# ---- block 1 ----
Fig. 1: block 1, cell classes on the final placement
(1 px per um) Fill, decap, tap and diode cells in grey.
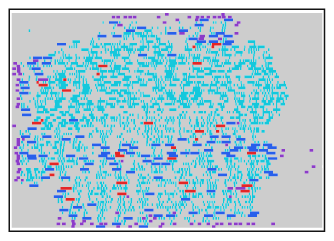

`src/rtl/mac16_accumulator.sv`:
```
// Multiply-accumulate front end for multi16: sums len unsigned 16x16 products into an ACC_W accumulator.
// Latency: last pair accepted at edge E -> result valid after E+2; in_ready/out_valid handshake backpressure.
// Optional MAC16_SATURATE_EN: saturating accumulate with sticky out_sat (wraps when undefined).

module multi16 (
  input  logic [15:0] a,
  input  logic [15:0] b,
  output logic [31:0] p
);
  // Behavioral form of the 16x16 tree multiplier; synthesis builds the reduction tree.
  assign p = {16'b0, a} * {16'b0, b};
endmodule

module mac16_accumulator #(
  parameter int ACC_W = 40
) (
  input  logic             clk,
  input  logic             rst_n,
  input  logic             start,
  input  logic [7:0]       len,
  input  logic             in_valid,
  output logic             in_ready,
  input  logic [15:0]      in_a,
  input  logic [15:0]      in_b,
  output logic             out_valid,
  input  logic             out_ready,
  output logic [ACC_W-1:0] out_acc,
  output logic             out_sat,
  output logic             busy
);
  typedef enum logic [1:0] {IDLE, RUN, DRAIN, DONE} state_t;

  state_t            state, state_nxt;
  logic [7:0]        len_q, cnt;
  logic              start_acc, fire, last;
  logic              s0_vld, s1_vld;
  logic [15:0]       a_q, b_q;
  logic [31:0]       prod, prod_q;
  logic [ACC_W-1:0]  acc;

  assign fire    = in_valid && in_ready;
  assign last    = (cnt + 8'd1) == len_q;
  assign out_acc = acc;

  always_ff @(posedge clk or negedge rst_n) begin
    if (!rst_n) state <= IDLE;
    else        state <= state_nxt;
  end

  always_comb begin
    state_nxt = state;
    in_ready  = 1'b0;
    out_valid = 1'b0;
    busy      = 1'b1;
    start_acc = 1'b0;
    case (state)
      IDLE: begin
        busy = 1'b0;
        if (start) begin
          start_acc = 1'b1;
          state_nxt = (len == 8'd0) ? DONE : RUN;
        end
      end
      RUN: begin
        in_ready = cnt < len_q;
        if (in_valid && last) state_nxt = DRAIN;
      end
      // Last pair has left stage 0 and is being summed on this edge.
      DRAIN: if (s1_vld && !s0_vld) state_nxt = DONE;
      DONE: begin
        out_valid = 1'b1;
        if (out_ready) state_nxt = IDLE;
      end
      default: state_nxt = IDLE;
    endcase
  end

  always_ff @(posedge clk or negedge rst_n) begin
    if (!rst_n) begin
      len_q <= 8'd0;
      cnt   <= 8'd0;
    end else if (start_acc) begin
      len_q <= len;
      cnt   <= 8'd0;
    end else if (fire) begin
      cnt <= cnt + 8'd1;
    end
  end

  always_ff @(posedge clk or negedge rst_n) begin
    if (!rst_n) begin
      s0_vld <= 1'b0;
      s1_vld <= 1'b0;
      a_q    <= 16'd0;
      b_q    <= 16'd0;
      prod_q <= 32'd0;
    end else begin
      s0_vld <= fire;
      s1_vld <= s0_vld;
      if (fire) begin
        a_q <= in_a;
        b_q <= in_b;
      end
      if (s0_vld) prod_q <= prod;
    end
  end

  multi16 u_mul (
    .a (a_q),
    .b (b_q),
    .p (prod)
  );

`ifdef MAC16_SATURATE_EN
  logic [ACC_W:0] sum;
  logic           sat_q;

  assign sum     = {1'b0, acc} + (ACC_W+1)'(prod_q);
  assign out_sat = sat_q;

  always_ff @(posedge clk or negedge rst_n) begin
    if (!rst_n) begin
      acc   <= '0;
      sat_q <= 1'b0;
    end else if (start_acc) begin
      acc   <= '0;
      sat_q <= 1'b0;
    end else if (s1_vld) begin
      if (sum[ACC_W]) begin
        acc   <= '1;
        sat_q <= 1'b1;
      end else begin
        acc <= sum[ACC_W-1:0];
      end
    end
  end
`else
  assign out_sat = 1'b0;

  always_ff @(posedge clk or negedge rst_n) begin
    if (!rst_n)         acc <= '0;
    else if (start_acc) acc <= '0;
    else if (s1_vld)    acc <= acc + ACC_W'(prod_q);
  end
`endif

endmodule

```
`config.mk`:
```
export PLATFORM = sky130hd
export DESIGN_NAME = mac16_accumulator
export DESIGN_NICKNAME = d
export VERILOG_FILES = /design/src/rtl/mac16_accumulator.sv
export SDC_FILE = /design/constraint.sdc
export NUM_CORES = 1
export LEC_CHECK = 0
export ABC_AREA = 1
export CAP_MARGIN = 40
export CELL_PAD_IN_SITES_DETAIL_PLACEMENT = 1
export CELL_PAD_IN_SITES_GLOBAL_PLACEMENT = 2
export CORE_ASPECT_RATIO = 0.7
export CORE_MARGIN = 1.5
export CORE_UTILIZATION = 25
export CTS_CLUSTER_SIZE = 25
export DETAILED_ROUTE_END_ITERATION = 16
export GPL_ROUTABILITY_DRIVEN = 0
export PLACE_DENSITY = 0.69
export SLEW_MARGIN = 20
export SYNTH_ARGS = -nofsm -noshare
export SYNTH_HDL_FRONTEND = slang
export SYNTH_SLANG_ARGS = --single-unit
```
`constraint.sdc`:
```
create_clock -name clk -period 8.9 [get_ports clk]
set_input_delay 1.335 -clock clk [delete_from_list [all_inputs] [get_ports clk]]
set_output_delay 1.335 -clock clk [all_outputs]
set_load 0.005 [all_outputs]
```
# ---- block 2 ----
$ cat src/rtl/tdm_demux_8ch.sv
// Eight-channel TDM demultiplexer: routes a 1-bit-per-slot serial stream into
// an 8-bit frame word, tracks frame alignment and flags sync errors.
module tdm_demux_8ch (
   input  logic       clk,
   input  logic       rst_n,
   input  logic       din,
   input  logic       din_valid,
   input  logic       frame_sync,
   output logic [7:0] dout,
   output logic       frame_valid,
   output logic [7:0] chan_en,
   output logic [2:0] slot,
   output logic       locked,
   output logic       sync_err
);

   localparam int unsigned NUM_CH = 8;
   localparam int unsigned SLOT_W = 3;
   localparam int unsigned HOLD_W = NUM_CH - 1;
   localparam logic [SLOT_W-1:0] LAST_SLOT = SLOT_W'(NUM_CH - 1);

   typedef enum logic {
      HUNT   = 1'b0,
      LOCKED = 1'b1
   } state_t;

   state_t              state, state_nxt;
   logic [HOLD_W-1:0]   hold, hold_nxt;
   logic [SLOT_W-1:0]   slot_nxt;
   logic [NUM_CH-1:0]   dout_nxt;
   logic [NUM_CH-1:0]   chan_en_nxt;
   logic                frame_valid_nxt;
   logic                sync_err_nxt;
   logic                locked_nxt;

   // State and output registers
   always_ff @(posedge clk or negedge rst_n) begin
      if (!rst_n) begin
         state       <= HUNT;
         hold        <= '0;
         slot        <= '0;
         dout        <= '0;
         chan_en     <= '0;
         frame_valid <= 1'b0;
         sync_err    <= 1'b0;
         locked      <= 1'b0;
      end else begin
         state       <= state_nxt;
         hold        <= hold_nxt;
         slot        <= slot_nxt;
         dout        <= dout_nxt;
         chan_en     <= chan_en_nxt;
         frame_valid <= frame_valid_nxt;
         sync_err    <= sync_err_nxt;
         locked      <= locked_nxt;
      end
   end

   // Next-state and output decode; non-beat cycles keep state and clear pulses
   always_comb begin
      state_nxt       = state;
      hold_nxt        = hold;
      slot_nxt        = slot;
      dout_nxt        = dout;
      chan_en_nxt     = '0;
      frame_valid_nxt = 1'b0;
      sync_err_nxt    = 1'b0;

      if (din_valid) begin
         unique case (state)
            HUNT: begin
               if (frame_sync) begin
                  hold_nxt[0] = din;
                  slot_nxt    = SLOT_W'(1);
                  chan_en_nxt = NUM_CH'(1);
                  state_nxt   = LOCKED;
               end
            end
            LOCKED: begin
               if (frame_sync) begin
                  // Sync anywhere but slot 0 abandons the partial frame and restarts
                  sync_err_nxt = (slot != '0);
                  hold_nxt[0]  = din;
                  slot_nxt     = SLOT_W'(1);
                  chan_en_nxt  = NUM_CH'(1);
               end else if (slot == '0) begin
                  sync_err_nxt = 1'b1;
                  slot_nxt     = '0;
                  state_nxt    = HUNT;
               end else if (slot == LAST_SLOT) begin
                  dout_nxt        = {din, hold};
                  frame_valid_nxt = 1'b1;
                  chan_en_nxt     = NUM_CH'(1) << slot;
                  slot_nxt        = '0;
               end else begin
                  hold_nxt[slot] = din;
                  chan_en_nxt    = NUM_CH'(1) << slot;
                  slot_nxt       = slot + SLOT_W'(1);
               end
            end
            default: state_nxt = HUNT;
         endcase
      end

      locked_nxt = (state_nxt == LOCKED);
   end

endmodule
$ cat config.mk
export PLATFORM = sky130hd
export DESIGN_NAME = tdm_demux_8ch
export DESIGN_NICKNAME = d
export VERILOG_FILES = /design/src/rtl/tdm_demux_8ch.sv
export SDC_FILE = /design/constraint.sdc
export NUM_CORES = 1
export LEC_CHECK = 0
export CELL_PAD_IN_SITES_DETAIL_PLACEMENT = 0
export CELL_PAD_IN_SITES_GLOBAL_PLACEMENT = 1
export CORE_MARGIN = 2
export CORE_UTILIZATION = 39
export CTS_CLUSTER_DIAMETER = 100
export DETAILED_ROUTE_END_ITERATION = 8
export PLACE_DENSITY_LB_ADDON = 0.1
export SYNTH_ARGS = -nofsm -noshare
export SYNTH_HDL_FRONTEND = slang
export SYNTH_SLANG_ARGS = --single-unit
$ cat constraint.sdc
create_clock -name clk -period 2.3 [get_ports clk]
set_input_delay 0.575 -clock clk [delete_from_list [all_inputs] [get_ports clk]]
set_output_delay 0.575 -clock clk [all_outputs]
set_load 0.005 [all_outputs]
Fig. 2: block 1, congestion heat map
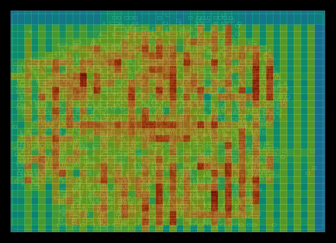
GR Util met3: 2.343%
Most Crowded Layer GR: met2
Global Route Usage Sum: 16.94%

## Picture notes: Fig. 1
[other buffers and delay cells] purple | cells: 105 | share of their area: 6.0%
[all other logic] cyan | cells: 2190 | share of their area: 73%
[clock drivers and dummy loads] red | cells: 32 | share of their area: 3.5%
[flip-flops] blue | cells: 124 | share of their area: 17%

==> run summary, block 1 <==
status = complete, no violations
register bit total from synthesis = 124
Reg clk slew, reported paths = 0.07 ns
Buffers, non-clock = 105
reg-to-reg slack, setup = 2.81 ns
reg2reg start = a_q[15]
CP arrival = 6.47 ns
Crit path top cell by count = fa_1
post-synthesis cell area = 16910 sq um
initial antenna violation count = 0
Final Cell Area = 19430 sq um
Crit path buffers/inverters = 4
Syn Inst Count = 2403
CP peak stage delay = 0.80 ns
CP startpoint = a_q[15]
Iter 0 DRT Violations = 724
#MultiIn Comb = 1669
area of the multi-input gates = 11500 sq um
## block 1: flip-flops by register name, indices dropped and copies added (netlist names)
name / flops
b_q: 16
state: 2
s0_vld: 1
cnt: 8
s1_vld: 1
a_q: 16
prod_q: 32
out_acc: 40
len_q: 8
## block 1: through the flow
step / hold slack [ns] / std cells
after floorplan: 0.4430 / 2403
after global placement: 0.4691 / 3299
final: 0.4857 / 3342
after CTS: 0.4888 / 3335
after global routing: 0.5039 / 3342
after detailed placement: 0.4758 / 3303
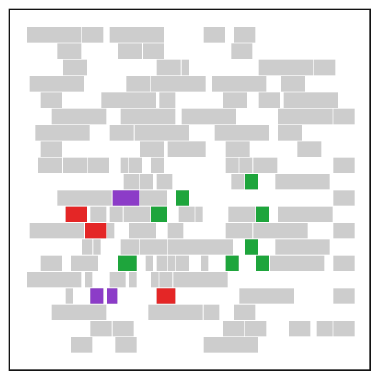
Fig. 3. Selected gate families (block 2).
(6 px per um)
[inverting AOI/OAI gates] purple | cells: 3
[AND and OR gates] green | cells: 8
[AND-OR and OR-AND gates] red | cells: 3 | most used: a32o_1
final cell count without fillers: 158
fraction of area in multi-input gates: 29.40%

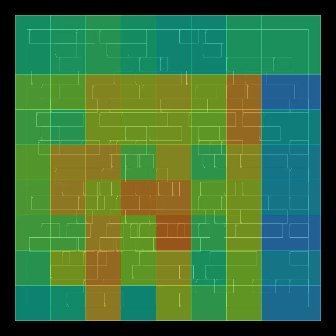
Fig. 4. Congestion heat map (block 2).
final core utilization: 53.29%
met2 Use GR: 23.14%

==> run summary, block 2 <==
dominant register cell = dfrtp_1
dpl ws = 0.1621 ns
CP peak stage delay = 0.55 ns
reg-to-reg slack, setup = 0.38 ns
register area = 700.7 sq um
fin nets = 138
Yosys Instances = 92
status = complete, no violations
# hold bufs at CTS = 0
Seq cells = 28
router iterations before antenna repair = 3
fin crit period = 1.958 ns
Worst path slowest cell = clkdlybuf4s50_1
Reg clk slew, reported paths = 0.15 ns
post-synthesis average cell area = 13.25 sq um
cts repair resizes = 0
Worst Path Required = 1.73 ns
RSZ-0062 raised after global routing = false
Final setup viols = 0
area post-placement = 1548 sq um
Dominant comb cell = multiplexers
# Taps = 33
mean routed wirelength per cell = 13.82 um
vias in the first global route = 837
Fin. Hold Viols = 0
Core Region = 3003 sq um
fraction of layout cells with a size suffix above 1 = 15.20%
met2 WL = 1084 um
CP arrival = 1.38 ns
Layout Skew = 0.006073 ns
H-tree depth = 1
I/O Buffers = 26
==> block 2: layer usage <==
metal	global-route usage (%)	vias up
met5	0	-
met4	5.714	0
met3	2.381	2
met2	23.14	15
met1	18.90	408
li1	-	394
==> block 2: registers in the layout (all words and copies together), names as in the netlist <==
signal / count
slot: 3
sync_err: 1
dout: 8
state: 1
chan_en: 8
hold: 7

==> screenshots <==
M3 wires.
picture 1
(8 px per um)
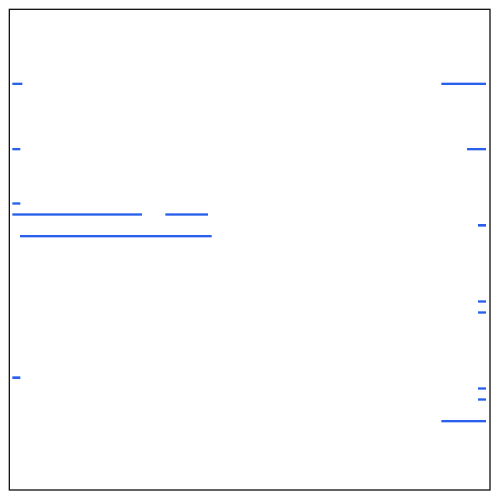
picture 2
(1.5 px per um)
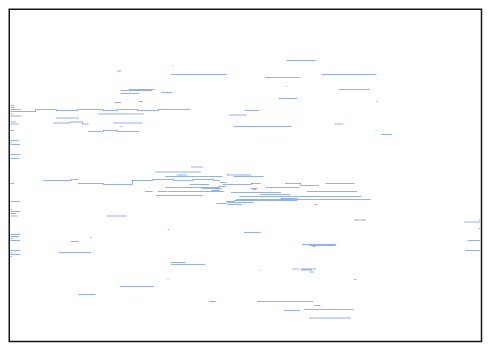
Block 2 is picture 1.
Block 1 is picture 2.
The one with the largest die is picture 2.


# ---- block 3 ----
Fig. 5: block 3, congestion heat map
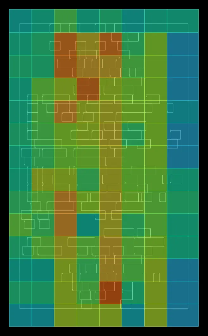

### config.mk
export PLATFORM = sky130hd
export DESIGN_NAME = mux_8to1_flat
export DESIGN_NICKNAME = d
export VERILOG_FILES = /design/src/rtl/mux_8to1_if.sv /design/src/rtl/mux_8to1.sv /design/src/flat_wrapper.sv
export SDC_FILE = /design/constraint.sdc
export NUM_CORES = 1
export LEC_CHECK = 0
export CELL_PAD_IN_SITES_DETAIL_PLACEMENT = 1
export CELL_PAD_IN_SITES_GLOBAL_PLACEMENT = 2
export CORE_ASPECT_RATIO = 1.75
export CORE_MARGIN = 3
export CORE_UTILIZATION = 16
export DETAILED_ROUTE_END_ITERATION = 10
export PLACE_DENSITY_LB_ADDON = 0.3
export SYNTH_ARGS = -nofsm -noshare
export SYNTH_HDL_FRONTEND = slang
export SYNTH_SLANG_ARGS = --single-unit
export TNS_END_PERCENT = 10
### constraint.sdc
create_clock -name clk -period 0.8 [get_ports clk]
set_input_delay 0.12 -clock clk [delete_from_list [all_inputs] [get_ports clk]]
set_output_delay 0.12 -clock clk [all_outputs]
set_load 0.01 [all_outputs]
### src/rtl/mux_8to1_if.sv
`default_nettype none
// ============================================================================
//  Module      : mux_8to1_if
//  Description : Bus bundle for the 8-way byte selector: the 3-bit select,
//                eight data inputs and the selected output.
//                  s      - select code, value k steers input ik to y
//                  i0..i7 - data inputs, WIDTH bits each
//                  y      - selected data, WIDTH bits
//                Modport master drives s and i0..i7 and observes y;
//                modport slave is the selector side.
//  Revision    : 1.0 - initial release
// ============================================================================
interface mux_8to1_if #(
    parameter int WIDTH = 8
);
    logic [2:0]       s;
    logic [WIDTH-1:0] i0;
    logic [WIDTH-1:0] i1;
    logic [WIDTH-1:0] i2;
    logic [WIDTH-1:0] i3;
    logic [WIDTH-1:0] i4;
    logic [WIDTH-1:0] i5;
    logic [WIDTH-1:0] i6;
    logic [WIDTH-1:0] i7;
    logic [WIDTH-1:0] y;

    modport master (
        output s, i0, i1, i2, i3, i4, i5, i6, i7,
        input  y
    );

    modport slave (
        input  s, i0, i1, i2, i3, i4, i5, i6, i7,
        output y
    );
endinterface
`default_nettype wire

### src/rtl/mux_8to1.sv
`default_nettype none
// ============================================================================
//  Module      : mux_8to1
//  Description : Eight-way WIDTH-bit data selector with optional output
//                register. The byte chosen by bus.s is presented on bus.y.
//  Ports       : clk  - system clock, rising edge active
//                rst  - asynchronous active-high reset, clears y to zero
//                bus  - mux_8to1_if slave modport (s, i0..i7 in; y out)
//  Parameters  : WIDTH   - data width of each input and of y
//                REG_OUT - 1: y registered (one-cycle latency)
//                          0: y combinational, clk/rst unused
//  Revision    : 1.0 - initial release
// ============================================================================
module mux_8to1 #(
    parameter int WIDTH   = 8,
    parameter bit REG_OUT = 1'b1
) (
    input  wire logic   clk,
    input  wire logic   rst,
    mux_8to1_if.slave   bus
);

    localparam int c_NUM_INPUTS = 8;

    // Gather the inputs into an array so selection is a single parallel
    // index: every code of s is valid, no priority chain, no latch.
    logic [WIDTH-1:0] w_bank [c_NUM_INPUTS];
    logic [WIDTH-1:0] w_sel;

    assign w_bank[0] = bus.i0;
    assign w_bank[1] = bus.i1;
    assign w_bank[2] = bus.i2;
    assign w_bank[3] = bus.i3;
    assign w_bank[4] = bus.i4;
    assign w_bank[5] = bus.i5;
    assign w_bank[6] = bus.i6;
    assign w_bank[7] = bus.i7;

    assign w_sel = w_bank[bus.s];

    generate
        if (REG_OUT) begin : g_reg
            logic [WIDTH-1:0] r_y;

            // Reset clears the output immediately; afterwards the register
            // reloads every cycle (there is deliberately no enable).
            always_ff @(posedge clk or posedge rst) begin
                if (rst) begin
                    r_y <= '0;
                end else begin
                    r_y <= w_sel;
                end
            end

            assign bus.y = r_y;
        end else begin : g_comb
            assign bus.y = w_sel;
        end
    endgenerate

endmodule
`default_nettype wire

### src/flat_wrapper.sv
// flat-port wrapper written by rule: the top's interface ports become plain ports
module mux_8to1_flat 
#(
    parameter int WIDTH   = 8,
    parameter bit REG_OUT = 1'b1
)
  (clk, rst, bus_s, bus_i0, bus_i1, bus_i2, bus_i3, bus_i4, bus_i5, bus_i6, bus_i7, bus_y);
  mux_8to1_if #(.WIDTH(WIDTH)) bus_i ();
  input  wire logic clk;
  input  wire logic rst;
  input wire logic [$bits(bus_i.s)-1:0] bus_s;
  input wire logic [$bits(bus_i.i0)-1:0] bus_i0;
  input wire logic [$bits(bus_i.i1)-1:0] bus_i1;
  input wire logic [$bits(bus_i.i2)-1:0] bus_i2;
  input wire logic [$bits(bus_i.i3)-1:0] bus_i3;
  input wire logic [$bits(bus_i.i4)-1:0] bus_i4;
  input wire logic [$bits(bus_i.i5)-1:0] bus_i5;
  input wire logic [$bits(bus_i.i6)-1:0] bus_i6;
  input wire logic [$bits(bus_i.i7)-1:0] bus_i7;
  output wire logic [$bits(bus_i.y)-1:0] bus_y;
  assign bus_i.s = bus_s;
  assign bus_i.i0 = bus_i0;
  assign bus_i.i1 = bus_i1;
  assign bus_i.i2 = bus_i2;
  assign bus_i.i3 = bus_i3;
  assign bus_i.i4 = bus_i4;
  assign bus_i.i5 = bus_i5;
  assign bus_i.i6 = bus_i6;
  assign bus_i.i7 = bus_i7;
  assign bus_y = bus_i.y;
  mux_8to1 #(.WIDTH(WIDTH), .REG_OUT(REG_OUT)) u_core (.clk(clk), .rst(rst), .bus(bus_i));
endmodule
# ---- block 4 ----
**src/rtl/user_ip_apb_arb2_pkg.sv**
```systemverilog
// Shared types and widths for the two-master APB4 arbiter slice.
package user_ip_arb_pkg;

    localparam int unsigned ADDR_W = 32;
    localparam int unsigned DATA_W = 32;
    localparam int unsigned STRB_W = DATA_W / 8;
    localparam int unsigned PROT_W = 3;
    localparam int unsigned TMO_W  = 16;

    typedef enum logic [1:0] {
        ARB_IDLE,
        ARB_SETUP,
        ARB_ACCESS
    } arb_state_e;

    localparam logic GRANT_M0 = 1'b0;
    localparam logic GRANT_M1 = 1'b1;

    // Request-side payload forwarded from the granted master to the slave.
    typedef struct packed {
        logic [ADDR_W-1:0] paddr;
        logic              pwrite;
        logic [DATA_W-1:0] pwdata;
        logic [STRB_W-1:0] pstrb;
        logic [PROT_W-1:0] pprot;
    } apb_req_t;

endpackage

```
**src/rtl/user_ip_apb_arb2_if.sv**
```systemverilog
// APB4 bus bundle; master modport drives the request, slave modport drives the response.
interface apb4_if;
    import user_ip_arb_pkg::*;

    logic [ADDR_W-1:0] paddr;
    logic              psel;
    logic              penable;
    logic              pwrite;
    logic [DATA_W-1:0] pwdata;
    logic [STRB_W-1:0] pstrb;
    logic [PROT_W-1:0] pprot;
    logic [DATA_W-1:0] prdata;
    logic              pready;
    logic              pslverr;

    modport master (
        output paddr, psel, penable, pwrite, pwdata, pstrb, pprot,
        input  prdata, pready, pslverr
    );

    modport slave (
        input  paddr, psel, penable, pwrite, pwdata, pstrb, pprot,
        output prdata, pready, pslverr
    );

endinterface

```
**src/rtl/user_ip_apb_arb2_rr.sv**
```systemverilog
// Two-requester grant picker: round-robin against the last-served pointer, or fixed m0 priority.
module user_ip_rr_arb2
    import user_ip_arb_pkg::*;
(
    input  logic [1:0] req,
    input  logic       last,
    input  logic       prio_mode,
    output logic       grant
);

    always_comb begin
        grant = GRANT_M0;
        if (req == 2'b10) begin
            grant = GRANT_M1;
        end else if (req == 2'b11) begin
            grant = prio_mode ? GRANT_M0 : ~last;
        end
    end

endmodule

```
**src/rtl/user_ip_apb_arb2.sv**
```systemverilog
// Two-master APB4 arbiter: serialises whole transfers from m0/m1 onto one user-IP slave port,
// with an optional access-phase timeout that completes the transfer with an error.
module user_ip_apb_arb2
    import user_ip_arb_pkg::*;
#(
    parameter int unsigned PRIO_MODE   = 0,
    parameter int unsigned TIMEOUT_CYC = 0
) (
    input  logic   clk_i,
    input  logic   rst_n_i,
    apb4_if.slave  m0,
    apb4_if.slave  m1,
    apb4_if.master s,
    output logic   busy_o
);

    localparam bit               TMO_EN  = (TIMEOUT_CYC != 0);
    localparam logic [TMO_W-1:0] TMO_LIM = TMO_W'(TIMEOUT_CYC);

    arb_state_e       state_q, state_d;
    logic             grant_q, grant_d;
    logic             last_q, last_d;
    logic             pick;
    logic [TMO_W-1:0] cnt_q, cnt_d;
    logic             tmo_hit, done;
    logic             s_psel, s_penable;
    apb_req_t         req_m0, req_m1, req_sel;

    user_ip_rr_arb2 u_pick (
        .req       ({m1.psel, m0.psel}),
        .last      (last_q),
        .prio_mode (PRIO_MODE != 0),
        .grant     (pick)
    );

    // A ready slave always beats a coinciding timeout.
    assign tmo_hit = TMO_EN && (state_q == ARB_ACCESS) && !s.pready && (cnt_q == TMO_LIM);
    assign done    = (state_q == ARB_ACCESS) && (s.pready || tmo_hit);

    always_ff @(posedge clk_i or negedge rst_n_i) begin
        if (!rst_n_i) begin
            state_q <= ARB_IDLE;
            grant_q <= GRANT_M0;
            last_q  <= GRANT_M1;
            cnt_q   <= '0;
        end else begin
            state_q <= state_d;
            grant_q <= grant_d;
            last_q  <= last_d;
            cnt_q   <= cnt_d;
        end
    end

    always_comb begin
        state_d   = state_q;
        grant_d   = grant_q;
        last_d    = last_q;
        cnt_d     = cnt_q;
        s_psel    = 1'b0;
        s_penable = 1'b0;
        case (state_q)
            ARB_IDLE: begin
                if (m0.psel || m1.psel) begin
                    grant_d = pick;
                    state_d = ARB_SETUP;
                end
            end
            ARB_SETUP: begin
                s_psel  = 1'b1;
                cnt_d   = '0;
                state_d = ARB_ACCESS;
            end
            ARB_ACCESS: begin
                s_psel    = !tmo_hit;
                s_penable = !tmo_hit;
                if (done) begin
                    state_d = ARB_IDLE;
                    last_d  = grant_q;
                end else if (TMO_EN) begin
                    cnt_d = cnt_q + TMO_W'(1);
                end
            end
            default: state_d = ARB_IDLE;
        endcase
    end

    assign req_m0 = '{paddr: m0.paddr, pwrite: m0.pwrite, pwdata: m0.pwdata,
                      pstrb: m0.pstrb, pprot: m0.pprot};
    assign req_m1 = '{paddr: m1.paddr, pwrite: m1.pwrite, pwdata: m1.pwdata,
                      pstrb: m1.pstrb, pprot: m1.pprot};
    assign req_sel = (grant_q == GRANT_M1) ? req_m1 : req_m0;

    assign s.psel    = s_psel;
    assign s.penable = s_penable;
    assign s.paddr   = req_sel.paddr;
    assign s.pwrite  = req_sel.pwrite;
    assign s.pwdata  = req_sel.pwdata;
    assign s.pstrb   = req_sel.pstrb;
    assign s.pprot   = req_sel.pprot;

    // Responses reach only the granted master; a timeout returns an error with no data.
    assign m0.pready  = done && (grant_q == GRANT_M0);
    assign m0.prdata  = (done && !tmo_hit && (grant_q == GRANT_M0)) ? s.prdata : '0;
    assign m0.pslverr = done && (grant_q == GRANT_M0) && (tmo_hit || s.pslverr);
    assign m1.pready  = done && (grant_q == GRANT_M1);
    assign m1.prdata  = (done && !tmo_hit && (grant_q == GRANT_M1)) ? s.prdata : '0;
    assign m1.pslverr = done && (grant_q == GRANT_M1) && (tmo_hit || s.pslverr);

    assign busy_o = (state_q != ARB_IDLE);

endmodule

```
**src/flat_wrapper.sv**
```systemverilog
// flat-port wrapper written by rule: the top's interface ports become plain ports
module user_ip_apb_arb2_flat import user_ip_arb_pkg::*;
#(
    parameter int unsigned PRIO_MODE   = 0,
    parameter int unsigned TIMEOUT_CYC = 0
)
  (clk_i, rst_n_i, busy_o, m0_paddr, m0_psel, m0_penable, m0_pwrite, m0_pwdata, m0_pstrb, m0_pprot, m0_prdata, m0_pready, m0_pslverr, m1_paddr, m1_psel, m1_penable, m1_pwrite, m1_pwdata, m1_pstrb, m1_pprot, m1_prdata, m1_pready, m1_pslverr, s_paddr, s_psel, s_penable, s_pwrite, s_pwdata, s_pstrb, s_pprot, s_prdata, s_pready, s_pslverr);
  apb4_if m0_i ();
  apb4_if m1_i ();
  apb4_if s_i ();
  input  logic clk_i;
  input  logic rst_n_i;
  output logic busy_o;
  input wire logic [$bits(m0_i.paddr)-1:0] m0_paddr;
  input wire logic [$bits(m0_i.psel)-1:0] m0_psel;
  input wire logic [$bits(m0_i.penable)-1:0] m0_penable;
  input wire logic [$bits(m0_i.pwrite)-1:0] m0_pwrite;
  input wire logic [$bits(m0_i.pwdata)-1:0] m0_pwdata;
  input wire logic [$bits(m0_i.pstrb)-1:0] m0_pstrb;
  input wire logic [$bits(m0_i.pprot)-1:0] m0_pprot;
  output wire logic [$bits(m0_i.prdata)-1:0] m0_prdata;
  output wire logic [$bits(m0_i.pready)-1:0] m0_pready;
  output wire logic [$bits(m0_i.pslverr)-1:0] m0_pslverr;
  input wire logic [$bits(m1_i.paddr)-1:0] m1_paddr;
  input wire logic [$bits(m1_i.psel)-1:0] m1_psel;
  input wire logic [$bits(m1_i.penable)-1:0] m1_penable;
  input wire logic [$bits(m1_i.pwrite)-1:0] m1_pwrite;
  input wire logic [$bits(m1_i.pwdata)-1:0] m1_pwdata;
  input wire logic [$bits(m1_i.pstrb)-1:0] m1_pstrb;
  input wire logic [$bits(m1_i.pprot)-1:0] m1_pprot;
  output wire logic [$bits(m1_i.prdata)-1:0] m1_prdata;
  output wire logic [$bits(m1_i.pready)-1:0] m1_pready;
  output wire logic [$bits(m1_i.pslverr)-1:0] m1_pslverr;
  output wire logic [$bits(s_i.paddr)-1:0] s_paddr;
  output wire logic [$bits(s_i.psel)-1:0] s_psel;
  output wire logic [$bits(s_i.penable)-1:0] s_penable;
  output wire logic [$bits(s_i.pwrite)-1:0] s_pwrite;
  output wire logic [$bits(s_i.pwdata)-1:0] s_pwdata;
  output wire logic [$bits(s_i.pstrb)-1:0] s_pstrb;
  output wire logic [$bits(s_i.pprot)-1:0] s_pprot;
  input wire logic [$bits(s_i.prdata)-1:0] s_prdata;
  input wire logic [$bits(s_i.pready)-1:0] s_pready;
  input wire logic [$bits(s_i.pslverr)-1:0] s_pslverr;
  assign m0_i.paddr = m0_paddr;
  assign m0_i.psel = m0_psel;
  assign m0_i.penable = m0_penable;
  assign m0_i.pwrite = m0_pwrite;
  assign m0_i.pwdata = m0_pwdata;
  assign m0_i.pstrb = m0_pstrb;
  assign m0_i.pprot = m0_pprot;
  assign m0_prdata = m0_i.prdata;
  assign m0_pready = m0_i.pready;
  assign m0_pslverr = m0_i.pslverr;
  assign m1_i.paddr = m1_paddr;
  assign m1_i.psel = m1_psel;
  assign m1_i.penable = m1_penable;
  assign m1_i.pwrite = m1_pwrite;
  assign m1_i.pwdata = m1_pwdata;
  assign m1_i.pstrb = m1_pstrb;
  assign m1_i.pprot = m1_pprot;
  assign m1_prdata = m1_i.prdata;
  assign m1_pready = m1_i.pready;
  assign m1_pslverr = m1_i.pslverr;
  assign s_paddr = s_i.paddr;
  assign s_psel = s_i.psel;
  assign s_penable = s_i.penable;
  assign s_pwrite = s_i.pwrite;
  assign s_pwdata = s_i.pwdata;
  assign s_pstrb = s_i.pstrb;
  assign s_pprot = s_i.pprot;
  assign s_i.prdata = s_prdata;
  assign s_i.pready = s_pready;
  assign s_i.pslverr = s_pslverr;
  user_ip_apb_arb2 #(.PRIO_MODE(PRIO_MODE), .TIMEOUT_CYC(TIMEOUT_CYC)) u_core (.clk_i(clk_i), .rst_n_i(rst_n_i), .m0(m0_i), .m1(m1_i), .s(s_i), .busy_o(busy_o));
endmodule
```
**config.mk**
```make
export PLATFORM = sky130hd
export DESIGN_NAME = user_ip_apb_arb2_flat
export DESIGN_NICKNAME = d
export VERILOG_FILES = /design/src/rtl/user_ip_apb_arb2_pkg.sv /design/src/rtl/user_ip_apb_arb2_if.sv /design/src/rtl/user_ip_apb_arb2_rr.sv /design/src/rtl/user_ip_apb_arb2.sv /design/src/flat_wrapper.sv
export SDC_FILE = /design/constraint.sdc
export NUM_CORES = 1
export LEC_CHECK = 0
export ABC_CLOCK_PERIOD_IN_PS = 1750
export CAP_MARGIN = 20
export CORE_AREA = 2 2 126 128
export DETAILED_ROUTE_END_ITERATION = 8
export DIE_AREA = 0 0 128 130
export PLACE_DENSITY = 0.53
export RECOVER_POWER = 25
export SYNTH_ARGS = -nofsm -noshare
export SYNTH_HDL_FRONTEND = slang
export SYNTH_SLANG_ARGS = --single-unit
```
**constraint.sdc**
```tcl
create_clock -name clk_i -period 1.75 [get_ports clk_i]
set_input_delay 0.35 -clock clk_i [delete_from_list [all_inputs] [get_ports clk_i]]
set_output_delay 0.35 -clock clk_i [all_outputs]
set_load 0.02 [all_outputs]
```
# ---- block 5 ----
**src/rtl/fc_train_ctrl.sv**
```systemverilog
// Mini-batch sequencer for the FC training memory: drives load/FC1/FC2/label/back-prop
// per sample, then the weight update, and owns the shared memory write port.
module fc_train_ctrl #(
  parameter int          BCK_CELL   = 10,
  parameter int          BATCH_SIZE = 32,
  parameter logic [15:0] LABEL_ONE  = 16'h0600,
  parameter int          TIMEOUT    = 4096
) (
  input  logic        clk,
  input  logic        reset_n,
  input  logic        start,
  input  logic        conv_we,
  input  logic [15:0] conv_addr,
  input  logic [15:0] conv_data,
  input  logic        conv_done,
  input  logic [3:0]  label,
  input  logic        eng_we,
  input  logic [15:0] eng_addr,
  input  logic [15:0] eng_data,
  output logic        fc1_start,
  output logic        fc2_start,
  input  logic        fc1_done,
  input  logic        fc2_done,
  output logic        mem_we,
  output logic [15:0] mem_addr,
  output logic [15:0] mem_data,
  output logic        fc1_com_end,
  output logic        fc2_com_end,
  output logic        bck_prop_start,
  input  logic        fc_bck_prop_end,
  output logic        batch_end,
  input  logic        fc_batch_end,
  output logic [5:0]  sample_cnt,
  output logic        busy,
  output logic        batch_done,
  output logic        timeout_err
);

  localparam int WAIT_W = $clog2(TIMEOUT);
  localparam int K_W    = $clog2(BCK_CELL);
  localparam logic [WAIT_W-1:0] WAIT_LAST  = WAIT_W'(TIMEOUT - 1);
  localparam logic [K_W-1:0]    K_LAST     = K_W'(BCK_CELL - 1);
  localparam logic [5:0]        BATCH_LAST = 6'(BATCH_SIZE);

  typedef enum logic [3:0] {
    S_IDLE, S_LOAD, S_FC1S, S_FC1W, S_FC2S, S_FC2W,
    S_LABEL, S_BPROP, S_GAP, S_UPDATE, S_DONE
  } state_t;

  state_t            state_q, state_d;
  logic [WAIT_W-1:0] wait_cnt_q;
  logic [K_W-1:0]    k_q;
  logic [3:0]        label_q;
  logic [5:0]        sample_cnt_q;
  logic              timeout_q;
  logic              timeout_hit;
  logic              wait_expired;

  assign wait_expired = (wait_cnt_q == WAIT_LAST);

  // NOTE: every signal assigned here gets a default first, so no path can infer a latch.
  always_comb begin
    state_d     = state_q;
    timeout_hit = 1'b0;
    unique case (state_q)
      S_IDLE:  if (start) state_d = S_LOAD;
      S_LOAD:  if (conv_done) state_d = S_FC1S;
      S_FC1S:  state_d = S_FC1W;
      S_FC1W: begin
        if (fc1_done)          state_d = S_FC2S;
        else if (wait_expired) begin state_d = S_IDLE; timeout_hit = 1'b1; end
      end
      S_FC2S:  state_d = S_FC2W;
      S_FC2W: begin
        if (fc2_done)          state_d = S_LABEL;
        else if (wait_expired) begin state_d = S_IDLE; timeout_hit = 1'b1; end
      end
      S_LABEL: if (k_q == K_LAST) state_d = S_BPROP;
      S_BPROP: begin
        if (fc_bck_prop_end)   state_d = S_GAP;
        else if (wait_expired) begin state_d = S_IDLE; timeout_hit = 1'b1; end
      end
      S_GAP:   state_d = (sample_cnt_q + 6'd1 == BATCH_LAST) ? S_UPDATE : S_LOAD;
      S_UPDATE: begin
        if (fc_batch_end)      state_d = S_DONE;
        else if (wait_expired) begin state_d = S_IDLE; timeout_hit = 1'b1; end
      end
      S_DONE:  state_d = S_IDLE;
      default: state_d = S_IDLE;
    endcase
  end

  // Moore decode of the control lines plus the write-port mux.
  always_comb begin
    fc1_start      = (state_q == S_FC1S);
    fc2_start      = (state_q == S_FC2S);
    bck_prop_start = (state_q == S_BPROP);
    batch_end      = (state_q == S_UPDATE);
    batch_done     = (state_q == S_DONE);
    busy           = (state_q != S_IDLE);
    fc1_com_end    = 1'b0;
    fc2_com_end    = 1'b0;
    mem_we         = 1'b0;
    mem_addr       = 16'h0000;
    mem_data       = 16'h0000;
    unique case (state_q)
      S_LOAD: begin
        mem_we   = conv_we;
        mem_addr = conv_addr;
        mem_data = conv_data;
      end
      S_FC1W: begin
        mem_we   = eng_we;
        mem_addr = eng_addr;
        mem_data = eng_data;
      end
      S_FC2S: fc1_com_end = 1'b1;
      S_FC2W: begin
        fc1_com_end = 1'b1;
        mem_we      = eng_we;
        mem_addr    = eng_addr;
        mem_data    = eng_data;
      end
      S_LABEL: begin
        fc1_com_end = 1'b1;
        fc2_com_end = 1'b1;
        mem_we      = 1'b1;
        mem_addr    = 16'(BCK_CELL) + 16'(k_q);
        // An out-of-range label never matches k, so the whole vector is written as zeros.
        mem_data    = ({12'h000, label_q} == 16'(k_q)) ? LABEL_ONE : 16'h0000;
      end
      S_BPROP, S_GAP: begin
        fc1_com_end = 1'b1;
        fc2_com_end = 1'b1;
      end
      default: ;
    endcase
  end

  // NOTE: state registers use non-blocking assignments so every flop samples pre-edge values.
  always_ff @(posedge clk or negedge reset_n) begin
    if (!reset_n) begin
      state_q      <= S_IDLE;
      wait_cnt_q   <= '0;
      k_q          <= '0;
      label_q      <= '0;
      sample_cnt_q <= '0;
      timeout_q    <= 1'b0;
    end else begin
      state_q    <= state_d;
      wait_cnt_q <= (state_d != state_q) ? '0 : wait_cnt_q + WAIT_W'(1);
      k_q        <= (state_q == S_LABEL) ? k_q + K_W'(1) : '0;
      if (state_q == S_LOAD && conv_done) label_q <= label;
      if (state_q == S_IDLE && start) begin
        sample_cnt_q <= '0;
        timeout_q    <= 1'b0;
      end
      if (state_q == S_GAP) sample_cnt_q <= sample_cnt_q + 6'd1;
      if (timeout_hit)      timeout_q    <= 1'b1;
    end
  end

  assign sample_cnt  = sample_cnt_q;
  assign timeout_err = timeout_q;

endmodule

```
**config.mk**
```make
export PLATFORM = sky130hd
export DESIGN_NAME = fc_train_ctrl
export DESIGN_NICKNAME = d
export VERILOG_FILES = /design/src/rtl/fc_train_ctrl.sv
export SDC_FILE = /design/constraint.sdc
export NUM_CORES = 1
export LEC_CHECK = 0
export ABC_AREA = 1
export CAP_MARGIN = 30
export CORE_MARGIN = 3
export CORE_UTILIZATION = 42
export DETAILED_ROUTE_END_ITERATION = 8
export PLACE_DENSITY = 0.87
export SLEW_MARGIN = 5
export SYNTH_ARGS = -nofsm -noshare
export SYNTH_HDL_FRONTEND = slang
export SYNTH_SLANG_ARGS = --single-unit
export TNS_END_PERCENT = 100
```
**constraint.sdc**
```tcl
create_clock -name clk -period 2.7 [get_ports clk]
set_clock_uncertainty 0.1 [all_clocks]
set_input_delay 0.54 -clock clk [delete_from_list [all_inputs] [get_ports clk]]
set_output_delay 0.54 -clock clk [all_outputs]
set_load 0.05 [all_outputs]
```

==> layout pictures side by side <==
Cells by drive strength.
image #1
(4 px per um)
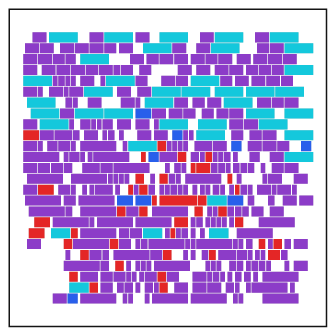
image #2
(4 px per um)
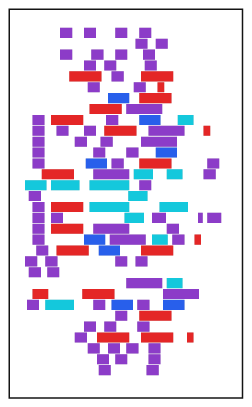
image #3
(3 px per um)
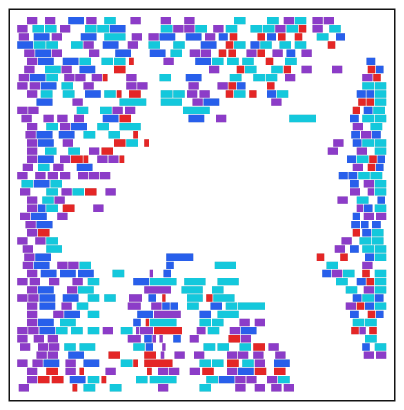
Of these, largest die: image #3
- image #2 = block 3
- image #3 = block 4
- image #1 = block 5

Fig. 6: block 4, M3 wires
(4 px per um)
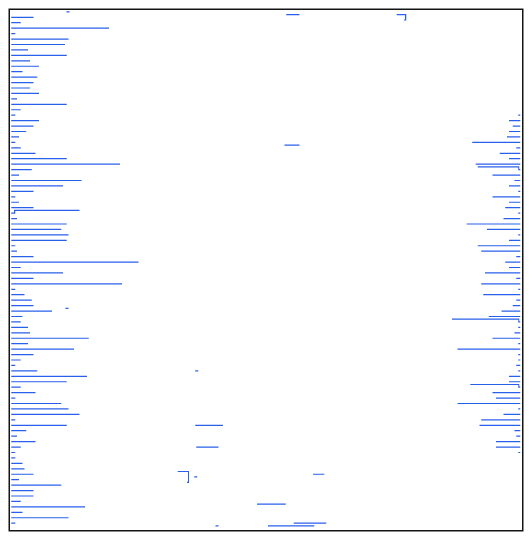
nets with wire on the layer: 166
longest straight run: 31.5 um
share of all routed wire: 8.7%
wire length on this layer: 1030 um
GR Util met3: 3.485%
routed via count: 2751

==> run summary, block 4 <==
Tightest Hold Check Type = input pin to asynchronous set/reset pin
initial antenna violation count = 0
Synth async-reset ratio = 100.0%
Initial Utilization = 10.20%
Dominant comb cell = multiplexers
fin nets = 723
CP startpoint = u_core.state_q[0]
most frequent cells in the layout = clkdlybuf4s50_1, buf_6, mux2_4, and2_2, and2_4
I/O Buffers = 324
Yosys chip area = 1574 sq um
Die Area = 16640 sq um
fmax = 527.6 MHz
Seq cells = 4
clk cell area share = 1.300%
setup tns final = -9.181 ns
Crit path top cell by count = buf_6
Final period util = 108.3%
pin count of the biggest net entering global routing = 18
Final setup viols = 120
power per cell area = 1087 nW/um^2
Seq/Total Area, Yosys = 6.439%
# rows = 46
final worst slack = -0.1453 ns
Reg clk slew, reported paths = 0.03 ns
status = finished, violations left
dominant register cell = dfrtp_1
CP Max Fanout = 8
first-pass GRT wire length = 15570 um
register bit total from synthesis = 4
Syn Inst Count = 177
Largest Pwr Group = combinational logic
fin crit period = 1.895 ns
# Taps = 192
vias in the first global route = 2698
Tot Pwr = 6595 uW
failing checks = setup timing
Die Span X = 128 um
CP arrival = 1.55 ns
leakage power = 0.002810 uW
mean routed wirelength per cell = 16.42 um
Longest Clk Path Bufs = 2
root buffer cell = clkbuf_16
fraction of layout cells with a size suffix above 1 = 62.66%
reported combinational group power = 6030 uW
Crit. End Element = output pin
CTS Buf Count = 3
CP peak stage delay = 0.38 ns
Critical Path End = m1_prdata[22]
XORs/XNORs by Area = 0%
combinational fraction of design power = 91.4%
[block 4: metal layers]
layer  track usage (%)  up-vias  share of wire [%]  routed length, um
met5                 0        -                  0                  0
met4             1.551        0                1.4                165
met3             3.485       11                8.7               1031
met2             24.88      176                 56               6709
met1             12.37     1246                 34               3995
li1                  -     1318                  -                  -
[block 4: registers in the layout, summed over array words and instances (netlist names)]
signal and count:
u_core.grant_q 1, u_core.last_q 1, u_core.state_q 2
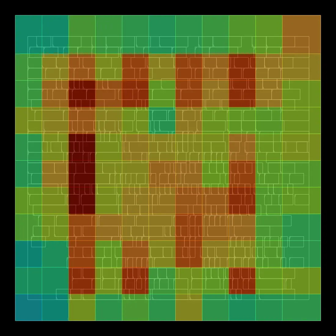
Fig. 7. Congestion heat map (block 5).
mean routed wirelength per cell: 17.14 um
Most Crowded Layer GR: met2
Global Route Usage Sum: 26.06%
final core utilization: 80.76%
grt met1 use: 30.79%

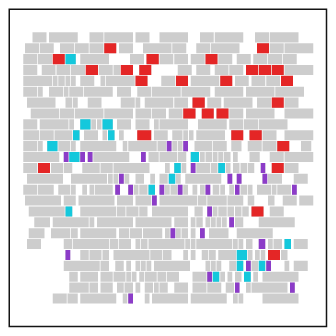
Fig. 8. Selected gate families (block 5).
(4 px per um)
[inverters] purple | cells: 32 | most used: inv_1
[AND-OR and OR-AND gates] red | cells: 28 | most used: a22o_1
[inverting AOI/OAI gates] cyan | cells: 19 | most used: o21ai_0

==> run summary, block 5 <==
Area leader share = 34.73%
Clock Power = 353 uW
CP Max Fanout = 5
register share of total power = 13.9%
clock buffer count = 5
most frequent cells in the layout = clkdlybuf4s50_1, nand2_1, buf_12, dfrtp_1, nand3_1
CP peak stage delay = 0.79 ns
dpl ws = 0.3385 ns
CP arrival = 1.97 ns
cell breakdown of the critical path = inv_2 > nor2_2 > nand2_1 > inv_1 > clkdlybuf4s50_1
DP Wirelength = 6718 um
met2 Use GR = 46.86%
Synthesized Nets = 373
Die Area = 6228 sq um
Syn Inst Count = 290
R2R cell count = 12
XORs/XNORs by Area = 5.882%
root buffer cell = clkbuf_8
top cells, area = dfrtp_1, nand2_1, a22o_1
# rows = 25
register bit total from synthesis = 31
Reg clk slew, reported paths = 0.07 ns
power per cell area = 1087 nW/um^2
flop share of the area = 19.47%
RSZ-0062 raised after global routing = true
Iter 0 DRT Violations = 156
fraction of layout cells with a size suffix above 1 = 21.29%
Die Ht = 78.92 um
CP Class = register to output pin
fraction of area in multi-input gates = 32.60%
Crit. End Element = output pin
EDFF count, synth = 0
Final GP Congestion = 0.9007
Die Span X = 78.92 um
Longest Clk Path Bufs = 2
dpl cells = 477
Net Sw Frac = 49.75%
detailed-routed wire length on met3 = 635 um
Syn. warnings = 0
setup tns final = 0 ns
synth cell count leaders = nand2_1, dfrtp_1, nand3_1
status = complete, no violations
Commonest Layout Cell = clkdlybuf4s50_1
first-pass GRT wire length = 12610 um
CTS Buf Count = 5
block 5: worst paths after layout:
check                                  to  slack, ns     startpoint
min in group asynchronous   wait_cnt_q[7]       0.55        reset_n
min                         wait_cnt_q[0]       0.37  wait_cnt_q[0]
min reg2reg                 wait_cnt_q[0]       0.37  wait_cnt_q[0]
max in group asynchronous      state_q[1]       1.65        reset_n
max reg2reg                wait_cnt_q[11]       0.40     state_q[2]
max                             fc2_start       0.09     state_q[2]
block 5: registers in the layout, summed over array words and instances, names as in the netlist:
register     cells
wait_cnt_q      12
sample_cnt       6
k_q              4
label_q          4
state_q          4
timeout_err      1
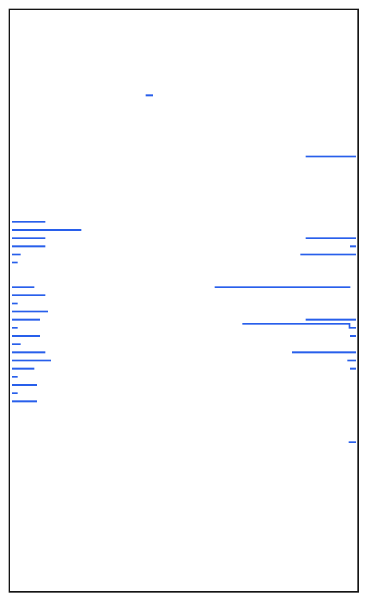
Fig. 9. M3 wires (block 3).
(6 px per um)
wire length on this layer: 169 um
share of all routed wire: 5.5%
nets with wire on the layer: 33
longest straight run: 22.3 um
main direction: horizontal

About Fig. 5:
mean routed wirelength per cell: 18.20 um
Global Route Usage Sum: 11.29%

==> run summary, block 3 <==
status = finished, violations left
failing checks = setup timing
cts repair resizes = 123
Crit path buffers/inverters = 2
CP Class = input pin to register
Commonest Layout Cell = dlygate4sd2_1
I/O pins = 77
final worst slack = -0.2163 ns
Final setup viols = 16
met2 Use GR = 21.78%
Synthesized Nets = 107
RSZ-0062 raised after global routing = true
Tightest Hold Check Type = input pin to asynchronous set/reset pin
fin nets = 188
fraction of area in multi-input gates = 30.48%
DR top layer = met4
Worst Hold Slack = 0.1635 ns
ant diodes = 0
root buffer cell = clkbuf_8
Reg clk slew, reported paths = 0.04 ns
clock buffer count = 3
# hold bufs at CTS = 0
yosys simple share = 0%
initial antenna violation count = 0
GR Util met3 = 2.003%
## block 3: cell usage after synthesis
| library cell | n |
|---|---|
| dfrtp_1 | 8 |
| mux2_2 | 8 |
| clkbuf_1 | 1 |
| buf_1 | 1 |
| mux4_2 | 1 |
| buf_6 | 1 |
| inv_1 | 1 |
| mux4_1 | 15 |
| buf_2 | 1 |
| buf_12 | 1 |
## block 3: report_power, final
part / internal, uW / switching [uW] / total (uW)
Combinational: 495 / 207 / 702
Sequential: 458 / 18.1 / 476
Clock: 325 / 144 / 469
Total: 1280 / 369 / 1650

# ---- block 6 ----
Fig. 10: block 6, selected gate families
(4 px per um)
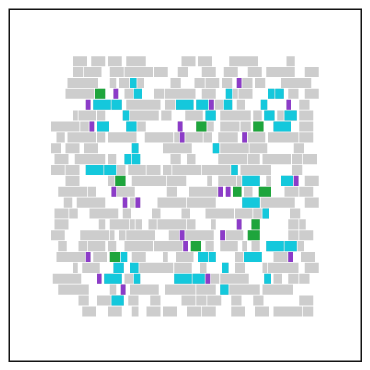

**config.mk**
```make
export PLATFORM = sky130hd
export DESIGN_NAME = detector_borda_cfg_flat
export DESIGN_NICKNAME = d
export VERILOG_FILES = /design/src/rtl/detector_borda_pkg.sv /design/src/rtl/detector_borda_if.sv /design/src/rtl/detector_borda_canal.sv /design/src/rtl/detector_borda_cfg.sv /design/src/flat_wrapper.sv
export SDC_FILE = /design/constraint.sdc
export NUM_CORES = 1
export LEC_CHECK = 0
export CAP_MARGIN = 20
export CORE_MARGIN = 10
export CORE_UTILIZATION = 48
export DETAILED_ROUTE_END_ITERATION = 16
export GPL_TIMING_DRIVEN = 0
export PLACE_DENSITY_LB_ADDON = 0.05
export SLEW_MARGIN = 0
export SYNTH_ARGS = -nofsm -noshare
export SYNTH_HDL_FRONTEND = slang
export SYNTH_SLANG_ARGS = --single-unit
```
**constraint.sdc**
```tcl
create_clock -name clk -period 1.7 [get_ports clk]
set_clock_uncertainty 0.2 [all_clocks]
set_input_delay 0.51 -clock clk [delete_from_list [all_inputs] [get_ports clk]]
set_output_delay 0.51 -clock clk [all_outputs]
set_load 0.005 [all_outputs]
```
**src/rtl/detector_borda_pkg.sv**
```systemverilog
// Shared constants for the edge detector: channel mode encoding and widths.
package detector_borda_pkg;

    localparam int MODO_W = 2;
    localparam int CNT_W  = 8;

    typedef enum logic [MODO_W-1:0] {
        MODO_OFF     = 2'b00,
        MODO_SUBIDA  = 2'b01,
        MODO_DESCIDA = 2'b10,
        MODO_AMBAS   = 2'b11
    } modo_e;

endpackage

```
**src/rtl/detector_borda_if.sv**
```systemverilog
// Channel bus of the edge detector: levels/modes/clears in, pulses/flags/irq out.
interface detector_borda_if #(
    parameter int N = 8
);
    logic [N-1:0]   entrada;
    logic [2*N-1:0] modo;
    logic [N-1:0]   clr;
    logic [N-1:0]   pulso;
    logic [N-1:0]   sticky;
    logic [N-1:0]   ovf;
    logic           irq;

    modport master (
        output entrada, modo, clr,
        input  pulso, sticky, ovf, irq
    );

    modport slave (
        input  entrada, modo, clr,
        output pulso, sticky, ovf, irq
    );
endinterface

```
**src/rtl/detector_borda_canal.sv**
```systemverilog
// One detector channel: synchronizer, optional debounce, edge qualify, sticky/ovf.
// Debounce filter is compiled in only when DETECTOR_BORDA_DEBOUNCE_EN is defined.
module detector_borda_canal
    import detector_borda_pkg::*;
#(
    parameter int SYNC_STAGES = 2,
    parameter int DEB_CYCLES  = 4
) (
    input  logic              clk,
    input  logic              rst,
    input  logic              entrada,
    input  logic [MODO_W-1:0] modo,
    input  logic              clr,
    output logic              pulso,
    output logic              sticky,
    output logic              ovf
);

    if (SYNC_STAGES < 2 || SYNC_STAGES > 4) begin : g_bad_sync
        $error("SYNC_STAGES must be 2..4");
    end
    if (DEB_CYCLES < 1 || DEB_CYCLES > 255) begin : g_bad_deb
        $error("DEB_CYCLES must be 1..255");
    end

    logic [SYNC_STAGES-1:0] sync;
    logic                   s;
    logic                   lvl;
    logic                   lvl_q;
    logic                   evento;

    // NOTE: sequential state uses non-blocking assignments so every flop samples pre-edge values.
    always_ff @(posedge clk) begin
        if (rst) begin
            sync <= '0;
        end else begin
            sync <= {sync[SYNC_STAGES-2:0], entrada};
        end
    end

    assign s = sync[SYNC_STAGES-1];

`ifdef DETECTOR_BORDA_DEBOUNCE_EN
    localparam logic [CNT_W-1:0] DEB_LAST = CNT_W'(DEB_CYCLES - 1);

    logic             f;
    logic [CNT_W-1:0] cnt;

    // f flips on the DEB_CYCLES-th consecutive mismatching sample; any match restarts the run.
    always_ff @(posedge clk) begin
        if (rst) begin
            f   <= 1'b0;
            cnt <= '0;
        end else if (s == f) begin
            cnt <= '0;
        end else if (cnt == DEB_LAST) begin
            f   <= ~f;
            cnt <= '0;
        end else begin
            cnt <= cnt + 1'b1;
        end
    end

    assign lvl = f;
`else
    assign lvl = s;
`endif

    // lvl_q is the level the edge stage last saw; without debounce it is the filtered level itself.
    // NOTE: evento gets a default before the case so no latch is inferred.
    always_comb begin
        evento = 1'b0;
        case (modo_e'(modo))
            MODO_OFF:     evento = 1'b0;
            MODO_SUBIDA:  evento = lvl & ~lvl_q;
            MODO_DESCIDA: evento = ~lvl & lvl_q;
            MODO_AMBAS:   evento = lvl ^ lvl_q;
            default:      evento = 1'b0;
        endcase
    end

    // A same-cycle event beats clr for sticky; clr still wins for ovf.
    always_ff @(posedge clk) begin
        if (rst) begin
            lvl_q  <= 1'b0;
            pulso  <= 1'b0;
            sticky <= 1'b0;
            ovf    <= 1'b0;
        end else begin
            lvl_q <= lvl;
            pulso <= evento;
            if (clr) begin
                sticky <= evento;
                ovf    <= 1'b0;
            end else if (evento) begin
                sticky <= 1'b1;
                if (sticky) begin
                    ovf <= 1'b1;
                end
            end
        end
    end

endmodule

```
**src/rtl/detector_borda_cfg.sv**
```systemverilog
// N-channel edge detector with sticky flags and a registered summary interrupt.
// Define DETECTOR_BORDA_DEBOUNCE_EN to compile in the per-channel debounce filter.
module detector_borda_cfg
    import detector_borda_pkg::*;
#(
    parameter int N           = 8,
    parameter int SYNC_STAGES = 2,
    parameter int DEB_CYCLES  = 4
) (
    input  logic             clk,
    input  logic             rst,
    detector_borda_if.slave  bus
);

    if (N < 1 || N > 32) begin : g_bad_n
        $error("N must be 1..32");
    end

    logic [N-1:0] pulso;
    logic [N-1:0] sticky;
    logic [N-1:0] ovf;
    logic         irq;

    for (genvar i = 0; i < N; i++) begin : g_canal
        detector_borda_canal #(
            .SYNC_STAGES (SYNC_STAGES),
            .DEB_CYCLES  (DEB_CYCLES)
        ) u_canal (
            .clk     (clk),
            .rst     (rst),
            .entrada (bus.entrada[i]),
            .modo    (bus.modo[MODO_W*i +: MODO_W]),
            .clr     (bus.clr[i]),
            .pulso   (pulso[i]),
            .sticky  (sticky[i]),
            .ovf     (ovf[i])
        );
    end

    always_ff @(posedge clk) begin
        if (rst) begin
            irq <= 1'b0;
        end else begin
            irq <= |sticky;
        end
    end

    assign bus.pulso  = pulso;
    assign bus.sticky = sticky;
    assign bus.ovf    = ovf;
    assign bus.irq    = irq;

endmodule

```
**src/flat_wrapper.sv**
```systemverilog
// flat-port wrapper written by rule: the top's interface ports become plain ports
module detector_borda_cfg_flat import detector_borda_pkg::*;
#(
    parameter int N           = 8,
    parameter int SYNC_STAGES = 2,
    parameter int DEB_CYCLES  = 4
)
  (clk, rst, bus_entrada, bus_modo, bus_clr, bus_pulso, bus_sticky, bus_ovf, bus_irq);
  detector_borda_if #(.N(N)) bus_i ();
  input  logic clk;
  input  logic rst;
  input wire logic [$bits(bus_i.entrada)-1:0] bus_entrada;
  input wire logic [$bits(bus_i.modo)-1:0] bus_modo;
  input wire logic [$bits(bus_i.clr)-1:0] bus_clr;
  output wire logic [$bits(bus_i.pulso)-1:0] bus_pulso;
  output wire logic [$bits(bus_i.sticky)-1:0] bus_sticky;
  output wire logic [$bits(bus_i.ovf)-1:0] bus_ovf;
  output wire logic [$bits(bus_i.irq)-1:0] bus_irq;
  assign bus_i.entrada = bus_entrada;
  assign bus_i.modo = bus_modo;
  assign bus_i.clr = bus_clr;
  assign bus_pulso = bus_i.pulso;
  assign bus_sticky = bus_i.sticky;
  assign bus_ovf = bus_i.ovf;
  assign bus_irq = bus_i.irq;
  detector_borda_cfg #(.N(N), .SYNC_STAGES(SYNC_STAGES), .DEB_CYCLES(DEB_CYCLES)) u_core (.clk(clk), .rst(rst), .bus(bus_i));
endmodule
```
# ---- block 7 ----
### config.mk
export PLATFORM = sky130hd
export DESIGN_NAME = mem_arbiter
export DESIGN_NICKNAME = d
export VERILOG_FILES = /design/src/rtl/mem_arbiter.sv
export SDC_FILE = /design/constraint.sdc
export NUM_CORES = 1
export LEC_CHECK = 0
export ABC_CLOCK_PERIOD_IN_PS = 4400
export CAP_MARGIN = 20
export CORE_AREA = 2 2 117 119
export CTS_BUF_LIST = sky130_fd_sc_hd__clkbuf_8
export DETAILED_ROUTE_END_ITERATION = 10
export DIE_AREA = 0 0 119 121
export GPL_ROUTABILITY_DRIVEN = 0
export PLACE_DENSITY_LB_ADDON = 0.2
export REMOVE_ABC_BUFFERS = 1
export SKIP_CTS_REPAIR_TIMING = 1
export SLEW_MARGIN = 10
export SYNTH_ARGS = -nofsm -noshare
export SYNTH_HDL_FRONTEND = slang
export SYNTH_SLANG_ARGS = --single-unit
export TNS_END_PERCENT = 1
### constraint.sdc
create_clock -name clk -period 4.4 [get_ports clk]
set_clock_uncertainty 0.05 [all_clocks]
set_input_delay 0.88 -clock clk [delete_from_list [all_inputs] [get_ports clk]]
set_output_delay 0.88 -clock clk [all_outputs]
set_load 0.03 [all_outputs]
### src/rtl/mem_arbiter.sv
// Two-port arbiter for the shared MIPS instruction/data memory: CPU has fixed
// priority, an aging counter guarantees DMA progress, fixed-latency reads are sequenced.

module mem_arbiter_chk (
  input logic        clk,
  input logic        reset,
  input logic        c_req,
  input logic        c_we,
  input logic [31:0] c_adr,
  input logic [31:0] c_wd,
  input logic        c_gnt,
  input logic        d_req,
  input logic        d_we,
  input logic [31:0] d_adr,
  input logic [31:0] d_wd,
  input logic        d_gnt
);
  // A waiting requester either withdraws or holds its request group unchanged.
  a_c_hold: assert property (@(posedge clk) disable iff (reset)
    (c_req && !c_gnt) |=> (!c_req || ($stable(c_we) && $stable(c_adr) && $stable(c_wd))));
  a_d_hold: assert property (@(posedge clk) disable iff (reset)
    (d_req && !d_gnt) |=> (!d_req || ($stable(d_we) && $stable(d_adr) && $stable(d_wd))));
  a_one_gnt: assert property (@(posedge clk) !(c_gnt && d_gnt));
endmodule

module mem_arbiter #(
  parameter int RD_LAT   = 2,
  parameter int MAX_WAIT = 4,
  parameter int WAIT_W   = 4
) (
  input  logic        clk,
  input  logic        reset,
  input  logic        c_req,
  input  logic        c_we,
  input  logic [31:0] c_adr,
  input  logic [31:0] c_wd,
  output logic        c_gnt,
  output logic        c_rvalid,
  output logic [31:0] c_rdata,
  input  logic        d_req,
  input  logic        d_we,
  input  logic [31:0] d_adr,
  input  logic [31:0] d_wd,
  output logic        d_gnt,
  output logic        d_rvalid,
  output logic [31:0] d_rdata,
  output logic [31:0] mem_adr,
  output logic [31:0] mem_wd,
  output logic        mem_we,
  output logic        mem_re,
  input  logic [31:0] mem_rd,
  output logic        busy
);
  localparam logic [WAIT_W-1:0] MAX_WAIT_C = WAIT_W'(MAX_WAIT);
  localparam logic [2:0]        RD_LOAD    = 3'(RD_LAT - 1);

  typedef enum logic {ST_IDLE = 1'b0, ST_RD_WAIT = 1'b1} state_t;
  typedef enum logic {OWN_C = 1'b0, OWN_D = 1'b1} owner_t;

  state_t             r_state, w_state_nxt;
  owner_t             r_owner, w_owner_nxt;
  logic [2:0]         r_rd_cnt, w_rd_cnt_nxt;
  logic [WAIT_W-1:0]  r_wait_cnt, w_wait_nxt;
  logic               w_c_win, w_d_win, w_we, w_re, w_capture;
  logic               r_c_rvalid, r_d_rvalid;
  logic [31:0]        r_c_rdata, r_d_rdata;
  logic [31:0]        w_adr, w_wd;

  // Winner selection: aged DMA, then CPU, then DMA; nothing outside IDLE or in reset.
  always_comb begin
    w_c_win = 1'b0;
    w_d_win = 1'b0;
    if (!reset && r_state == ST_IDLE) begin
      if (d_req && r_wait_cnt == MAX_WAIT_C) w_d_win = 1'b1;
      else if (c_req)                        w_c_win = 1'b1;
      else if (d_req)                        w_d_win = 1'b1;
      else                                   w_d_win = 1'b0;
    end else begin
      w_c_win = 1'b0;
    end
  end

  // Memory request mux driven from the winner's request group.
  always_comb begin
    w_adr = 32'd0;
    w_wd  = 32'd0;
    w_we  = 1'b0;
    w_re  = 1'b0;
    if (w_c_win) begin
      w_adr = c_adr;
      w_wd  = c_wd;
      w_we  = c_we;
      w_re  = ~c_we;
    end else if (w_d_win) begin
      w_adr = d_adr;
      w_wd  = d_wd;
      w_we  = d_we;
      w_re  = ~d_we;
    end else begin
      w_adr = 32'd0;
    end
  end

  assign w_capture = (r_state == ST_RD_WAIT) && (r_rd_cnt == 3'd0);

  // Read sequencing FSM next state.
  always_comb begin
    w_state_nxt  = r_state;
    w_owner_nxt  = r_owner;
    w_rd_cnt_nxt = r_rd_cnt;
    case (r_state)
      ST_IDLE: begin
        if (w_re) begin
          w_state_nxt  = ST_RD_WAIT;
          w_owner_nxt  = w_d_win ? OWN_D : OWN_C;
          w_rd_cnt_nxt = RD_LOAD;
        end else begin
          w_state_nxt = ST_IDLE;
        end
      end
      ST_RD_WAIT: begin
        if (r_rd_cnt == 3'd0) w_state_nxt = ST_IDLE;
        else                  w_rd_cnt_nxt = r_rd_cnt - 3'd1;
      end
      default: w_state_nxt = ST_IDLE;
    endcase
  end

  // DMA aging: count denied request cycles, saturating; clear on grant or withdrawal.
  always_comb begin
    w_wait_nxt = r_wait_cnt;
    if (!d_req || w_d_win)              w_wait_nxt = {WAIT_W{1'b0}};
    else if (r_wait_cnt != MAX_WAIT_C)  w_wait_nxt = r_wait_cnt + {{(WAIT_W-1){1'b0}}, 1'b1};
    else                                w_wait_nxt = r_wait_cnt;
  end

  // State, counters and registered read return.
  always_ff @(posedge clk) begin
    if (reset) begin
      r_state    <= ST_IDLE;
      r_owner    <= OWN_C;
      r_rd_cnt   <= 3'd0;
      r_wait_cnt <= {WAIT_W{1'b0}};
      r_c_rvalid <= 1'b0;
      r_d_rvalid <= 1'b0;
      r_c_rdata  <= 32'd0;
      r_d_rdata  <= 32'd0;
    end else begin
      r_state    <= w_state_nxt;
      r_owner    <= w_owner_nxt;
      r_rd_cnt   <= w_rd_cnt_nxt;
      r_wait_cnt <= w_wait_nxt;
      r_c_rvalid <= w_capture && (r_owner == OWN_C);
      r_d_rvalid <= w_capture && (r_owner == OWN_D);
      if (w_capture && r_owner == OWN_C) r_c_rdata <= mem_rd;
      if (w_capture && r_owner == OWN_D) r_d_rdata <= mem_rd;
    end
  end

  assign c_gnt    = w_c_win;
  assign d_gnt    = w_d_win;
  assign mem_adr  = w_adr;
  assign mem_wd   = w_wd;
  assign mem_we   = w_we;
  assign mem_re   = w_re;
  assign busy     = (r_state == ST_RD_WAIT);
  assign c_rvalid = r_c_rvalid;
  assign d_rvalid = r_d_rvalid;
  assign c_rdata  = r_c_rdata;
  assign d_rdata  = r_d_rdata;

  mem_arbiter_chk u_chk (
    .clk(clk), .reset(reset),
    .c_req(c_req), .c_we(c_we), .c_adr(c_adr), .c_wd(c_wd), .c_gnt(w_c_win),
    .d_req(d_req), .d_we(d_we), .d_adr(d_adr), .d_wd(d_wd), .d_gnt(w_d_win)
  );
endmodule

# ---- block 8 ----
===== config.mk =====
export PLATFORM = sky130hd
export DESIGN_NAME = mem_access_unit
export DESIGN_NICKNAME = d
export VERILOG_FILES = /design/src/rtl/mem_access_unit.sv
export SDC_FILE = /design/constraint.sdc
export NUM_CORES = 1
export LEC_CHECK = 0
export ABC_AREA = 1
export CAP_MARGIN = 0
export CORE_MARGIN = 3
export CORE_UTILIZATION = 47
export CTS_BUF_LIST = sky130_fd_sc_hd__clkbuf_16
export DETAILED_ROUTE_END_ITERATION = 7
export PLACE_DENSITY = 0.88
export SYNTH_ARGS = -nofsm -noshare
export SYNTH_HDL_FRONTEND = slang
export SYNTH_SLANG_ARGS = --single-unit

===== constraint.sdc =====
create_clock -name clk -period 10.7 [get_ports clk]
set_input_delay 2.14 -clock clk [delete_from_list [all_inputs] [get_ports clk]]
set_output_delay 2.14 -clock clk [all_outputs]
set_load 0.02 [all_outputs]

===== src/rtl/mem_access_unit.sv =====
// -----------------------------------------------------------------------------
// mem_access_unit
//
// Memory-access stage that sits directly after execute. It runs RV32I loads and
// stores over a single-outstanding req/ack data bus. While a transfer is in
// flight it stalls upstream. When the access finishes it pulses MemDone, and
// for loads it returns sign- or zero-extended data.
//
// Optional build macro:
//   MEM_ALIGN_CHECK_EN - when defined, a misaligned halfword or word access
//                        faults without issuing a bus cycle. When undefined,
//                        the low address bits are ignored according to the
//                        access size.
//
// Parameters:
//   TIMEOUT_CYCLES - WAIT cycles without BusAck before the access faults (1..255)
//
// Ports:
//   clk, rst              clock, asynchronous active-high reset
//   instruction           instruction word (opcode [6:0], funct3 [14:12])
//   MemValid              instruction in this stage is valid
//   ALUresult             effective address
//   Reg2RD                store data (rs2)
//   MemStall              upstream must hold
//   MemDone, MemFault     completion pulse and its fault qualifier
//   MemRData              extended load data, non-zero only while MemDone
//   BusReq/WE/Addr/WData/ByteEn   request side of the data bus
//   BusAck, BusRData      completion and read data from the data bus
//
// State  | meaning
// -------+-----------------------------------------------------------
// IDLE   | no access pending; decode and launch (or fault) a memory op
// WAIT   | bus request outstanding; waiting for BusAck or timeout
// DONE   | one-cycle completion pulse towards write-back
// -----------------------------------------------------------------------------
module mem_access_unit #(
   parameter int unsigned TIMEOUT_CYCLES = 255
) (
   input  logic        clk,
   input  logic        rst,
   input  logic [31:0] instruction,
   input  logic        MemValid,
   input  logic [31:0] ALUresult,
   input  logic [31:0] Reg2RD,
   output logic        MemStall,
   output logic        MemDone,
   output logic        MemFault,
   output logic [31:0] MemRData,
   output logic        BusReq,
   output logic        BusWE,
   output logic [31:0] BusAddr,
   output logic [31:0] BusWData,
   output logic [3:0]  BusByteEn,
   input  logic        BusAck,
   input  logic [31:0] BusRData
);

   typedef enum logic [1:0] {S_IDLE, S_WAIT, S_DONE} state_t;

   localparam logic [6:0] OP_LOAD  = 7'b0000011;
   localparam logic [6:0] OP_STORE = 7'b0100011;
   // The counter holds the number of ack-less WAIT cycles already completed,
   // so the last allowed cycle is the one where it equals TIMEOUT_CYCLES-1.
   localparam logic [7:0] CNT_LAST = 8'(TIMEOUT_CYCLES - 1);

   state_t      state_q;
   logic [7:0]  cnt_q;
   logic [2:0]  f3_q;
   logic [1:0]  alo_q;
   logic        done_q, fault_q, req_q, we_q;
   logic [31:0] rdata_q, addr_q, wdata_q;
   logic [3:0]  be_q;

   logic [6:0]  opcode;
   logic [2:0]  funct3;
   logic        is_load, is_store, is_mem, f3_ok, misaligned_d, fault_d;
   logic [3:0]  be_d;
   logic [31:0] wdata_d, ldata_d;
   logic [7:0]  byte_sel;
   logic [15:0] half_sel;
   logic        unused_instr;

   assign opcode = instruction[6:0];
   assign funct3 = instruction[14:12];
   assign unused_instr = ^{instruction[31:15], instruction[11:7]};

   always_comb begin
      is_load  = (opcode == OP_LOAD);
      is_store = (opcode == OP_STORE);
      is_mem   = is_load || is_store;

      f3_ok = 1'b0;
      if (is_load) begin
         case (funct3)
            3'b000, 3'b001, 3'b010, 3'b100, 3'b101: f3_ok = 1'b1;
            default:                                f3_ok = 1'b0;
         endcase
      end else if (is_store) begin
         case (funct3)
            3'b000, 3'b001, 3'b010: f3_ok = 1'b1;
            default:                f3_ok = 1'b0;
         endcase
      end

      // funct3[1:0] encodes the size for both loads and stores: 00 byte,
      // 01 half, 10 word.
      misaligned_d = 1'b0;
`ifdef MEM_ALIGN_CHECK_EN
      case (funct3[1:0])
         2'b01:   misaligned_d = ALUresult[0];
         2'b10:   misaligned_d = |ALUresult[1:0];
         default: misaligned_d = 1'b0;
      endcase
`endif
      fault_d = !f3_ok || misaligned_d;

      case (funct3[1:0])
         2'b00:   be_d = 4'b0001 << ALUresult[1:0];
         2'b01:   be_d = 4'b0011 << {ALUresult[1], 1'b0};
         default: be_d = 4'b1111;
      endcase

      case (funct3[1:0])
         2'b00:   wdata_d = {4{Reg2RD[7:0]}};
         2'b01:   wdata_d = {2{Reg2RD[15:0]}};
         default: wdata_d = Reg2RD;
      endcase

      // Lane selection uses the address bits captured at launch, not the
      // live ALUresult, since upstream may change it once it sees DONE.
      case (alo_q)
         2'b00:   byte_sel = BusRData[7:0];
         2'b01:   byte_sel = BusRData[15:8];
         2'b10:   byte_sel = BusRData[23:16];
         default: byte_sel = BusRData[31:24];
      endcase
      half_sel = alo_q[1] ? BusRData[31:16] : BusRData[15:0];

      case (f3_q)
         3'b000:  ldata_d = {{24{byte_sel[7]}}, byte_sel};
         3'b001:  ldata_d = {{16{half_sel[15]}}, half_sel};
         3'b100:  ldata_d = {24'h0, byte_sel};
         3'b101:  ldata_d = {16'h0, half_sel};
         default: ldata_d = BusRData;
      endcase
   end

   always_ff @(posedge clk or posedge rst) begin
      if (rst) begin
         state_q <= S_IDLE;
         cnt_q   <= '0;
         f3_q    <= '0;
         alo_q   <= '0;
         done_q  <= 1'b0;
         fault_q <= 1'b0;
         rdata_q <= '0;
         req_q   <= 1'b0;
         we_q    <= 1'b0;
         addr_q  <= '0;
         wdata_q <= '0;
         be_q    <= '0;
      end else begin
         case (state_q)
            S_IDLE: begin
               done_q  <= 1'b0;
               fault_q <= 1'b0;
               rdata_q <= '0;
               cnt_q   <= '0;
               if (MemValid && is_mem) begin
                  if (fault_d) begin
                     state_q <= S_DONE;
                     done_q  <= 1'b1;
                     fault_q <= 1'b1;
                  end else begin
                     state_q <= S_WAIT;
                     req_q   <= 1'b1;
                     we_q    <= is_store;
                     addr_q  <= {ALUresult[31:2], 2'b00};
                     wdata_q <= is_store ? wdata_d : 32'h0;
                     be_q    <= be_d;
                     f3_q    <= funct3;
                     alo_q   <= ALUresult[1:0];
                  end
               end
            end
            S_WAIT: begin
               // Ack is checked first so an ack on the final allowed cycle wins.
               if (BusAck) begin
                  state_q <= S_DONE;
                  req_q   <= 1'b0;
                  done_q  <= 1'b1;
                  rdata_q <= we_q ? 32'h0 : ldata_d;
                  cnt_q   <= '0;
               end else if (cnt_q == CNT_LAST) begin
                  state_q <= S_DONE;
                  req_q   <= 1'b0;
                  done_q  <= 1'b1;
                  fault_q <= 1'b1;
                  cnt_q   <= '0;
               end else begin
                  cnt_q <= cnt_q + 8'd1;
               end
            end
            S_DONE: begin
               state_q <= S_IDLE;
               done_q  <= 1'b0;
               fault_q <= 1'b0;
               rdata_q <= '0;
            end
            default: begin
               state_q <= S_IDLE;
               req_q   <= 1'b0;
               done_q  <= 1'b0;
               fault_q <= 1'b0;
            end
         endcase
      end
   end

   // Combinational so upstream is held in the very cycle a memory op arrives;
   // gated by rst so the output also reads 0 while reset is asserted.
   assign MemStall  = !rst && (((state_q == S_IDLE) && MemValid && is_mem) ||
                               (state_q == S_WAIT));
   assign MemDone   = done_q;
   assign MemFault  = fault_q;
   assign MemRData  = rdata_q;
   assign BusReq    = req_q;
   assign BusWE     = we_q;
   assign BusAddr   = addr_q;
   assign BusWData  = wdata_q;
   assign BusByteEn = be_q;

endmodule


# ---- block 9 ----
==> config.mk <==
export PLATFORM = sky130hd
export DESIGN_NAME = instr_fetch
export DESIGN_NICKNAME = d
export VERILOG_FILES = /design/src/rtl/instr_fetch.sv
export SDC_FILE = /design/constraint.sdc
export NUM_CORES = 1
export LEC_CHECK = 0
export CAP_MARGIN = 20
export CORE_ASPECT_RATIO = 2
export CORE_MARGIN = 2
export CORE_UTILIZATION = 45
export DETAILED_ROUTE_END_ITERATION = 6
export PLACE_DENSITY_LB_ADDON = 0.2
export SYNTH_ARGS = -nofsm -noshare
export SYNTH_HDL_FRONTEND = slang
export SYNTH_SLANG_ARGS = --single-unit
==> constraint.sdc <==
create_clock -name clk -period 2.3 [get_ports clk]
set_input_delay 0.575 -clock clk [delete_from_list [all_inputs] [get_ports clk]]
set_output_delay 0.575 -clock clk [all_outputs]
set_load 0.05 [all_outputs]
==> src/rtl/instr_fetch.sv <==
// -----------------------------------------------------------------------------
// instr_fetch
//   DLX instruction-fetch stage plus the IF/ID pipeline register. Owns the PC,
//   runs a request/ready handshake to instruction memory, absorbs a decode
//   stall with a one-entry skid buffer and squashes wrong-path fetches when a
//   branch/jump redirect is resolved.
//
//   Bit numbering: the DLX documentation numbers bits big-endian ([0:31], bit 0
//   is the MSB). Here vectors are declared [31:0]; numeric values are identical,
//   so DLX bit k corresponds to bit (31-k). OpCode is the top six bits of the
//   instruction, Function the bottom six, and the word-aligned low bits are
//   [1:0].
//
// Ports
//   clk         in   rising-edge clock
//   rst_n       in   asynchronous active-low reset
//   Stall       in   decode cannot accept; freeze IF/ID
//   Redirect    in   taken branch/jump resolved; flush and refetch
//   RedirectPC  in   redirect target, low two bits ignored
//   IReq        out  instruction-memory request
//   IAddr       out  fetch address, always word aligned
//   IReady      in   memory accepts the request and returns IData this cycle
//   IData       in   fetched word, valid when IReq & IReady
//   InstrValid  out  IF/ID holds a real instruction
//   Instr       out  IF/ID instruction
//   OpCode      out  opcode field of Instr
//   Function    out  function field of Instr
//   PCPlus4     out  fetch PC + 4 of the IF/ID instruction (link value)
// -----------------------------------------------------------------------------
module instr_fetch #(
  parameter logic [31:0] RESET_PC  = 32'h0000_0000,
  parameter logic [31:0] NOP_INSTR = 32'h0000_0000
) (
  input  logic        clk,
  input  logic        rst_n,
  input  logic        Stall,
  input  logic        Redirect,
  input  logic [31:0] RedirectPC,
  output logic        IReq,
  output logic [31:0] IAddr,
  input  logic        IReady,
  input  logic [31:0] IData,
  output logic        InstrValid,
  output logic [31:0] Instr,
  output logic [5:0]  OpCode,
  output logic [5:0]  Function,
  output logic [31:0] PCPlus4
);

  localparam int unsigned XLEN = 32;
  localparam int unsigned FW   = 6;

  typedef enum logic [1:0] {
    ST_BOOT  = 2'd0,
    ST_FETCH = 2'd1,
    ST_HOLD  = 2'd2,
    ST_DRAIN = 2'd3
  } state_e;

  state_e            state_q, state_d;
  logic [XLEN-1:0]   pc_q, pc_d;
  logic [XLEN-1:0]   pend_pc_q, pend_pc_d;
  logic [XLEN-1:0]   buf_instr_q, buf_instr_d;
  logic [XLEN-1:0]   buf_pc4_q, buf_pc4_d;
  logic              buf_valid_q, buf_valid_d;
  logic              if_valid_q, if_valid_d;
  logic [XLEN-1:0]   if_instr_q, if_instr_d;
  logic [XLEN-1:0]   if_pc4_q, if_pc4_d;
  logic              ireq_q, ireq_d;

  logic              accept_c;
  logic [XLEN-1:0]   redirect_pc_c;
  logic [XLEN-1:0]   pc_plus4_c;
  logic              unused_redirect_lsb;

  // Low target bits are forced to zero; keep them visibly consumed.
  assign unused_redirect_lsb = ^RedirectPC[1:0];

  assign accept_c      = ireq_q & IReady;
  assign redirect_pc_c = {RedirectPC[XLEN-1:2], 2'b00};
  assign pc_plus4_c    = pc_q + XLEN'(4);

  // Next-state and IF/ID update logic.
  always_comb begin
    state_d     = state_q;
    pc_d        = pc_q;
    pend_pc_d   = pend_pc_q;
    buf_instr_d = buf_instr_q;
    buf_pc4_d   = buf_pc4_q;
    buf_valid_d = buf_valid_q;
    if_valid_d  = if_valid_q;
    if_instr_d  = if_instr_q;
    if_pc4_d    = if_pc4_q;

    case (state_q)
      ST_BOOT: begin
        state_d = ST_FETCH;
        if (Redirect) begin
          pc_d = redirect_pc_c;
        end
      end

      ST_FETCH: begin
        if (Redirect) begin
          if (accept_c) begin
            pc_d = redirect_pc_c;
          end else begin
            // Request is outstanding: finish it before fetching the target.
            pend_pc_d = redirect_pc_c;
            state_d   = ST_DRAIN;
          end
        end else if (accept_c) begin
          pc_d = pc_plus4_c;
          if (Stall) begin
            buf_valid_d = 1'b1;
            buf_instr_d = IData;
            buf_pc4_d   = pc_plus4_c;
            state_d     = ST_HOLD;
          end else begin
            if_valid_d = 1'b1;
            if_instr_d = IData;
            if_pc4_d   = pc_plus4_c;
          end
        end
      end

      ST_HOLD: begin
        if (Redirect) begin
          pc_d    = redirect_pc_c;
          state_d = ST_FETCH;
        end else if (!Stall) begin
          if_valid_d  = buf_valid_q;
          if_instr_d  = buf_instr_q;
          if_pc4_d    = buf_pc4_q;
          buf_valid_d = 1'b0;
          state_d     = ST_FETCH;
        end
      end

      ST_DRAIN: begin
        // IAddr stays on the squashed address; returned data is dropped.
        if (Redirect) begin
          if (accept_c) begin
            pc_d    = redirect_pc_c;
            state_d = ST_FETCH;
          end else begin
            pend_pc_d = redirect_pc_c;
          end
        end else if (accept_c) begin
          pc_d    = pend_pc_q;
          state_d = ST_FETCH;
        end
      end

      default: begin
        state_d = ST_BOOT;
      end
    endcase

    // Redirect flushes IF/ID and the skid buffer in every state.
    if (Redirect) begin
      if_valid_d  = 1'b0;
      if_instr_d  = NOP_INSTR;
      if_pc4_d    = '0;
      buf_valid_d = 1'b0;
    end

    ireq_d = (state_d == ST_FETCH) || (state_d == ST_DRAIN);
  end

  // State and pipeline registers.
  always_ff @(posedge clk or negedge rst_n) begin
    if (!rst_n) begin
      state_q     <= ST_BOOT;
      pc_q        <= RESET_PC;
      pend_pc_q   <= RESET_PC;
      buf_instr_q <= NOP_INSTR;
      buf_pc4_q   <= '0;
      buf_valid_q <= 1'b0;
      if_valid_q  <= 1'b0;
      if_instr_q  <= NOP_INSTR;
      if_pc4_q    <= '0;
      ireq_q      <= 1'b0;
    end else begin
      state_q     <= state_d;
      pc_q        <= pc_d;
      pend_pc_q   <= pend_pc_d;
      buf_instr_q <= buf_instr_d;
      buf_pc4_q   <= buf_pc4_d;
      buf_valid_q <= buf_valid_d;
      if_valid_q  <= if_valid_d;
      if_instr_q  <= if_instr_d;
      if_pc4_q    <= if_pc4_d;
      ireq_q      <= ireq_d;
    end
  end

  // In DRAIN the PC still holds the squashed address, so IAddr is always pc_q.
  assign IReq       = ireq_q;
  assign IAddr      = pc_q;
  assign InstrValid = if_valid_q;
  assign Instr      = if_instr_q;
  assign OpCode     = if_instr_q[XLEN-1 -: FW];
  assign Function   = if_instr_q[FW-1:0];
  assign PCPlus4    = if_pc4_q;

endmodule


==> notes/layouts.md <==
Pictures saved along the way, in no particular order.

Cell classes on the final placement.
(a)
(3 px per um) Fill, decap, tap and diode cells in grey.
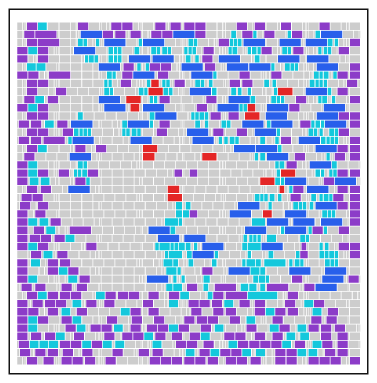
(b)
(4 px per um) Fill, decap, tap and diode cells in grey.
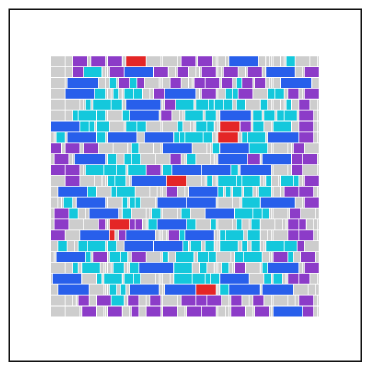
(c)
(2 px per um) Fill, decap, tap and diode cells in grey.
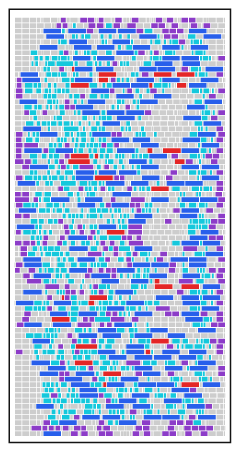
(d)
(3 px per um) Fill, decap, tap and diode cells in grey.
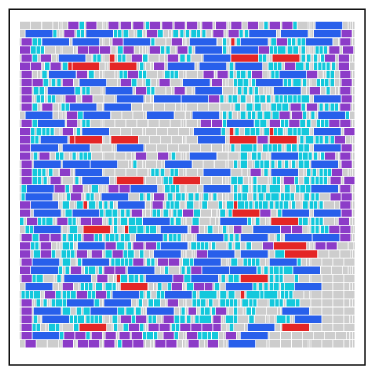
Of these, fewest cells: (b)
Of these, most cells: (c)
(c): block 9
(b): block 6
(d): block 8
(a): block 7

Fig. 11: block 6, congestion heat map
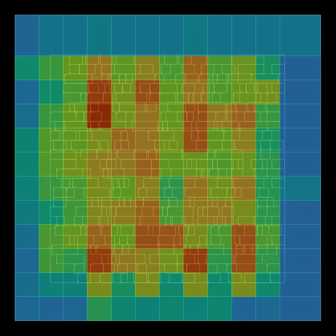
mean routed wirelength per cell: 13.70 um
final core utilization: 68.01%
GR Util met3: 5.292%
Most Crowded Layer GR: met2

About Fig. 10:
[inverters] purple | cells: 24 | most used: inv_1
[inverting AOI/OAI gates] cyan | cells: 45 | most used: a21oi_1
[AND and OR gates] green | cells: 10 | most used: and2b_1

==> run summary, block 6 <==
status = complete, no violations
Least-Margin Pin Slew = 0.5746 ns
global route overflow = 0
clock buffer count = 7
dpl cells = 334
detailed-routed wire length on met3 = 368 um
H-tree depth = 2
Tot Pwr = 2153 uW
Core Region = 4384 sq um
Buffers, non-clock = 94
clk latency of the worst-skew pair = 0.30 ns
fraction of the mapped netlist area in adder cells = 9.127%
# hold bufs at CTS = 0
cell taking the most area after synthesis = dfxtp_1
Syn Inst Count = 225
met2 Use GR = 24.07%
TritonCTS clock tree = yes
routed via count = 1743
hold depth = 1
fraction of area in multi-input gates = 30.72%
dpl ws = -0.1633 ns
Seq cells = 49
reg2reg start = u_core.g_canal[6].u_canal.sync[1]
vias per cell = 4.994
Fin. Hold Viols = 0
CP arrival = 0.94 ns
combinational fraction of design power = 12.9%
OpenROAD warning count = 34
post-synthesis cell area = 2193 sq um
dominant register cell = dfxtp_1
Die Area = 7673 sq um
Clk pwr share = 31.3%
XORs/XNORs by Area = 0%
yosys simple share = 16.54%
Area Overhead vs Synth = 35.94%
Net Sw Power = 483.5 uW
Critical R2R Capture = u_core.g_canal[6].u_canal.ovf
DR DRC count = 0
Initial Utilization = 50.03%
clk cell area share = 2.896%
met2 WL = 2419 um
Final setup viols = 0
buffer share of cell area = 27.28%
register share of total power = 55.8%
Synthesized Nets = 275
register area = 1011 sq um
fmax = 604.7 MHz
Min-Delay Startpoint = u_core.g_canal[5].u_canal.sync[0]
Non-clk invs = 24
register bit total from synthesis = 49
Die Ht = 87.60 um
Final period util = 97.27%
VDD IR-drop max = 0.4401 mV
Area leader share = 44.72%
CP Class = register to output pin
Yosys Instances = 225
max-slew violations = 0
Net Sw Frac = 22.46%
I/O Buffers = 57
Final GP Congestion = 0.8168
Dominant comb cell = simple AND/OR/NAND/NOR gates
# rows = 24
==> block 6: cells by family after synthesis <==
group | count (synthesis)
fa+ha+maj | 16
compound gates | 45
buf+inv | 53
simple gates | 62
flops | 49
==> block 6: state kept, by name (all words and copies together) (netlist names) <==
register	count
u_core.g_canal.u_canal.sticky	8
u_core.bus.irq	1
u_core.g_canal.u_canal.ovf	8
u_core.g_canal.u_canal.pulso	8
u_core.g_canal.u_canal.sync	16
u_core.g_canal.u_canal.lvl_q	8
==> block 6: worst max-delay path: stages (launching register included) <==
cell and delay, ns:
dfxtp_2 0.33, buf_4 0.12, clkdlybuf4s15_1 0.20
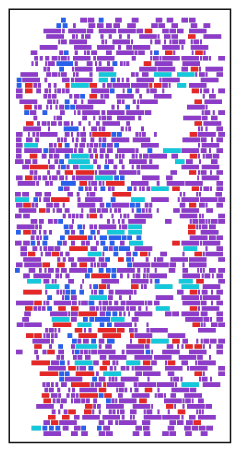
Fig. 12. Cells by drive strength (block 9).
(2 px per um)
[drive 2] red | cells: 109 | most used: mux2_2
[drive 6 and up] cyan | cells: 39 | most used: clkbuf_16
[drive 3 to 4] blue | cells: 119 | most used: buf_4
[drive 1 or less] purple | cells: 994 | most used: dfrtp_1
Final Cell Area: 13270 sq um
Area Overhead vs Synth: 31.43%

==> run summary, block 9 <==
cell taking the most area after synthesis = dfrtp_1
Fin. Hold Viols = 0
Initial Utilization = 45.78%
RSZ-0062 raised after global routing = false
Final GP Congestion = 0.9475
global route overflow = 0
power per cell area = 852.9 nW/um^2
DR DRC count = 0
R2R cell count = 6
GR Util met3 = 4.742%
CTS Buf Count = 17
ant diodes = 0
most frequent cells in the layout = dfrtp_1, nand2_1, clkdlybuf4s50_1, buf_4, mux2_2
antenna-violating nets left = 0
Buffers, non-clock = 276
dominant register cell = dfrtp_1
pin count of the biggest net entering global routing = 52
OpenROAD warning count = 29
Final setup viols = 0
Core Region = 22060 sq um
reg-to-reg slack, setup = 0.14 ns
Seq/Total Area, Yosys = 48.07%
Clk pwr share = 26.4%
# rows = 77
detailed-routed wire length on met3 = 1470 um
slew margin rel. = 56.83%
drt total wl = 30670 um
Final period util = 97.22%
Worst Hold Slack = 0.08738 ns
Dominant comb cell = AND-OR/OR-AND gates
cts repair resizes = 8
Die Ht = 215.9 um
fraction of the mapped netlist area in adder cells = 0.1239%
Yosys Instances = 1059
Worst Path Required = 1.73 ns
DR top layer = met4
Reg clk slew, reported paths = 0.07 ns
# hold bufs at CTS = 0
CP peak stage delay = 0.84 ns
Non-clk invs = 15
Syn Inst Count = 1059
fin nets = 1319
VDD IR-drop max = 0.5715 mV
leakage power = 0.005578 uW
cell breakdown of the critical path = clkdlybuf4s50_1
synth cell count leaders = dfrtp_1, nand2_1, mux2_2
CP arrival = 1.66 ns
mean routed wirelength per cell = 19.95 um
CP delay by family, top = buffers and inverters
router iterations before antenna repair = 5
Area leader share = 48.07%
stages on the worst setup path = 1
Tightest Hold Check Type = input pin to asynchronous set/reset pin
root buffer cell = clkbuf_16
clk latency of the worst-skew pair = 0.45 ns
DP Wirelength = 22220 um
routed via count = 8977
status = complete, no violations
top cells, area = dfrtp_1, mux2_2, nand2_1
Seq cells = 194
==> block 9: stage by stage <==
step	setup slack (ns)	total power, uW	TNS, ns
after global placement	-0.2080	8317	-6.961
after CTS	0.01684	11370	0
after global routing	0.004278	11850	0
after floorplan	-0.009177	6895	-0.009177
final	0.06397	11320	0
after detailed placement	-0.2427	8411	-8.055
==> block 9: power by group through the flow <==
stage | sequential [uW] | clock [uW] | combinational (uW)
global placement | 4600 | 0 | 3720
global route | 4660 | 3170 | 4020
finish | 4580 | 2990 | 3760
floorplan | 5290 | 0 | 1610
CTS | 4570 | 3040 | 3760
detailed placement | 4630 | 0 | 3780
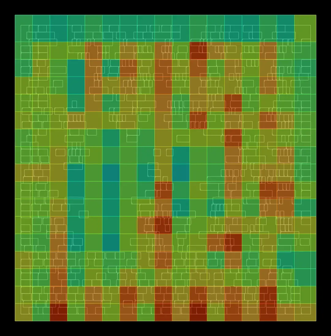
Fig. 13. Congestion heat map (block 7).
Most Crowded Layer GR: met2
grt met1 use: 22.45%
GR Util met3: 4.934%

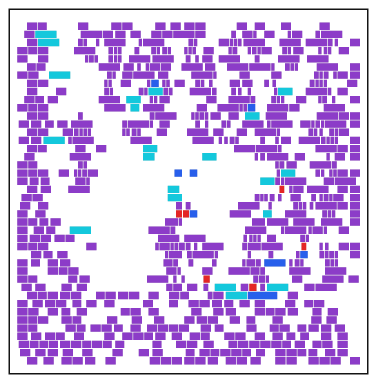
Fig. 14. Cells by drive strength (block 7).
(3 px per um)
[drive 6 and up] cyan | cells: 21 | most used: clkbuf_8
[drive 3 to 4] blue | cells: 8 | most used: buf_4
[drive 1 or less] purple | cells: 673 | most used: clkdlybuf4s50_1
[drive 2] red | cells: 6

==> run summary, block 7 <==
ant diodes = 0
Dominant comb cell = AND-OR/OR-AND gates
initial antenna violation count = 0
Crit path top cell by count = clkdlybuf4s50_1
Die Area = 14400 sq um
CP Max Fanout = 67
dpl cells = 868
Synth async-reset ratio = 0%
H-tree depth = 3
WL met1 = 5648 um
Worst Path Required = 3.47 ns
# rows = 42
fmax = 241.6 MHz
Iter 0 DRT Violations = 222
status = complete, no violations
#MultiIn Comb = 303
Min-Delay Startpoint = d_rdata[16]
reg-to-reg slack, setup = 2.30 ns
Final Cell Area = 6763 sq um
Least-Margin Pin Slew = 0.7463 ns
dominant register cell = dfxtp_1
Reg clk slew, reported paths = 0.08 ns
Sink Count = 75
top cells, area = dfxtp_1, a22o_1, nand2_1
leakage power = 0.002385 uW
post-synthesis cell area = 3368 sq um
clk latency of the worst-skew pair = 0.35 ns
vias in the first global route = 4128
detailed-routed wire length on met3 = 1090 um
register bit total from synthesis = 75
Critical R2R Capture = r_rd_cnt[1]
# Taps = 176
Die Span X = 119 um
Non-clk invs = 7
CP startpoint kind = input pin
top cell category = buffers
Yosys chip area = 3368 sq um
root buffer cell = clkbuf_8
area of the multi-input gates = 1693 sq um
register area = 1501 sq um
dpl ws = 0.2386 ns
Tightest Hold Check Type = register to register
met2 WL = 7409 um
CP peak stage delay = 0.69 ns
Syn Inst Count = 422
EDFF count, synth = 0
Area Overhead vs Synth = 100.8%
Worst Hold Slack = 0.4074 ns
Global Route Usage Sum = 19.24%
drt total wl = 14280 um
Unique cell types = 26
Area leader share = 44.58%
block 7: where the power goes:
group	switching (uW)	internal (uW)	leakage [uW]
sequential	7.89	691	0.000606
clock	286	216	0.0000901
combinational	226	264	0.00169
total	520	1170	0.00238
block 7: placed cells by master (no fill, tap or decap), drive strengths merged:
cell,count
clkdlybuf4s50,294
nand2,132
dfxtp,75
a21oi,72
a22o,65
buf,13
inv,11
clkbuf,9
nor2,9
ha,4
nand3,3
nor3,3
xnor2,3
a32o,2
clkinvlp,2
nand3b,1
a2111oi,1
nand4b,1
nor3b,1
and2,1
and3,1
nor2b,1
a31oi,1
or3,1
or2,1
clkinv,1
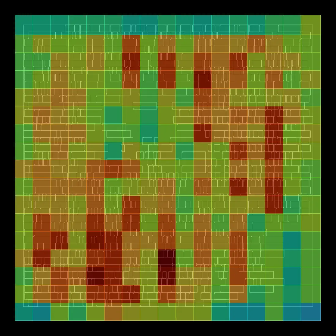
Fig. 15. Congestion heat map (block 8).
grt met1 use: 31.80%
Global Route Usage Sum: 26.27%
final core utilization: 70.27%
GR Util met3: 9.899%

==> run summary, block 8 <==
flop share of the area = 34.26%
cell internal pwr = 819.6 uW
top cell category = flip-flops and latches
Sink Count = 117
WL met1 = 6976 um
dpl cells = 1113
Final Cell Area = 8546 sq um
setup bufs post-CTS = 0
reported combinational group power = 86.9 uW
CTS Buf Count = 17
initial antenna violation count = 1
CP startpoint = instruction[1]
Crit. End Element = output pin
Min-Delay Startpoint = BusAddr[16]
final cell count without fillers = 1143
CP peak stage delay = 0.61 ns
Core Region = 12160 sq um
DR top layer = met5
status = complete, no violations
MUX area fraction = 0%
register area = 2928 sq um
reg-to-reg slack, setup = 8.08 ns
register share of total power = 42.6%
max-slew violations = 0
EDFF count, synth = 0
Final GP Congestion = 0.9361
## block 8: path summary, 6_finish.rpt
path / to / depth (start not counted)
worst max-delay path: MemStall / 8
worst min-delay path: BusAddr[16] / 2
worst max register to register: BusAddr[26] / 8
worst min register to register: BusAddr[16] / 2
max in group asynchronous: BusAddr[5] / 3
min in group asynchronous: BusWData[22] / 2
## block 8: registers in the layout, indices dropped and copies added, names as in the netlist, 2 cells and up
register,count
BusByteEn,4
BusWData,32
MemRData,32
BusAddr,30
state_q,2
alo_q,2
cnt_q,8
f3_q,3


==> layout pictures side by side <==
Selected gate families.
Plate I
(3 px per um)
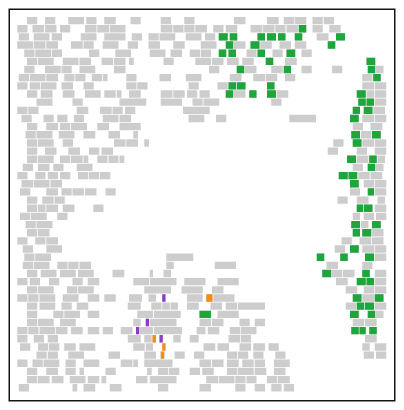
Plate II
(3 px per um)
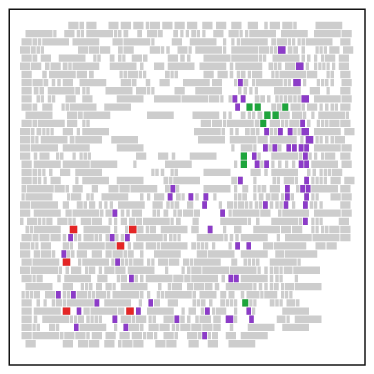
Plate III
(2 px per um)
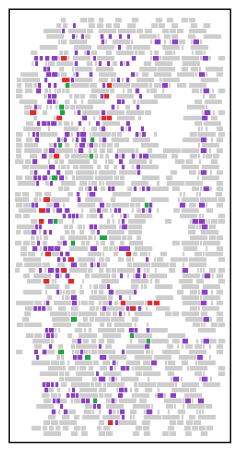
Plate IV
(3 px per um)
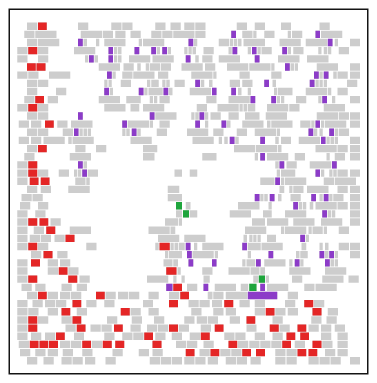
- block 9 = Plate III
- block 7 = Plate IV
- block 4 = Plate I
- block 8 = Plate II
- fewest cells: Plate I
- largest die: Plate III


==> notes/layouts.md <==
Pictures saved along the way, in no particular order.

M3 wires.
shot_01.png
(6 px per um)
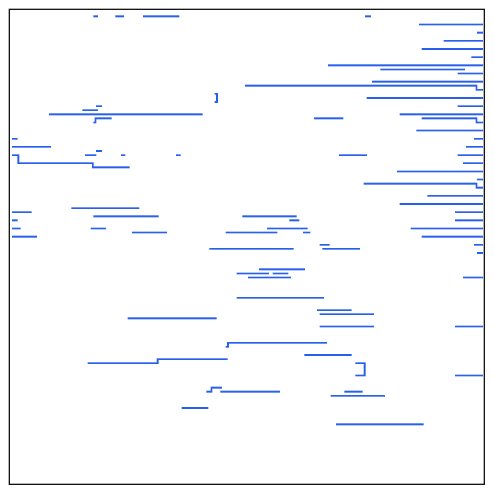
shot_02.png
(3 px per um)
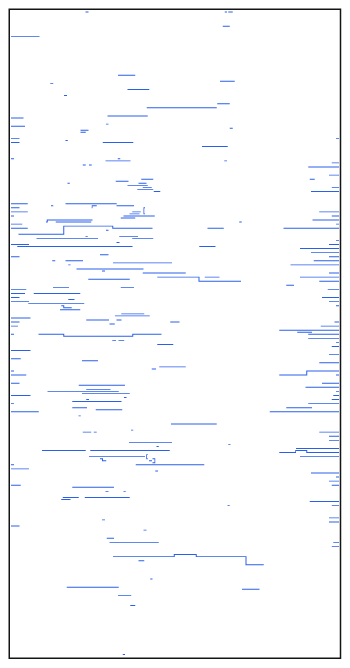
shot_03.png
(6 px per um)
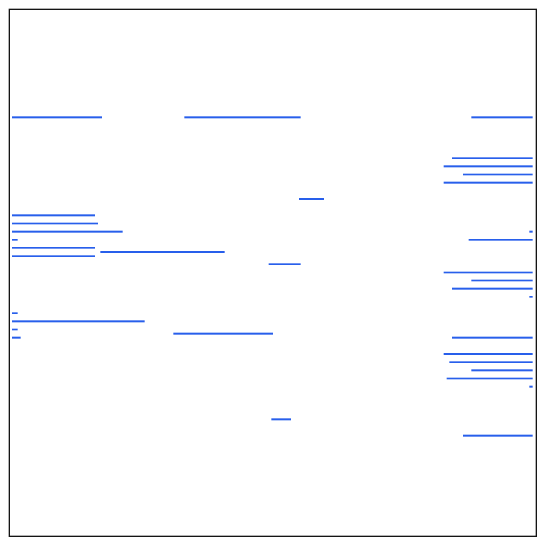
shot_04.png
(4 px per um)
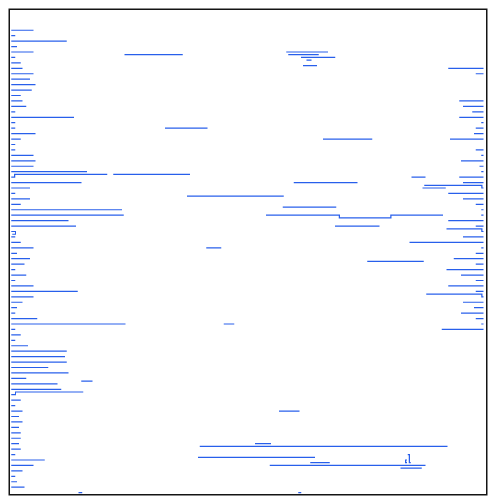
shot_05.png
(4 px per um)
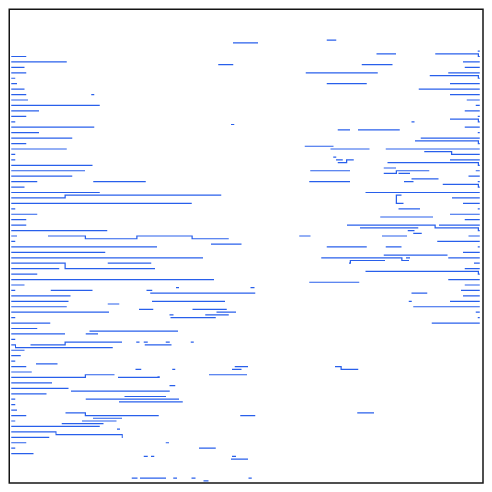
shot_02.png -> block 9
shot_01.png -> block 5
shot_05.png -> block 8
shot_03.png -> block 6
shot_04.png -> block 7
Of these, largest die: shot_02.png
Of these, smallest die: shot_01.png

Key to shot_01.png:
share of all routed wire: 7.6%
wire length on this layer: 636 um
main direction: horizontal

Power and IR drop assume default switching activity.
